=== gray_step_decoder ===
gray_step_decoder, nets reached from selected ports:
Scale: 3 px per um.
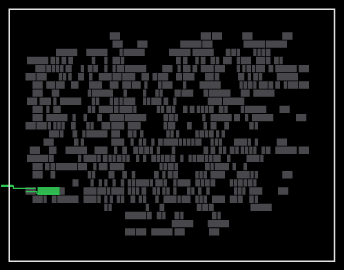

[config.mk]
export PLATFORM = sky130hd
export DESIGN_NAME = gray_step_decoder
export DESIGN_NICKNAME = d
export VERILOG_FILES = /design/src/rtl/gray_step_decoder.sv
export SDC_FILE = /design/constraint.sdc
export NUM_CORES = 1
export LEC_CHECK = 0
export ABC_AREA = 1
export CAP_MARGIN = 0
export CORE_ASPECT_RATIO = 0.75
export CORE_MARGIN = 5
export CORE_UTILIZATION = 35
export CTS_BUF_LIST = sky130_fd_sc_hd__clkbuf_8 sky130_fd_sc_hd__clkbuf_16
export DETAILED_ROUTE_END_ITERATION = 8
export PLACE_DENSITY = 0.63
export SLEW_MARGIN = 30
export SYNTH_ARGS = -nofsm -noshare
export SYNTH_HDL_FRONTEND = slang
export SYNTH_SLANG_ARGS = --single-unit
[constraint.sdc]
create_clock -name clk -period 4.2 [get_ports clk]
set_input_delay 0.84 -clock clk [delete_from_list [all_inputs] [get_ports clk]]
set_output_delay 0.84 -clock clk [all_outputs]
set_load 0.05 [all_outputs]
[src/rtl/gray_step_decoder.sv]
// gray_step_decoder: receives a Gray-coded up/down count, converts it to
// binary, decodes each step (+1, -1, -2) between consecutive samples and
// unwraps the modulo-2^N count into a signed P-bit position.
// Any other step is reported as an error and counted in a saturating counter.
module gray_step_decoder #(
  parameter int N = 4,
  parameter int P = 16,
  parameter int E = 8
) (
  input  logic         clk,
  input  logic         reset,
  input  logic         en,
  input  logic         clr,
  input  logic [N-1:0] gray_in,
  output logic [N-1:0] bin_out,
  output logic [1:0]   step,
  output logic         step_valid,
  output logic         err,
  output logic [P-1:0] pos,
  output logic [E-1:0] err_cnt,
  output logic         locked
);

  typedef enum logic [0:0] {
    ST_EMPTY = 1'b0,
    ST_TRACK = 1'b1
  } state_t;

  state_t state_r;
  state_t state_nxt_s;

  logic [N-1:0] dec_s;
  logic [N-1:0] delta_s;
  logic         legal_s;

  logic [N-1:0] bin_nxt_s;
  logic [1:0]   step_nxt_s;
  logic         step_valid_nxt_s;
  logic         err_nxt_s;
  logic [P-1:0] pos_nxt_s;
  logic [E-1:0] err_cnt_nxt_s;

  // Gray to binary: each binary bit is the XOR of all Gray bits at or above it.
  function automatic logic [N-1:0] gray_to_bin(input logic [N-1:0] g);
    logic [N-1:0] b;
    b[N-1] = g[N-1];
    for (int i = N - 2; i >= 0; i--) begin
      b[i] = b[i+1] ^ g[i];
    end
    return b;
  endfunction

  // Legal deltas are +1, -1 and -2 in N-bit two's complement (for N=2, +2 aliases -2).
  function automatic logic is_legal_step(input logic [N-1:0] d);
    return (d == {{(N-1){1'b0}}, 1'b1}) ||
           (d == {N{1'b1}}) ||
           (d == {{(N-1){1'b1}}, 1'b0});
  endfunction

  assign dec_s   = gray_to_bin(gray_in);
  assign delta_s = dec_s - bin_out;
  assign legal_s = is_legal_step(delta_s);

  // State register plus every registered output; reset wins over en and clr.
  always_ff @(posedge clk) begin
    if (reset) begin
      state_r    <= ST_EMPTY;
      bin_out    <= {N{1'b0}};
      step       <= 2'b00;
      step_valid <= 1'b0;
      err        <= 1'b0;
      pos        <= {P{1'b0}};
      err_cnt    <= {E{1'b0}};
      locked     <= 1'b0;
    end else begin
      state_r    <= state_nxt_s;
      bin_out    <= bin_nxt_s;
      step       <= step_nxt_s;
      step_valid <= step_valid_nxt_s;
      err        <= err_nxt_s;
      pos        <= pos_nxt_s;
      err_cnt    <= err_cnt_nxt_s;
      locked     <= (state_nxt_s == ST_TRACK);
    end
  end

  // Next state: clr drops back to EMPTY, any accepted sample leads to TRACK.
  always_comb begin
    state_nxt_s = state_r;
    if (clr) begin
      state_nxt_s = ST_EMPTY;
    end else if (en) begin
      state_nxt_s = ST_TRACK;
    end else begin
      state_nxt_s = state_r;
    end
  end

  // Next datapath values: first sample seeds pos, later samples step it or flag an error.
  always_comb begin
    bin_nxt_s        = bin_out;
    step_nxt_s       = step;
    step_valid_nxt_s = 1'b0;
    err_nxt_s        = 1'b0;
    pos_nxt_s        = pos;
    err_cnt_nxt_s    = err_cnt;
    if (clr) begin
      bin_nxt_s = bin_out;
    end else if (en) begin
      case (state_r)
        ST_EMPTY: begin
          bin_nxt_s = dec_s;
          pos_nxt_s = {{(P-N){1'b0}}, dec_s};
        end
        ST_TRACK: begin
          bin_nxt_s = dec_s;
          if (legal_s) begin
            step_nxt_s       = delta_s[1:0];
            step_valid_nxt_s = 1'b1;
            pos_nxt_s        = pos + {{(P-N){delta_s[N-1]}}, delta_s};
          end else begin
            err_nxt_s = 1'b1;
            if (err_cnt != {E{1'b1}}) begin
              err_cnt_nxt_s = err_cnt + {{(E-1){1'b0}}, 1'b1};
            end else begin
              err_cnt_nxt_s = err_cnt;
            end
          end
        end
        default: begin
          bin_nxt_s = bin_out;
        end
      endcase
    end else begin
      bin_nxt_s = bin_out;
    end
  end

endmodule

=== instruction_fetch_unit ===
**config.mk**
```make
export PLATFORM = sky130hd
export DESIGN_NAME = instruction_fetch_unit
export DESIGN_NICKNAME = d
export VERILOG_FILES = /design/src/rtl/instruction_fetch_unit.sv
export SDC_FILE = /design/constraint.sdc
export NUM_CORES = 1
export LEC_CHECK = 0
export CAP_MARGIN = 20
export CORE_UTILIZATION = 36
export CTS_BUF_LIST = sky130_fd_sc_hd__clkbuf_4 sky130_fd_sc_hd__clkbuf_8
export DETAILED_ROUTE_END_ITERATION = 7
export PLACE_DENSITY_LB_ADDON = 0.08
export SYNTH_ARGS = -nofsm -noshare
export SYNTH_HDL_FRONTEND = slang
export SYNTH_SLANG_ARGS = --single-unit
```
**constraint.sdc**
```tcl
create_clock -name clk -period 3.1 [get_ports clk]
set_input_delay 0.62 -clock clk [delete_from_list [all_inputs] [get_ports clk]]
set_output_delay 0.62 -clock clk [all_outputs]
set_load 0.05 [all_outputs]
```
**src/rtl/instruction_fetch_unit.sv**
```systemverilog
// instruction_fetch_unit: program memory plus PC sequencer that issues decodable
// 16-bit words to control_unit under a valid/stall handshake.
module instruction_fetch_unit #(
  parameter int unsigned DEPTH = 16,
  parameter int unsigned AW    = 4
) (
  input  logic          clk,
  input  logic          rst,
  input  logic          start,
  input  logic          stall,
  input  logic          load_en,
  input  logic [AW-1:0] load_addr,
  input  logic [15:0]   load_data,
  output logic [15:0]   instruction,
  output logic          instr_valid,
  output logic [AW-1:0] pc,
  output logic          busy,
  output logic          halted,
  output logic          illegal
);

  localparam int unsigned WW = 16;
  localparam logic [AW-1:0] LAST_ADDR = AW'(DEPTH - 1);

  localparam logic [3:0] OP_AND  = 4'b0000;
  localparam logic [3:0] OP_OR   = 4'b0001;
  localparam logic [3:0] OP_ADD  = 4'b0010;
  localparam logic [3:0] OP_SUB  = 4'b0101;
  localparam logic [3:0] OP_HALT = 4'b1111;

  typedef enum logic [1:0] {
    IDLE  = 2'd0,
    FETCH = 2'd1,
    ISSUE = 2'd2,
    HALT  = 2'd3
  } state_t;

  state_t         state;
  logic [WW-1:0]  mem [0:DEPTH-1];
  logic [WW-1:0]  word;
  logic [3:0]     opcode;
  logic           legal;

  assign word   = mem[pc];
  assign opcode = word[11:8];

  // Status outputs decode straight from the state register, so they add no latency.
  assign busy        = (state == FETCH) || (state == ISSUE);
  assign halted      = (state == HALT);
  assign instr_valid = (state == ISSUE);

  // Decodable opcode filter.
  always_comb begin
    legal = 1'b0;
    case (opcode)
      OP_AND, OP_OR, OP_ADD, OP_SUB: legal = 1'b1;
      default:                       legal = 1'b0;
    endcase
  end

  // Program memory write port; dropped while a program is running, survives reset.
  always_ff @(posedge clk) begin
    if (load_en && !busy) begin
      mem[load_addr] <= load_data;
    end
  end

  // Sequencer: fetch, skip illegal words, issue legal ones, stop on HALT or last address.
  always_ff @(posedge clk) begin
    if (rst) begin
      state       <= IDLE;
      instruction <= '0;
      pc          <= '0;
      illegal     <= 1'b0;
    end else begin
      case (state)
        IDLE, HALT: begin
          if (start) begin
            pc      <= '0;
            illegal <= 1'b0;
            state   <= FETCH;
          end
        end
        FETCH: begin
          if (opcode == OP_HALT) begin
            state <= HALT;
          end else if (!legal) begin
            illegal <= 1'b1;
            if (pc == LAST_ADDR) begin
              state <= HALT;
            end else begin
              pc <= pc + AW'(1);
            end
          end else begin
            instruction <= word;
            state       <= ISSUE;
          end
        end
        ISSUE: begin
          if (!stall) begin
            if (pc == LAST_ADDR) begin
              state <= HALT;
            end else begin
              pc    <= pc + AW'(1);
              state <= FETCH;
            end
          end
        end
        default: state <= IDLE;
      endcase
    end
  end

endmodule
```
=== udp_rx_word_packer_flat ===
`src/rtl/eth_pkg.sv`:
```
// eth_pkg: shared constants and state encoding for the UDP receive word packer
package eth_pkg;
  localparam int UDP_HDR_LEN = 8;
  localparam int MAX_WORDS = 120;
  localparam int CNT_W = 7;
  localparam logic [2:0] ST_IDLE = 3'd0;
  localparam logic [2:0] ST_PACK = 3'd1;
  localparam logic [2:0] ST_FLUSH = 3'd2;
  localparam logic [2:0] ST_DONE = 3'd3;
  localparam logic [2:0] ST_DRAIN = 3'd4;
  function automatic logic [15:0] payload_len(input logic [15:0] len);
    return len < 16'(UDP_HDR_LEN) ? 16'd0 : len - 16'(UDP_HDR_LEN);
  endfunction
endpackage

```
`src/rtl/udp_rx_word_packer_if.sv`:
```
// udp_rx_word_packer_if: payload byte stream in, FIFO write port and frame status out
interface udp_rx_word_packer_if;
  logic udp_rec_data_valid;
  logic [7:0] udp_rec_rdata;
  logic [15:0] udp_rec_data_length;
  logic fifo_full;
  logic clr_overflow;
  logic wr_en;
  logic [31:0] wr_data;
  logic frame_done;
  logic [eth_pkg::CNT_W-1:0] frame_words;
  logic len_err;
  logic overflow;
  modport master (
    output udp_rec_data_valid, udp_rec_rdata, udp_rec_data_length, fifo_full, clr_overflow,
    input wr_en, wr_data, frame_done, frame_words, len_err, overflow
  );
  modport slave (
    input udp_rec_data_valid, udp_rec_rdata, udp_rec_data_length, fifo_full, clr_overflow,
    output wr_en, wr_data, frame_done, frame_words, len_err, overflow
  );
endinterface

```
`src/rtl/byte_lane_packer.sv`:
```
// byte_lane_packer: big-endian 4-lane byte accumulator with zero-filled word output
module byte_lane_packer (
  input  logic        clk_i,
  input  logic        rstn_i,
  input  logic        push_i,
  input  logic        last_i,
  input  logic        flush_i,
  input  logic [7:0]  byte_i,
  output logic [31:0] word_o,
  output logic        rdy_o
);
  logic [31:0] acc_q, acc_d, word_q, word_d, ins;
  logic [1:0] lane_q, lane_d;
  logic rdy_q, rdy_d, full, part;
  // insert the byte at its lane; a completed or flushed word leaves the accumulator empty (all zero)
  always_comb begin
    ins = acc_q | ({24'd0, byte_i} << {~lane_q, 3'b000});
    full = push_i && (last_i || lane_q == 2'd3);
    part = flush_i && lane_q != 2'd0;
    rdy_d = full || part;
    word_d = full ? ins : part ? acc_q : word_q;
    acc_d = (full || flush_i) ? '0 : push_i ? ins : acc_q;
    lane_d = (full || flush_i) ? '0 : push_i ? lane_q + 2'd1 : lane_q;
  end
  // lane registers; rdy is a one-cycle word-ready pulse
  always_ff @(posedge clk_i) begin
    if (!rstn_i) begin
      acc_q <= '0;
      word_q <= '0;
      lane_q <= '0;
      rdy_q <= 1'b0;
    end else begin
      acc_q <= acc_d;
      word_q <= word_d;
      lane_q <= lane_d;
      rdy_q <= rdy_d;
    end
  end
  assign word_o = word_q;
  assign rdy_o = rdy_q;
endmodule

```
`src/rtl/udp_rx_word_packer.sv`:
```
// udp_rx_word_packer: packs UDP payload bytes into 32-bit FIFO words and reports per-frame status
module udp_rx_word_packer import eth_pkg::*; (
  input logic rgmii_clk,
  input logic rstn,
  udp_rx_word_packer_if.slave bus
);
  logic [2:0] state_q, state_d;
  logic [15:0] exp_q, exp_d, cnt_q, cnt_d, cap;
  logic [CNT_W-1:0] iss_q, iss_d, wcnt_q, wcnt_d, fw_q, fw_d;
  logic err_q, err_d, done_q, done_d, lerr_q, lerr_d, ovf_q, ovf_d;
  logic v, start, push, last, flush, rdy, lim, wr, drop;
  logic [31:0] word;
  assign v = bus.udp_rec_data_valid;
  assign cap = payload_len(bus.udp_rec_data_length);
  assign start = state_q == ST_IDLE && v;
  assign lim = iss_q == CNT_W'(MAX_WORDS);
  assign wr = rdy && !lim && !bus.fifo_full;
  assign drop = rdy && !lim && bus.fifo_full;
  byte_lane_packer u_lanes (
    .clk_i(rgmii_clk), .rstn_i(rstn), .push_i(push), .last_i(last), .flush_i(flush),
    .byte_i(bus.udp_rec_rdata), .word_o(word), .rdy_o(rdy)
  );
  // state register
  always_ff @(posedge rgmii_clk) state_q <= !rstn ? ST_IDLE : state_d;
  // next state; a first byte with exp<=1 completes (or overruns) the frame immediately
  always_comb begin
    state_d = ST_IDLE;
    case (state_q)
      ST_IDLE: state_d = !v ? ST_IDLE : cap <= 16'd1 ? ST_DONE : ST_PACK;
      ST_PACK: state_d = !v ? ST_FLUSH : last ? ST_DONE : ST_PACK;
      ST_FLUSH: state_d = ST_DONE;
      ST_DONE, ST_DRAIN: state_d = v ? ST_DRAIN : ST_IDLE;
      default: state_d = ST_IDLE;
    endcase
  end
  // lane packer controls decoded from state
  always_comb begin
    push = v && (start ? cap != 16'd0 : state_q == ST_PACK);
    last = start ? cap == 16'd1 : cnt_q + 16'd1 == exp_q;
    flush = state_q == ST_FLUSH;
  end
  // frame counters, word limit and FIFO gating; results latch when leaving DONE
  always_comb begin
    exp_d = start ? cap : exp_q;
    cnt_d = start ? 16'd1 : push ? cnt_q + 16'd1 : cnt_q;
    iss_d = start ? '0 : (rdy && !lim) ? iss_q + CNT_W'(1) : iss_q;
    wcnt_d = start ? '0 : wcnt_q + CNT_W'(wr);
    err_d = start ? cap == 16'd0 : err_q || flush || (rdy && lim);
    done_d = state_q == ST_DONE;
    lerr_d = done_d && (err_q || v || (rdy && lim));
    fw_d = done_d ? wcnt_q + CNT_W'(wr) : fw_q;
    ovf_d = drop || (ovf_q && !bus.clr_overflow);
  end
  // datapath registers
  always_ff @(posedge rgmii_clk) begin
    if (!rstn) begin
      exp_q <= '0;
      cnt_q <= '0;
      iss_q <= '0;
      wcnt_q <= '0;
      fw_q <= '0;
      err_q <= 1'b0;
      done_q <= 1'b0;
      lerr_q <= 1'b0;
      ovf_q <= 1'b0;
    end else begin
      exp_q <= exp_d;
      cnt_q <= cnt_d;
      iss_q <= iss_d;
      wcnt_q <= wcnt_d;
      fw_q <= fw_d;
      err_q <= err_d;
      done_q <= done_d;
      lerr_q <= lerr_d;
      ovf_q <= ovf_d;
    end
  end
  assign bus.wr_en = wr;
  assign bus.wr_data = word;
  assign bus.frame_done = done_q;
  assign bus.frame_words = fw_q;
  assign bus.len_err = lerr_q;
  assign bus.overflow = ovf_q;
endmodule

```
`src/flat_wrapper.sv`:
```
// flat-port wrapper written by rule: the top's interface ports become plain ports
module udp_rx_word_packer_flat import eth_pkg::*;
  (rgmii_clk, rstn, bus_udp_rec_data_valid, bus_udp_rec_rdata, bus_udp_rec_data_length, bus_fifo_full, bus_clr_overflow, bus_wr_en, bus_wr_data, bus_frame_done, bus_frame_words, bus_len_err, bus_overflow);
  udp_rx_word_packer_if bus_i ();
  input logic rgmii_clk;
  input logic rstn;
  input wire logic [$bits(bus_i.udp_rec_data_valid)-1:0] bus_udp_rec_data_valid;
  input wire logic [$bits(bus_i.udp_rec_rdata)-1:0] bus_udp_rec_rdata;
  input wire logic [$bits(bus_i.udp_rec_data_length)-1:0] bus_udp_rec_data_length;
  input wire logic [$bits(bus_i.fifo_full)-1:0] bus_fifo_full;
  input wire logic [$bits(bus_i.clr_overflow)-1:0] bus_clr_overflow;
  output wire logic [$bits(bus_i.wr_en)-1:0] bus_wr_en;
  output wire logic [$bits(bus_i.wr_data)-1:0] bus_wr_data;
  output wire logic [$bits(bus_i.frame_done)-1:0] bus_frame_done;
  output wire logic [$bits(bus_i.frame_words)-1:0] bus_frame_words;
  output wire logic [$bits(bus_i.len_err)-1:0] bus_len_err;
  output wire logic [$bits(bus_i.overflow)-1:0] bus_overflow;
  assign bus_i.udp_rec_data_valid = bus_udp_rec_data_valid;
  assign bus_i.udp_rec_rdata = bus_udp_rec_rdata;
  assign bus_i.udp_rec_data_length = bus_udp_rec_data_length;
  assign bus_i.fifo_full = bus_fifo_full;
  assign bus_i.clr_overflow = bus_clr_overflow;
  assign bus_wr_en = bus_i.wr_en;
  assign bus_wr_data = bus_i.wr_data;
  assign bus_frame_done = bus_i.frame_done;
  assign bus_frame_words = bus_i.frame_words;
  assign bus_len_err = bus_i.len_err;
  assign bus_overflow = bus_i.overflow;
  udp_rx_word_packer u_core (.rgmii_clk(rgmii_clk), .rstn(rstn), .bus(bus_i));
endmodule
```
`config.mk`:
```
export PLATFORM = sky130hd
export DESIGN_NAME = udp_rx_word_packer_flat
export DESIGN_NICKNAME = d
export VERILOG_FILES = /design/src/rtl/eth_pkg.sv /design/src/rtl/udp_rx_word_packer_if.sv /design/src/rtl/byte_lane_packer.sv /design/src/rtl/udp_rx_word_packer.sv /design/src/flat_wrapper.sv
export SDC_FILE = /design/constraint.sdc
export NUM_CORES = 1
export LEC_CHECK = 0
export CORE_ASPECT_RATIO = 0.75
export CORE_UTILIZATION = 35
export CTS_BUF_LIST = sky130_fd_sc_hd__clkbuf_8
export DETAILED_ROUTE_END_ITERATION = 16
export GPL_TIMING_DRIVEN = 0
export PLACE_DENSITY = 0.51
export SLEW_MARGIN = 30
export SYNTH_ARGS = -nofsm -noshare
export SYNTH_HDL_FRONTEND = slang
export SYNTH_HIERARCHICAL = 1
export SYNTH_SLANG_ARGS = --single-unit
```
`constraint.sdc`:
```
create_clock -name rgmii_clk -period 10.7 [get_ports rgmii_clk]
set_input_delay 1.07 -clock rgmii_clk [delete_from_list [all_inputs] [get_ports rgmii_clk]]
set_output_delay 1.07 -clock rgmii_clk [all_outputs]
set_load 0.01 [all_outputs]
```
udp_rx_word_packer_flat, signal wires on met2:
Scale: 3 px per um. Cells faint in the background.
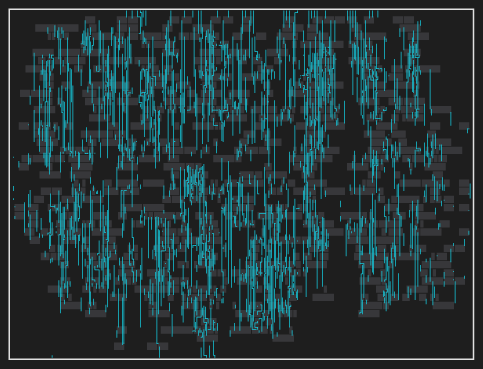
nets with wire on the layer	692
longest straight run	42.5 um
share of all routed wire	40%
wire length on this layer	7,260 um
main direction	vertical
Vias: 5,537
final wirelength: 18.3 mm

==> out/results.ini, udp_rx_word_packer_flat <==
[cells_and_area]
diodes = 0
fillers = 1686
seq_area_share_pct = 34.2
n_all_inverters = 15
seq_cell_count = 127

[critical_path]
reg2reg_depth = 14
worstSetupPathDepth = 15
start_kind = input pin
crit_family = buffers and inverters

[sta]
final.setup.worst_slack_ns = 5.98
relSlewSlack_pct = 46.5
fin_skew_ns = 0.0101
finalSetupTns_ns = 0

[global_routing]
antenna_found_initial = 0
grt_usage_pct = 21.0

[power]
power_switching_uw = 296
power_frac_seq_pct = 48.6
share_comb_of_total_power_pct = 11.9
p_clk_uw = 405

[yosys]
synth_warnings = 6
yosysSeqAreaShare_pct = 41.8
ff_type = dfxtp_1
adder_share_pct = 1.65
synth.distinct_cells = 60
ys_area_mm2 = 0.00608
xor_area_share_pct = 5.76
netlist_logic_family_top = AND-OR/OR-AND gates

[min_path]
holdPathEnd = u_core/exp_q[0]

[floorplan]
die_h_um = 116
core_area_mm2 = 0.0169

[status]
outcome = complete, no violations

[place]
gp_congestion = 0.880

[clock_network]
htreeDepth = 4
ctsLongestPathBuffers = 2
numCtsBuffers = 17

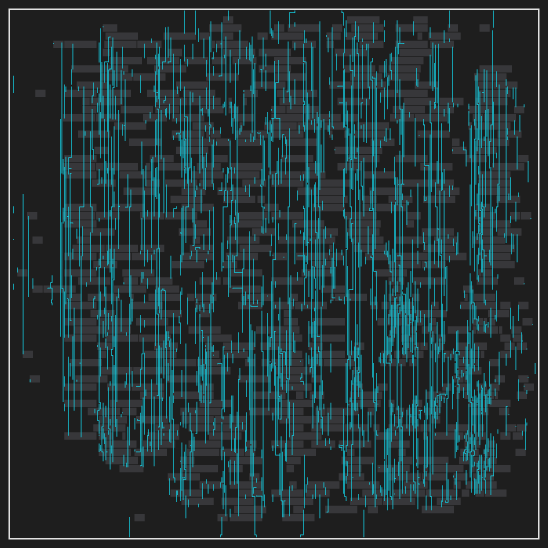
instruction_fetch_unit: signal wires on met2
Scale: 3 px per um. Cells faint in the background.
nets with wire on the layer	593
longest straight run	79.2 um
share of all routed wire	49%
wire length on this layer	12,400 um

==> out/results.ini, instruction_fetch_unit <==
[status]
outcome = complete, no violations

[clock_network]
clock.latency.late_pin_ns = 0.56
cts_num_sinks = 283

[critical_path]
cp_max_fo = 8
critical_path.max_stage_delay_ns = 0.82
worstSetupPathDepth = 4
crit_top_cell = inv_1

[sta]
final.setup.worst_slack_ns = 0.145
tightest_slew_ns = 0.637

[yosys]
syn_inst = 520
top_area_cell = edfxtp_1
yosysSeqAreaShare_pct = 75.5
top_cells_by_area = edfxtp_1, mux4_2, dfxtp_1, mux2i_1, nor2_1
adder_share_pct = 0.459
synth_warnings = 0

[cells_and_area]
diodes = 0
comb_area_share_pct = 20.0
instances_no_fill = 1054
reg.largest.list = mem x256, instruction x16, pc x4
utilization_pct = 43.8

[min_path]
hold_depth = 2
hold_class = flip-flop to flip-flop

[power]
power_density_mw_per_mm2 = 706
p_sw_share_pct = 25.9
pg_seq_mw = 4.39
maxPowerGroup = sequential cells
power_frac_seq_pct = 47.7

[floorplan]
fp-utilization_pct = 36.7
rows = 63

[route]
routed-wl-met3_mm = 1.64
drt_first_pass_iters = 4
routedWlPerCell_um = 24.1
ant_nets = 0

[global_routing]
use_met3_pct = 3.53
met1_usage_pct = 23.3
grt_pass1_vias = 5699

[flow_run]
tool_warnings = 28

[place]
placed_area_mm2 = 0.0121
hpwlAfterDp_mm = 14.6
gp_congestion = 0.734

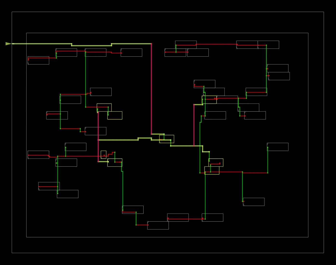
gray_step_decoder: clock wiring as the flow saved it
clock buffer count: 7
Worst Skew: 0.00970 ns
CTS Sinks: 33
CTS Buf Count: 5
total clock network power: 276 uW

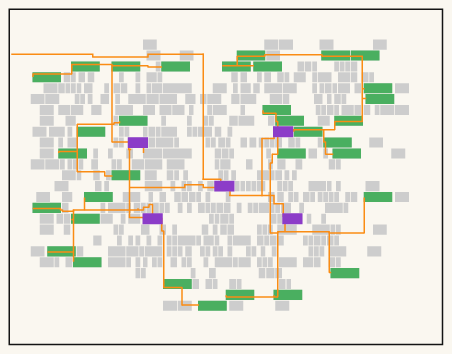
gray_step_decoder: clock wires, drivers and flops
Scale: 4 px per um.
[flip-flops] green | count: 33
[clock wires] orange | length: 580 um
[clock-net drivers] purple | count: 5
routed clock nets	6
clk ins delay skew pair: 0.29 ns
Clock Power Share: 28.9%

## Picture notes: 'nets reached from selected ports' of gray_step_decoder
port	colour	bits	direction	edge	end cells	buffers	wire
step_valid	green	1	output	west	1	1	20.6 um
num ports: 41
PortBufs: 40

==> out/results.ini, gray_step_decoder <==
[critical_path]
path_cells = clkdlybuf4s50_1, xnor2_1, nand2_1, nand2_2, xnor2_1, ha_1, nand3b_1, nand2_1, nand2_1, nand2_1, buf_4, ha_1, nand2_1, inv_1, a21oi_1, nor2_1, nor2_1, nand2_1, nand2_1, nand3_1, a21oi_1
crit_family = simple AND/OR/NAND/NOR gates

[route]
dr_wl_met2_mm = 2.59
routedWlPerCell_um = 12.4
routed_wl_mm = 6.60

[cells_and_area]
seq_area_um2 = 661
reg.largest.list = pos x16, err_cnt x8, bin_out x4
synthToLayoutAreaGrowth_pct = 25.6
lay_top_cells = nand2_1, inv_1, clkdlybuf4s50_1

[status]
outcome = complete, no violations

[min_path]
holdCritStartpoint = pos[14]
hold_depth = 2

[yosys]
syn_inst = 387

[sta]
fin_hold_ws_ns = 0.488

[power]
share_comb_of_total_power_pct = 36.5


==> gallery <==
Cell classes on the final placement.
panel A
Scale: 3 px per um. Fill, decap, tap and diode cells in grey.
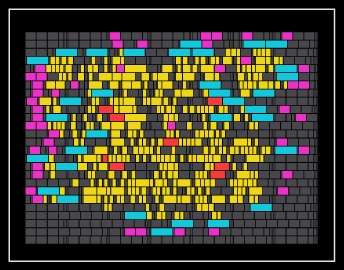
panel B
Scale: 2 px per um. Fill, decap, tap and diode cells in grey.
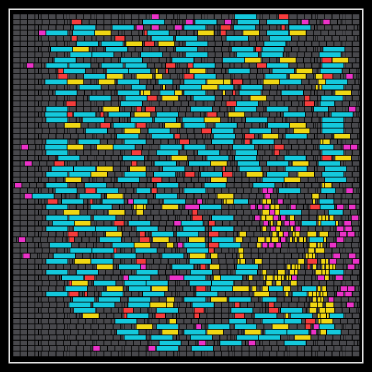
panel C
Scale: 2 px per um. Fill, decap, tap and diode cells in grey.
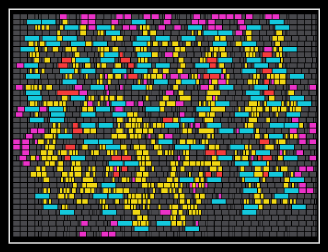
The one with the most sequential cells is panel B.
panel A -> gray_step_decoder
panel B -> instruction_fetch_unit
panel C -> udp_rx_word_packer_flat


=== sram_fifo_ctrl ===
## src/rtl/sram_fifo_ctrl.sv

```systemverilog
// ---------------------------------------------------------------------------
// sram_fifo_ctrl
//
// FIFO controller that keeps its words in an external single-port SRAM
// macro (DEPTH = 2**AW entries of WIDTH bits). A two-entry output buffer
// hides the one-cycle read latency of the macro. At most one SRAM access
// (read or write) happens per cycle, and a pending read always wins over
// a write.
//
// Optional feature (compile-time macro):
//   SRAM_FIFO_CTRL_BYPASS_EN - when the SRAM is empty and no read is in
//   flight, a pushed word is written straight into the output buffer,
//   skipping the macro. Without the macro every word goes through the SRAM.
//
// Ports:
//   clk        single clock, all state changes on its rising edge
//   rst        asynchronous, active-high reset
//   in_valid   producer offers in_data
//   in_ready   controller accepts in_data this cycle
//   in_data    word to be written
//   out_valid  out_data holds the head word
//   out_ready  consumer takes the head word
//   out_data   head word
//   count      words held in SRAM + in-flight read + output buffer (0..34)
//   sram_a     macro address
//   sram_csb   macro chip select, active low
//   sram_web   macro write enable, active low
//   sram_oeb   macro output enable, tied low
//   sram_i     macro write data (always in_data)
//   sram_o     macro read data, valid the cycle after a read edge
// ---------------------------------------------------------------------------
module sram_fifo_ctrl #(
  parameter int WIDTH = 50,
  parameter int AW    = 5
) (
  input  logic             clk,
  input  logic             rst,
  input  logic             in_valid,
  output logic             in_ready,
  input  logic [WIDTH-1:0] in_data,
  output logic             out_valid,
  input  logic             out_ready,
  output logic [WIDTH-1:0] out_data,
  output logic [5:0]       count,
  output logic [AW-1:0]    sram_a,
  output logic             sram_csb,
  output logic             sram_web,
  output logic             sram_oeb,
  output logic [WIDTH-1:0] sram_i,
  input  logic [WIDTH-1:0] sram_o
);

  localparam int          DEPTH    = 1 << AW;
  localparam logic [AW:0] FULL_CNT = (AW + 1)'(DEPTH);

  logic [AW-1:0]    wp;
  logic [AW-1:0]    rp;
  logic [AW:0]      sram_cnt;
  logic             rd_inflight;
  logic [1:0]       ob_cnt;
  logic [WIDTH-1:0] ob0;
  logic [WIDTH-1:0] ob1;

  logic             pop;
  logic             push;
  logic             rd_go;
  logic             byp;
  logic             sram_wr;
  logic             append;
  logic [WIDTH-1:0] app_data;
  logic [2:0]       ob_room_use;

  // Handshakes and the per-cycle arbitration of the single SRAM port.
  // ob_room_use is the output-buffer occupancy once this cycle's pop and the
  // in-flight read have settled; a new read is only issued if its word will
  // still have a slot when it lands one cycle later.
  always_comb begin
    pop         = out_valid & out_ready;
    ob_room_use = {1'b0, ob_cnt} + {2'b00, rd_inflight} - {2'b00, pop};
    rd_go       = (sram_cnt != '0) && (ob_room_use < 3'd2);
    in_ready    = !rst && !rd_go && (sram_cnt != FULL_CNT);
    push        = in_valid & in_ready;
  end

`ifdef SRAM_FIFO_CTRL_BYPASS_EN
  // A push skips the macro only if nothing older is in the SRAM or in flight,
  // otherwise ordering would break.
  assign byp = push && (sram_cnt == '0) && !rd_inflight &&
               ((ob_cnt - {1'b0, pop}) < 2'd2);
`else
  assign byp = 1'b0;
`endif

  assign sram_wr  = push & ~byp;
  // Bypass requires no read in flight, so the two append sources never collide.
  assign append   = rd_inflight | byp;
  assign app_data = rd_inflight ? sram_o : in_data;

  assign sram_csb = ~(rd_go | sram_wr);
  assign sram_web = ~sram_wr;
  assign sram_a   = rd_go ? rp : wp;
  assign sram_oeb = 1'b0;
  assign sram_i   = in_data;

  assign out_valid = (ob_cnt != 2'd0);
  assign out_data  = ob0;
  assign count     = 6'(sram_cnt) + {5'b0, rd_inflight} + {4'b0, ob_cnt};

  // Pointer and SRAM occupancy bookkeeping. A read and a write never share
  // a cycle, so sram_cnt moves by at most one.
  always_ff @(posedge clk or posedge rst) begin
    if (rst) begin
      wp          <= '0;
      rp          <= '0;
      sram_cnt    <= '0;
      rd_inflight <= 1'b0;
    end else begin
      rd_inflight <= rd_go;
      if (rd_go) begin
        rp       <= rp + AW'(1);
        sram_cnt <= sram_cnt - (AW + 1)'(1);
      end else if (sram_wr) begin
        wp       <= wp + AW'(1);
        sram_cnt <= sram_cnt + (AW + 1)'(1);
      end
    end
  end

  // Two-entry output buffer; ob0 is the head. Reset clears the occupancy
  // together with rd_inflight, so a read that was in flight is never captured.
  always_ff @(posedge clk or posedge rst) begin
    if (rst) begin
      ob_cnt <= 2'd0;
      ob0    <= '0;
      ob1    <= '0;
    end else begin
      unique case ({pop, append})
        2'b10: begin
          ob0    <= ob1;
          ob_cnt <= ob_cnt - 2'd1;
        end
        2'b01: begin
          if (ob_cnt == 2'd0) ob0 <= app_data;
          else                ob1 <= app_data;
          ob_cnt <= ob_cnt + 2'd1;
        end
        2'b11: begin
          if (ob_cnt == 2'd1) begin
            ob0 <= app_data;
          end else begin
            ob0 <= ob1;
            ob1 <= app_data;
          end
        end
        default: begin
        end
      endcase
    end
  end

endmodule

```

## config.mk

```make
export PLATFORM = sky130hd
export DESIGN_NAME = sram_fifo_ctrl
export DESIGN_NICKNAME = d
export VERILOG_FILES = /design/src/rtl/sram_fifo_ctrl.sv
export SDC_FILE = /design/constraint.sdc
export NUM_CORES = 1
export LEC_CHECK = 0
export CAP_MARGIN = 30
export CORE_ASPECT_RATIO = 0.75
export CORE_UTILIZATION = 39
export DETAILED_ROUTE_END_ITERATION = 10
export PLACE_DENSITY = 0.71
export SLEW_MARGIN = 15
export SYNTH_ARGS = -nofsm -noshare
export SYNTH_HDL_FRONTEND = slang
export SYNTH_SLANG_ARGS = --single-unit
```

## constraint.sdc

```tcl
create_clock -name clk -period 4.31 [get_ports clk]
set_clock_uncertainty 0.1 [all_clocks]
set_input_delay 0.431 -clock clk [delete_from_list [all_inputs] [get_ports clk]]
set_output_delay 0.431 -clock clk [all_outputs]
set_load 0.1 [all_outputs]
```

=== pc_target_encoder ===
===== src/rtl/pc_lut_pkg.sv =====
// rtl/pc_lut_pkg.sv - shared constants and types for the branch-target encoder
package pc_lut_pkg;

  localparam int D     = 12;
  localparam int N     = 32;
  localparam int IDX_W = $clog2(N);

  typedef enum logic [1:0] {IDLE, SCAN, RESP} enc_state_t;

  typedef struct packed {
    logic         valid;
    logic [D-1:0] target;
  } tgt_entry_t;

endpackage


===== src/rtl/pc_target_table.sv =====
// rtl/pc_target_table.sv - N-entry target register file
// One write port, clear-all with priority over writes, one asynchronous read port.
module pc_target_table #(
  parameter int D     = 12,
  parameter int N     = 32,
  parameter int IDX_W = $clog2(N)
) (
  input  logic             Clk,
  input  logic             Reset_n,
  input  logic             wr_en,
  input  logic [IDX_W-1:0] wr_idx,
  input  logic [D-1:0]     wr_target,
  input  logic             clr_all,
  input  logic [IDX_W-1:0] rd_idx,
  output logic             rd_valid,
  output logic [D-1:0]     rd_target
);

  logic [N-1:0] valid_q;
  logic [D-1:0] target_q [N];

  always_ff @(posedge Clk or negedge Reset_n) begin
    if (!Reset_n) begin
      valid_q <= '0;
      for (int i = 0; i < N; i++) target_q[i] <= '0;
    end else if (clr_all) begin
      valid_q <= '0;
    end else if (wr_en) begin
      valid_q[wr_idx]  <= 1'b1;
      target_q[wr_idx] <= wr_target;
    end
  end

  // Pre-edge contents: a same-cycle write is not visible to this read.
  assign rd_valid  = valid_q[rd_idx];
  assign rd_target = target_q[rd_idx];

endmodule


===== src/rtl/pc_target_encoder.sv =====
// rtl/pc_target_encoder.sv - reverse lookup of a target address to its table index
// Sequential scan from index 0; the lowest matching valid entry wins.
module pc_target_encoder
  import pc_lut_pkg::*;
#(
  parameter int D = 12,
  parameter int N = 32
) (
  input  logic                 Clk,
  input  logic                 Reset_n,
  input  logic                 wr_en,
  input  logic [$clog2(N)-1:0] wr_idx,
  input  logic [D-1:0]         wr_target,
  input  logic                 clr_all,
  input  logic                 req_valid,
  output logic                 req_ready,
  input  logic [D-1:0]         req_target,
  output logic                 rsp_valid,
  input  logic                 rsp_ready,
  output logic [$clog2(N)-1:0] rsp_idx,
  output logic                 rsp_hit,
  output logic                 busy
);

  localparam int IW = $clog2(N);

  enc_state_t    state;
  logic [D-1:0]  key;
  logic [IW-1:0] scan_idx;
  logic          rd_valid;
  logic [D-1:0]  rd_target;
  logic          match;

  pc_target_table #(
    .D    (D),
    .N    (N),
    .IDX_W(IW)
  ) u_table (
    .Clk      (Clk),
    .Reset_n  (Reset_n),
    .wr_en    (wr_en),
    .wr_idx   (wr_idx),
    .wr_target(wr_target),
    .clr_all  (clr_all),
    .rd_idx   (scan_idx),
    .rd_valid (rd_valid),
    .rd_target(rd_target)
  );

  assign match = rd_valid && (rd_target == key);

  always_ff @(posedge Clk or negedge Reset_n) begin
    if (!Reset_n) begin
      state     <= IDLE;
      key       <= '0;
      scan_idx  <= '0;
      rsp_valid <= 1'b0;
      rsp_idx   <= '0;
      rsp_hit   <= 1'b0;
    end else begin
      case (state)
        IDLE: begin
          if (req_valid) begin
            key      <= req_target;
            scan_idx <= '0;
            state    <= SCAN;
          end
        end
        SCAN: begin
          if (match) begin
            state     <= RESP;
            rsp_valid <= 1'b1;
            rsp_idx   <= scan_idx;
            rsp_hit   <= 1'b1;
          end else if (scan_idx == IW'(N - 1)) begin
            state     <= RESP;
            rsp_valid <= 1'b1;
            rsp_idx   <= '0;
            rsp_hit   <= 1'b0;
          end else begin
            scan_idx <= scan_idx + 1'b1;
          end
        end
        RESP: begin
          // Result held stable until the consumer takes it.
          if (rsp_ready) begin
            state     <= IDLE;
            rsp_valid <= 1'b0;
          end
        end
        default: state <= IDLE;
      endcase
    end
  end

  assign req_ready = (state == IDLE);
  assign busy      = (state != IDLE);

endmodule

===== config.mk =====
export PLATFORM = sky130hd
export DESIGN_NAME = pc_target_encoder
export DESIGN_NICKNAME = d
export VERILOG_FILES = /design/src/rtl/pc_lut_pkg.sv /design/src/rtl/pc_target_table.sv /design/src/rtl/pc_target_encoder.sv
export SDC_FILE = /design/constraint.sdc
export NUM_CORES = 1
export LEC_CHECK = 0
export CAP_MARGIN = 10
export CORE_ASPECT_RATIO = 0.8
export CORE_MARGIN = 8
export CORE_UTILIZATION = 40
export DETAILED_ROUTE_END_ITERATION = 10
export PLACE_DENSITY = 0.66
export SETUP_SLACK_MARGIN = 0.1
export SLEW_MARGIN = 10
export SYNTH_ARGS = -nofsm -noshare
export SYNTH_HDL_FRONTEND = slang
export SYNTH_SLANG_ARGS = --single-unit
export TNS_END_PERCENT = 10

===== constraint.sdc =====
create_clock -name Clk -period 2.9 [get_ports Clk]
set_input_delay 0.87 -clock Clk [delete_from_list [all_inputs] [get_ports Clk]]
set_output_delay 0.87 -clock Clk [all_outputs]
set_load 0.02 [all_outputs]

=== load_store_unit ===
## src/rtl/load_store_unit.sv

```systemverilog
// Load/store unit: one RV32 load/store at a time against a word-wide, combinational-read data memory.
// Optional statistics counters are built in when the macro LSU_STATS_EN is defined.
module load_store_unit #(
  parameter int unsigned MEM_BYTES = 65536,
  parameter int unsigned CNT_W     = 16
) (
  input  logic             clk,
  input  logic             rst,
  input  logic             req_valid,
  output logic             req_ready,
  input  logic             req_we,
  input  logic [2:0]       req_funct3,
  input  logic [31:0]      req_addr,
  input  logic [31:0]      req_wdata,
  output logic             resp_valid,
  output logic             resp_err,
  output logic [31:0]      resp_rdata,
  output logic             mem_WE,
  output logic [31:0]      mem_A,
  output logic [31:0]      mem_WD,
  input  logic [31:0]      mem_RD
`ifdef LSU_STATS_EN
  ,
  output logic [CNT_W-1:0] stat_loads,
  output logic [CNT_W-1:0] stat_stores,
  output logic [CNT_W-1:0] stat_errs
`endif
);

  localparam logic [2:0] F3_B  = 3'b000;
  localparam logic [2:0] F3_H  = 3'b001;
  localparam logic [2:0] F3_W  = 3'b010;
  localparam logic [2:0] F3_BU = 3'b100;
  localparam logic [2:0] F3_HU = 3'b101;

  typedef enum logic [2:0] {
    S_IDLE,
    S_LOAD,
    S_RMW_RD,
    S_WRITE,
    S_RESP
  } state_e;

  state_e      state_q, state_d;
  logic [31:0] addr_q, addr_d;
  logic [2:0]  funct3_q, funct3_d;
  logic [31:0] wdata_q, wdata_d;
  logic        we_q, we_d;
  logic [31:0] merge_q, merge_d;
  logic [31:0] rdata_q, rdata_d;
  logic        err_q, err_d;

  logic        accept;
  logic        req_err;
  logic [32:0] req_size;
  logic [32:0] req_end;
  logic [31:0] load_shifted;
  logic [31:0] load_value;
  logic [3:0]  lane_mask;
  logic [31:0] lane_data;
  logic [31:0] write_word;

  assign accept = req_valid && (state_q == S_IDLE);

  // Request legality is decided at accept so an illegal request never reaches the memory port.
  always_comb begin
    // NOTE: every always_comb output gets a default first, so no path can infer a latch.
    req_size = 33'd1;
    case (req_funct3)
      F3_H, F3_HU: req_size = 33'd2;
      F3_W:        req_size = 33'd4;
      default:     req_size = 33'd1;
    endcase
    req_end = {1'b0, req_addr} + req_size;
    req_err = 1'b0;
    if (!(req_funct3 inside {F3_B, F3_H, F3_W, F3_BU, F3_HU})) req_err = 1'b1;
    if ((req_funct3 == F3_H || req_funct3 == F3_HU) && req_addr[0]) req_err = 1'b1;
    if (req_funct3 == F3_W && req_addr[1:0] != 2'b00) req_err = 1'b1;
    if (req_we && (req_funct3 == F3_BU || req_funct3 == F3_HU)) req_err = 1'b1;
    if (req_end > 33'(MEM_BYTES)) req_err = 1'b1;
  end

  // Load lane extraction and extension.
  always_comb begin
    load_shifted = mem_RD >> {addr_q[1:0], 3'b000};
    case (funct3_q)
      F3_B:    load_value = {{24{load_shifted[7]}}, load_shifted[7:0]};
      F3_BU:   load_value = {24'd0, load_shifted[7:0]};
      F3_H:    load_value = {{16{load_shifted[15]}}, load_shifted[15:0]};
      F3_HU:   load_value = {16'd0, load_shifted[15:0]};
      default: load_value = mem_RD;
    endcase
  end

  // Store merge: only the selected byte lanes take new data, the rest come from the captured word.
  always_comb begin
    case (funct3_q)
      F3_B: begin
        lane_mask = 4'b0001 << addr_q[1:0];
        lane_data = {4{wdata_q[7:0]}};
      end
      F3_H: begin
        lane_mask = 4'b0011 << addr_q[1:0];
        lane_data = {2{wdata_q[15:0]}};
      end
      default: begin
        lane_mask = 4'b1111;
        lane_data = wdata_q;
      end
    endcase
    for (int i = 0; i < 4; i++) begin
      write_word[8*i +: 8] = lane_mask[i] ? lane_data[8*i +: 8] : merge_q[8*i +: 8];
    end
  end

  // FSM: state register.
  always_ff @(posedge clk) begin
    // NOTE: sequential state uses non-blocking assignments so every register samples pre-edge values.
    if (rst) state_q <= S_IDLE;
    else     state_q <= state_d;
  end

  // FSM: next-state logic.
  always_comb begin
    state_d = state_q;
    case (state_q)
      S_IDLE: begin
        if (req_valid) begin
          if (req_err)                state_d = S_RESP;
          else if (!req_we)           state_d = S_LOAD;
          else if (req_funct3 == F3_W) state_d = S_WRITE;
          else                        state_d = S_RMW_RD;
        end
      end
      S_LOAD:   state_d = S_RESP;
      S_RMW_RD: state_d = S_WRITE;
      S_WRITE:  state_d = S_RESP;
      S_RESP:   state_d = S_IDLE;
      default:  state_d = S_IDLE;
    endcase
  end

  // FSM: outputs. The write strobe is masked by rst so a reset edge never commits a write.
  always_comb begin
    req_ready  = (state_q == S_IDLE);
    resp_valid = (state_q == S_RESP);
    resp_err   = err_q;
    resp_rdata = rdata_q;
    mem_WE     = (state_q == S_WRITE) && !rst;
    mem_A      = 32'd0;
    mem_WD     = 32'd0;
    if (state_q == S_LOAD || state_q == S_RMW_RD || state_q == S_WRITE) begin
      mem_A = {addr_q[31:2], 2'b00};
    end
    if (state_q == S_WRITE) mem_WD = write_word;
  end

  // Request latches, merge register and response registers.
  always_comb begin
    addr_d   = addr_q;
    funct3_d = funct3_q;
    wdata_d  = wdata_q;
    we_d     = we_q;
    merge_d  = merge_q;
    rdata_d  = rdata_q;
    err_d    = err_q;
    if (accept) begin
      addr_d   = req_addr;
      funct3_d = req_funct3;
      wdata_d  = req_wdata;
      we_d     = req_we;
      if (req_err) begin
        err_d   = 1'b1;
        rdata_d = 32'd0;
      end
    end
    case (state_q)
      S_LOAD: begin
        err_d   = 1'b0;
        rdata_d = load_value;
      end
      S_RMW_RD: merge_d = mem_RD;
      S_WRITE: begin
        err_d   = 1'b0;
        rdata_d = 32'd0;
      end
      default: ;
    endcase
  end

  always_ff @(posedge clk) begin
    if (rst) begin
      addr_q   <= 32'd0;
      funct3_q <= 3'd0;
      wdata_q  <= 32'd0;
      we_q     <= 1'b0;
      merge_q  <= 32'd0;
      rdata_q  <= 32'd0;
      err_q    <= 1'b0;
    end else begin
      addr_q   <= addr_d;
      funct3_q <= funct3_d;
      wdata_q  <= wdata_d;
      we_q     <= we_d;
      merge_q  <= merge_d;
      rdata_q  <= rdata_d;
      err_q    <= err_d;
    end
  end

`ifdef LSU_STATS_EN
  logic [CNT_W-1:0] loads_q, loads_d;
  logic [CNT_W-1:0] stores_q, stores_d;
  logic [CNT_W-1:0] errs_q, errs_d;

  // Saturating per-class counters, bumped once per completed response.
  always_comb begin
    loads_d  = loads_q;
    stores_d = stores_q;
    errs_d   = errs_q;
    if (state_q == S_RESP) begin
      if (err_q) begin
        if (errs_q != '1) errs_d = errs_q + 1'b1;
      end else if (we_q) begin
        if (stores_q != '1) stores_d = stores_q + 1'b1;
      end else begin
        if (loads_q != '1) loads_d = loads_q + 1'b1;
      end
    end
  end

  always_ff @(posedge clk) begin
    if (rst) begin
      loads_q  <= '0;
      stores_q <= '0;
      errs_q   <= '0;
    end else begin
      loads_q  <= loads_d;
      stores_q <= stores_d;
      errs_q   <= errs_d;
    end
  end

  assign stat_loads  = loads_q;
  assign stat_stores = stores_q;
  assign stat_errs   = errs_q;
`endif

endmodule

```

## config.mk

```make
export PLATFORM = sky130hd
export DESIGN_NAME = load_store_unit
export DESIGN_NICKNAME = d
export VERILOG_FILES = /design/src/rtl/load_store_unit.sv
export SDC_FILE = /design/constraint.sdc
export NUM_CORES = 1
export LEC_CHECK = 0
export CORE_MARGIN = 2
export CORE_UTILIZATION = 45
export CTS_BUF_LIST = sky130_fd_sc_hd__clkbuf_8
export CTS_CLUSTER_DIAMETER = 200
export DETAILED_ROUTE_END_ITERATION = 8
export GPL_ROUTABILITY_DRIVEN = 0
export MAX_ROUTING_LAYER = met4
export PLACE_DENSITY_LB_ADDON = 0.08
export SETUP_SLACK_MARGIN = 0.15
export SLEW_MARGIN = 20
export SYNTH_ARGS = -nofsm -noshare
export SYNTH_HDL_FRONTEND = slang
export SYNTH_SLANG_ARGS = --single-unit
export TNS_END_PERCENT = 50
```

## constraint.sdc

```tcl
create_clock -name clk -period 3.7 [get_ports clk]
set_input_delay 0.74 -clock clk [delete_from_list [all_inputs] [get_ports clk]]
set_output_delay 0.74 -clock clk [all_outputs]
set_load 0.05 [all_outputs]
```

=== instruction_decoder ===
--- src/rtl/instruction_decoder.sv ---
`default_nettype none
// ============================================================================
// Module   : instruction_decoder
// Brief    : Registered RV32I decoder producing one-hot class vectors and raw
//            register/immediate fields. Define CUSTOM_OP_EN to decode 7'h7F.
// Revision : 1.0 - initial release
// ============================================================================
module instruction_decoder (
  input  logic        clk,
  input  logic        rst_n,
  input  logic [31:0] instruction_code,
  input  logic        en,
  output logic        invalid_instruction,
  output logic [18:0] alu_op,
  output logic [8:0]  jmp_op,
  output logic [8:0]  mem_op,
  output logic        cust_op,
  output logic [5:0]  csr_op,
  output logic [7:0]  mechie_op,
  output logic [4:0]  rd,
  output logic [4:0]  rs1,
  output logic [4:0]  rs2,
  output logic [6:0]  imm_2531,
  output logic [19:0] imm_1231,
  output logic [11:0] imm_2032
);

  logic [6:0]  w_opcode;
  logic [2:0]  w_funct3;
  logic [6:0]  w_funct7;
  logic [18:0] w_alu;
  logic [8:0]  w_jmp;
  logic [8:0]  w_mem;
  logic [5:0]  w_csr;
  logic [7:0]  w_mech;
  logic        w_cust;
  logic        w_none;

  assign w_opcode = instruction_code[6:0];
  assign w_funct3 = instruction_code[14:12];
  assign w_funct7 = instruction_code[31:25];

  always_comb begin
    w_alu  = '0;
    w_jmp  = '0;
    w_mem  = '0;
    w_csr  = '0;
    w_mech = '0;
    w_cust = 1'b0;
    case (w_opcode)
      7'h37: w_alu[0] = 1'b1;
      7'h17: w_alu[1] = 1'b1;
      7'h33: begin
        case (w_funct3)
          3'b000: begin
            if (w_funct7 == 7'h00) w_alu[2] = 1'b1;
            else if (w_funct7 == 7'h20) w_alu[3] = 1'b1;
          end
          3'b001: w_alu[4]  = (w_funct7 == 7'h00);
          3'b010: w_alu[5]  = (w_funct7 == 7'h00);
          3'b011: w_alu[6]  = (w_funct7 == 7'h00);
          3'b100: w_alu[7]  = (w_funct7 == 7'h00);
          3'b101: begin
            if (w_funct7 == 7'h00) w_alu[8] = 1'b1;
            else if (w_funct7 == 7'h20) w_alu[9] = 1'b1;
          end
          3'b110: w_alu[10] = (w_funct7 == 7'h00);
          3'b111: w_alu[11] = (w_funct7 == 7'h00);
        endcase
      end
      7'h13: begin
        // Shift-immediates carry funct7 in the immediate field and are flagged by bit 18
        case (w_funct3)
          3'b000: w_alu[12] = 1'b1;
          3'b001: begin
            if (w_funct7 == 7'h00) begin
              w_alu[4]  = 1'b1;
              w_alu[18] = 1'b1;
            end
          end
          3'b010: w_alu[13] = 1'b1;
          3'b011: w_alu[14] = 1'b1;
          3'b100: w_alu[15] = 1'b1;
          3'b101: begin
            if (w_funct7 == 7'h00) begin
              w_alu[8]  = 1'b1;
              w_alu[18] = 1'b1;
            end else if (w_funct7 == 7'h20) begin
              w_alu[9]  = 1'b1;
              w_alu[18] = 1'b1;
            end
          end
          3'b110: w_alu[16] = 1'b1;
          3'b111: w_alu[17] = 1'b1;
        endcase
      end
      7'h6F: w_jmp[0] = 1'b1;
      7'h67: w_jmp[1] = (w_funct3 == 3'b000);
      7'h63: begin
        case (w_funct3)
          3'b000:  w_jmp[2] = 1'b1;
          3'b001:  w_jmp[3] = 1'b1;
          3'b100:  w_jmp[4] = 1'b1;
          3'b101:  w_jmp[5] = 1'b1;
          3'b110:  w_jmp[6] = 1'b1;
          3'b111:  w_jmp[7] = 1'b1;
          default: ;
        endcase
      end
      7'h03: begin
        case (w_funct3)
          3'b000:  w_mem[0] = 1'b1;
          3'b001:  w_mem[1] = 1'b1;
          3'b010:  w_mem[2] = 1'b1;
          3'b100:  w_mem[3] = 1'b1;
          3'b101:  w_mem[4] = 1'b1;
          default: ;
        endcase
      end
      7'h23: begin
        case (w_funct3)
          3'b000:  w_mem[5] = 1'b1;
          3'b001:  w_mem[6] = 1'b1;
          3'b010:  w_mem[7] = 1'b1;
          default: ;
        endcase
        w_mem[8] = (w_funct3 == 3'b000) || (w_funct3 == 3'b001) || (w_funct3 == 3'b010);
      end
      7'h73: begin
        case (w_funct3)
          3'b000: begin
            // Privileged/system words are only legal as exact encodings
            case (instruction_code)
              32'h00000073: w_mech[0] = 1'b1;
              32'h00100073: w_mech[1] = 1'b1;
              32'h30200073: begin
                w_mech[2] = 1'b1;
                w_jmp[8]  = 1'b1;
              end
              32'h10500073: w_mech[3] = 1'b1;
              32'h10200073: w_mech[6] = 1'b1;
              32'h00200073: w_mech[7] = 1'b1;
              default: ;
            endcase
          end
          3'b001:  w_csr[0] = 1'b1;
          3'b010:  w_csr[1] = 1'b1;
          3'b011:  w_csr[2] = 1'b1;
          3'b101:  w_csr[3] = 1'b1;
          3'b110:  w_csr[4] = 1'b1;
          3'b111:  w_csr[5] = 1'b1;
          default: ;
        endcase
      end
      7'h0F: begin
        w_mech[4] = (w_funct3 == 3'b000);
        w_mech[5] = (w_funct3 == 3'b001);
      end
`ifdef CUSTOM_OP_EN
      7'h7F: w_cust = 1'b1;
`endif
      default: ;
    endcase
  end

  assign w_none = ~(|{w_alu, w_jmp, w_mem, w_csr, w_mech, w_cust});

  always_ff @(posedge clk or negedge rst_n) begin
    if (!rst_n) begin
      invalid_instruction <= 1'b0;
      alu_op    <= '0;
      jmp_op    <= '0;
      mem_op    <= '0;
      cust_op   <= 1'b0;
      csr_op    <= '0;
      mechie_op <= '0;
      rd        <= '0;
      rs1       <= '0;
      rs2       <= '0;
      imm_2531  <= '0;
      imm_1231  <= '0;
      imm_2032  <= '0;
    end else if (en) begin
      invalid_instruction <= w_none;
      alu_op    <= w_alu;
      jmp_op    <= w_jmp;
      mem_op    <= w_mem;
      cust_op   <= w_cust;
      csr_op    <= w_csr;
      mechie_op <= w_mech;
      rd        <= instruction_code[11:7];
      rs1       <= instruction_code[19:15];
      rs2       <= instruction_code[24:20];
      imm_2531  <= instruction_code[31:25];
      imm_1231  <= instruction_code[31:12];
      imm_2032  <= instruction_code[31:20];
    end else begin
      // Field outputs deliberately hold while disabled
      invalid_instruction <= 1'b0;
      alu_op    <= '0;
      jmp_op    <= '0;
      mem_op    <= '0;
      cust_op   <= 1'b0;
      csr_op    <= '0;
      mechie_op <= '0;
    end
  end

endmodule
`default_nettype wire

--- config.mk ---
export PLATFORM = sky130hd
export DESIGN_NAME = instruction_decoder
export DESIGN_NICKNAME = d
export VERILOG_FILES = /design/src/rtl/instruction_decoder.sv
export SDC_FILE = /design/constraint.sdc
export NUM_CORES = 1
export LEC_CHECK = 0
export CORE_ASPECT_RATIO = 0.9
export CORE_MARGIN = 5
export CORE_UTILIZATION = 38
export DETAILED_ROUTE_END_ITERATION = 8
export GPL_TIMING_DRIVEN = 1
export PLACE_DENSITY = 0.86
export SYNTH_ARGS = -nofsm -noshare
export SYNTH_HDL_FRONTEND = slang
export SYNTH_SLANG_ARGS = --single-unit
--- constraint.sdc ---
create_clock -name clk -period 0.9 [get_ports clk]
set_clock_uncertainty 0.2 [all_clocks]
set_input_delay 0.135 -clock clk [delete_from_list [all_inputs] [get_ports clk]]
set_output_delay 0.135 -clock clk [all_outputs]
set_load 0.01 [all_outputs]
instruction_decoder, clock wiring as the flow saved it:
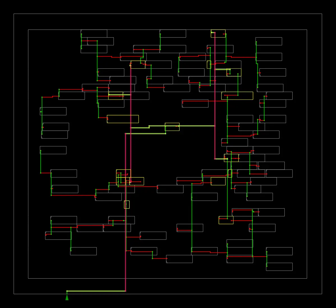
CTS Sinks: 76
clk ins delay skew pair: 0.34 ns
clock buffer count: 12

==> out/results.ini, instruction_decoder <==
[cells_and_area]
comb.multi_input.count = 165
seq_area_mm2 = 0.00190
instances_no_fill = 610
drive_gt1_share_pct = 71.1
layout.area.comb_mm2 = 0.00172
n_all_buffers = 230
lay_top_cells = buf_2, buf_6, dfrtp_1
seq_cell_count = 76
comb_area_share_pct = 29.0
n_all_inverters = 4

[global_routing]
grt_usage_pct = 20.2
met2_usage_pct = 35.9
grt_pass1_wl_mm = 16.9
grt_max_degree = 40
grt_pass1_vias = 3215

[yosys]
ff_type = dfrtp_1
synth_area_mm2 = 0.00327
edf_count = 0
top_area_cell = dfrtp_1
common_cells = dfrtp_1, nor2_1, buf_4
yosysSeqAreaShare_pct = 58.1
ys_async_sr_fraction_pct = 100
muxShareOfSynthArea_pct = 7.91
syn_inst = 288
xor_area_share_pct = 0.268
synth.distinct_cells = 42
aoi_share_pct = 4.36
adder_share_pct = 0

[status]
outcome = finished with violations
violations = hold timing, setup timing

[route]
dr_wl_met2_mm = 5.69
drc = 0
vias = 2957
wl_met1_mm = 4.06
drt_first_pass_iters = 4
first_iter_violations = 127
routedWlPerCell_um = 17.4

[sta]
fin_hold_ws_ns = -0.193
fmax_mhz = 648
finalHoldViolCount = 14
final.setup.worst_slack_ns = -0.644
setup_viol = 178

[critical_path]
critical_path.max_stage_delay_ns = 0.58
crit_required_ns = 0.92
r2r_setup_slack_ns = -0.33
worstSetupPathDepth = 7
path_cells = buf_6, or4_4, nor4_4, buf_4, nand4_1, o31ai_4, a2111oi_4
crit_path_start = instruction_code[18]
crit_type = input pin to flip-flop
critical_path.endpoint = invalid_instruction
regToRegEndpoint = imm_2032[3]
cp_max_fo = 4

[flow_run]
cap_violations = 0
tool_warnings = 31

[clock_network]
postCtsHoldBufs = 1
htreeDepth = 3
post_cts_resized = 647
clkTransAtPathRegs_ns = 0.08

[place]
gp_congestion = 0.811
portBuffers = 140

[min_path]
holdPathEnd = rs1[3]

[floorplan]
core_area_mm2 = 0.00849
die_h_um = 98.0

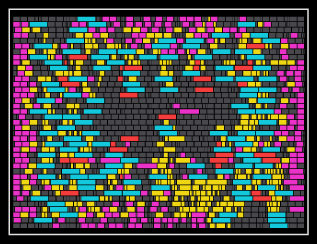
sram_fifo_ctrl: cell classes on the final placement
Scale: 2 px per um. Fill, decap, tap and diode cells in grey.
class	colour	cells
remaining logic cells	yellow	367
remaining buffers and delay cells	magenta	230
clock drivers and dummy loads	red	32
registers	cyan	119

==> out/results.ini, sram_fifo_ctrl <==
[sta]
finalClockPeriodUsage_pct = 96.0
setup_viol = 0
tightest_slew_ns = 1.03
rsz0062_at_grt = no
min_period_ns = 4.14
finalSetupTns_ns = 0
timing.final.max_slew_violations = 0
fin_hold_ws_ns = 0.252
finalHoldViolCount = 0

[critical_path]
critical_path_buf_inv_count = 4
crit_path_start = ob_cnt[1]
worstSetupPathDepth = 13
critical_path.max_stage_delay_ns = 0.46
path_cells = inv_1, ha_1, nor2b_1, inv_1, ha_1, nand2b_1, fa_1, xnor2_2, o311ai_2, inv_2, nand2_1, nand2_1, buf_12
crit_type = flip-flop to output port
reg2reg_depth = 14
cp-end-kind = output port
crit_family = adder cells
start_kind = flip-flop
slowest_stage = dfrtp_2
r2r_setup_slack_ns = 0.61

[cells_and_area]
comb_area_share_pct = 30.5
seq_area_mm2 = 0.00298
layout.area.comb_mm2 = 0.00275
final_cell_area_mm2 = 0.00900
diodes = 0
drive_gt1_share_pct = 23.4
synthToLayoutAreaGrowth_pct = 43.3
comb.multi_input.count = 354
lay_top_cells = clkdlybuf4s50_1, dfrtp_1, mux2_2

[yosys]
synth_area_mm2 = 0.00628
top_cell = dfrtp_1
synth.distinct_cells = 44
aoi_share_pct = 12.5
adder_share_pct = 2.35
syn_inst = 575
ys_seq_elements = 119
yosys.area.top_type_share_pct = 47.4
muxShareOfSynthArea_pct = 18.3
netlist_logic_family_top = multiplexers

[clock_network]
post_cts_resized = 1
cts_tree = done
cts_num_sinks = 119
root_buffer = clkbuf_16
numCtsBuffers = 17
postCtsHoldBufs = 0

[route]
routed_wl_mm = 15.2
drc = 0
wl_met1_mm = 6.70
drt_first_pass_iters = 4
first_iter_violations = 291
highest_layer = met4

[status]
outcome = complete, no violations

[flow_run]
cap_violations = 0
tool_warnings = 27

[floorplan]
rows = 39

[global_routing]
busiest_layer = met2
grt_pass1_wl_mm = 24.5
use_met3_pct = 6.02
grt_usage_pct = 19.0

[min_path]
hold_class = input pin to async pin

[place]
placed_area_mm2 = 0.00836

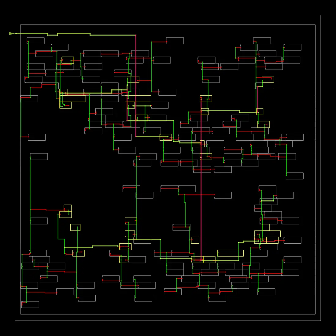
load_store_unit: clock wiring as the flow saved it
clock buffer count: 17
Flops: 135

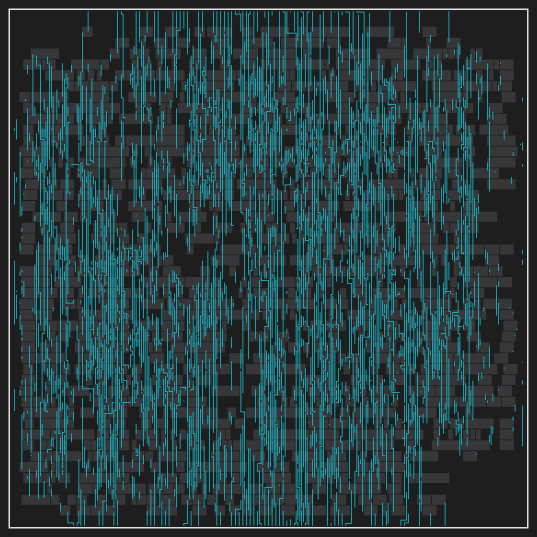
load_store_unit: signal wires on met2
Scale: 4 px per um. Cells faint in the background.
longest straight run	48.6 um
wire length on this layer	11,900 um
main direction	vertical
nets with wire on the layer	1,097
grt met2 use: 49.3%
Vias: 7,955

==> out/results.ini, load_store_unit <==
[cells_and_area]
utilization_pct = 67.7
layout_top_cell = nand2_1
instances_no_fill = 1440
comb_area_share_pct = 40.0
fin_nets = 1323
fillers = 1361
comb.multi_input.count = 775
final_cell_area_mm2 = 0.0103
nonClkBufAreaFrac_pct = 26.7
lay_top_cells = nand2_1, dfxtp_1, clkdlybuf4s50_1
synthToLayoutAreaGrowth_pct = 46.5

[sta]
tightest_slew_ns = 1.04
relSlewSlack_pct = 30.3
rsz0062_at_grt = no
finalClockPeriodUsage_pct = 92.9
min_period_ns = 3.44
fin_hold_ws_ns = 0.450

[place]
place_ws_ns = -0.313
placedCellCount = 1407
hpwlAfterDp_mm = 17.6

[clock_network]
ctsLongestPathBuffers = 2
numCtsBuffers = 17
cts_tree = done
post_cts_resized = 0
clkTransAtPathRegs_ns = 0.08
clock.latency.late_pin_ns = 0.46
cts_num_sinks = 135

[yosys]
netlist_logic_family_top = simple AND/OR/NAND/NOR gates
syn_inst = 993
ys_sh_simple_pct = 29.3
yosysSeqAreaShare_pct = 38.3
ys_async_sr_fraction_pct = 0
ys_cells = 993
edf_count = 0
syn_area_per_cell_um2 = 7.11
adder_share_pct = 0.816
yosys.area.top_type_share_pct = 38.3

[route]
drt_first_pass_iters = 6
first_iter_violations = 710
dr_wl_met2_mm = 11.9
routed-wl-met3_mm = 1.53

[status]
outcome = complete, no violations

[global_routing]
grt_max_degree = 66
use_met3_pct = 6.15
grt_pass1_vias = 7528
busiest_layer = met2

[floorplan]
rows = 45
core_area_mm2 = 0.0153
fp.dieW_um = 129

[flow_run]
tool_warnings = 27

[critical_path]
r2r_setup_slack_ns = 1.40
critical_path_buf_inv_count = 2
critical_path.max_stage_delay_ns = 0.46
start_kind = input pin
worstPathArrival_ns = 3.80

[min_path]
holdPathEnd = resp_rdata[29]
hold_depth = 2

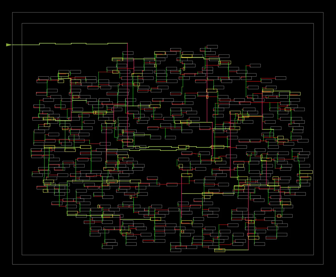
pc_target_encoder: clock wiring as the flow saved it
clk ins delay skew pair: 0.55 ns
CTS Sinks: 442

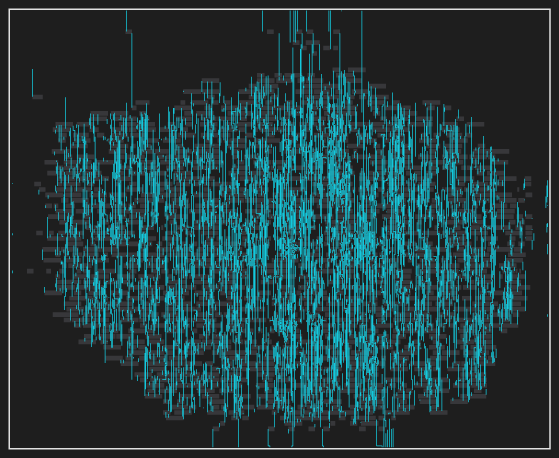
pc_target_encoder: signal wires on met2
Scale: 2 px per um. Cells faint in the background.
wire length on this layer	25.2 mm
longest straight run	82.6 um

==> out/results.ini, pc_target_encoder <==
[floorplan]
fp.dieW_um = 270
rows = 74

[critical_path]
cp-end-kind = flip-flop

[cells_and_area]
nClkBuffers = 69
seq_cell_count = 442

[yosys]
ys_area_mm2 = 0.0206

[route]
wl_met1_mm = 27.0
vias_per_cell = 5.77
drt_first_pass_iters = 6
vias = 13297

[sta]
setup_viol = 14
final.setup.worst_slack_ns = -0.519
tightest_slew_ns = 0.562

[status]
outcome = finished with violations
violations = setup timing

[global_routing]
met1_usage_pct = 29.0



==> gallery <==
Nets reached from selected ports.
Plate I
Scale: 3 px per um.
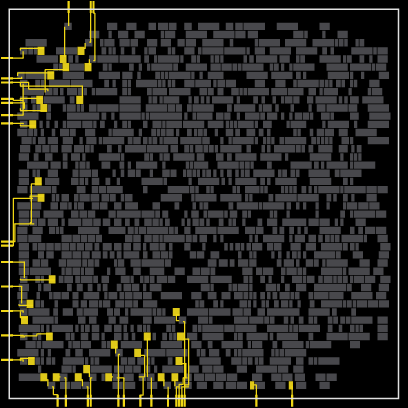
Plate II
Scale: 2 px per um.
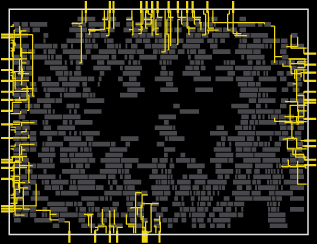
Plate III
Scale: 2 px per um.
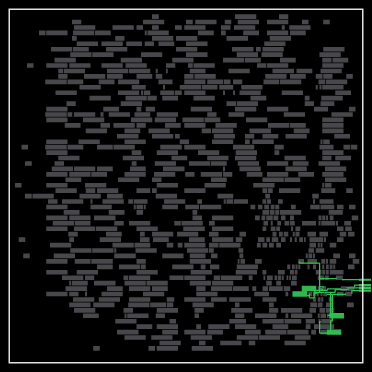
Plate IV
Scale: 1.5 px per um.
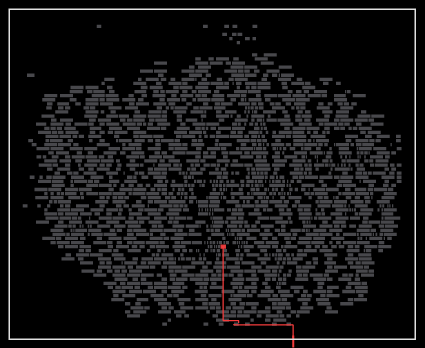
Plate V
Scale: 3 px per um.
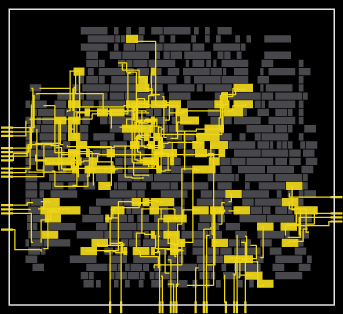
Plate VI
Scale: 2 px per um.
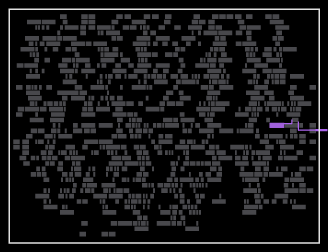
instruction_fetch_unit -> Plate III
udp_rx_word_packer_flat -> Plate VI
load_store_unit -> Plate I
pc_target_encoder -> Plate IV
sram_fifo_ctrl -> Plate II
instruction_decoder -> Plate V
- fewest cells: Plate V
- largest die: Plate IV


==> layout pictures side by side <==
Cell classes on the final placement.
image #1
Scale: 1.5 px per um. Fill, decap, tap and diode cells in grey.
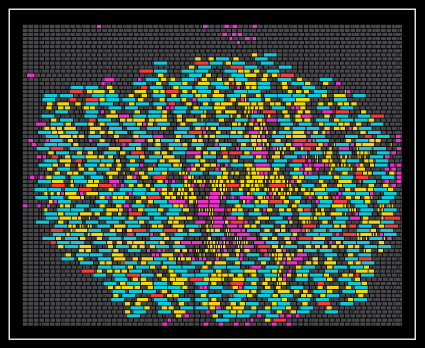
image #2
Scale: 3 px per um. Fill, decap, tap and diode cells in grey.
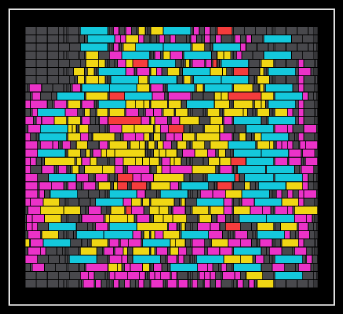
image #3
Scale: 3 px per um. Fill, decap, tap and diode cells in grey.
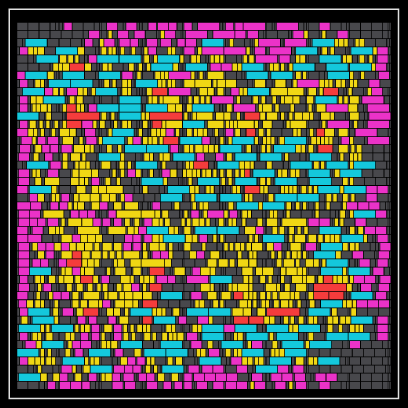
| picture | from |
|---|---|
| image #3 | load_store_unit |
| image #1 | pc_target_encoder |
| image #2 | instruction_decoder |

Key to image #1:
class	colour	cells
remaining logic cells	yellow	882
registers	cyan	442
remaining buffers and delay cells	magenta	222
clock drivers and dummy loads	red	76

Power figures rest on the tool's default switching activity, not on a simulated workload.
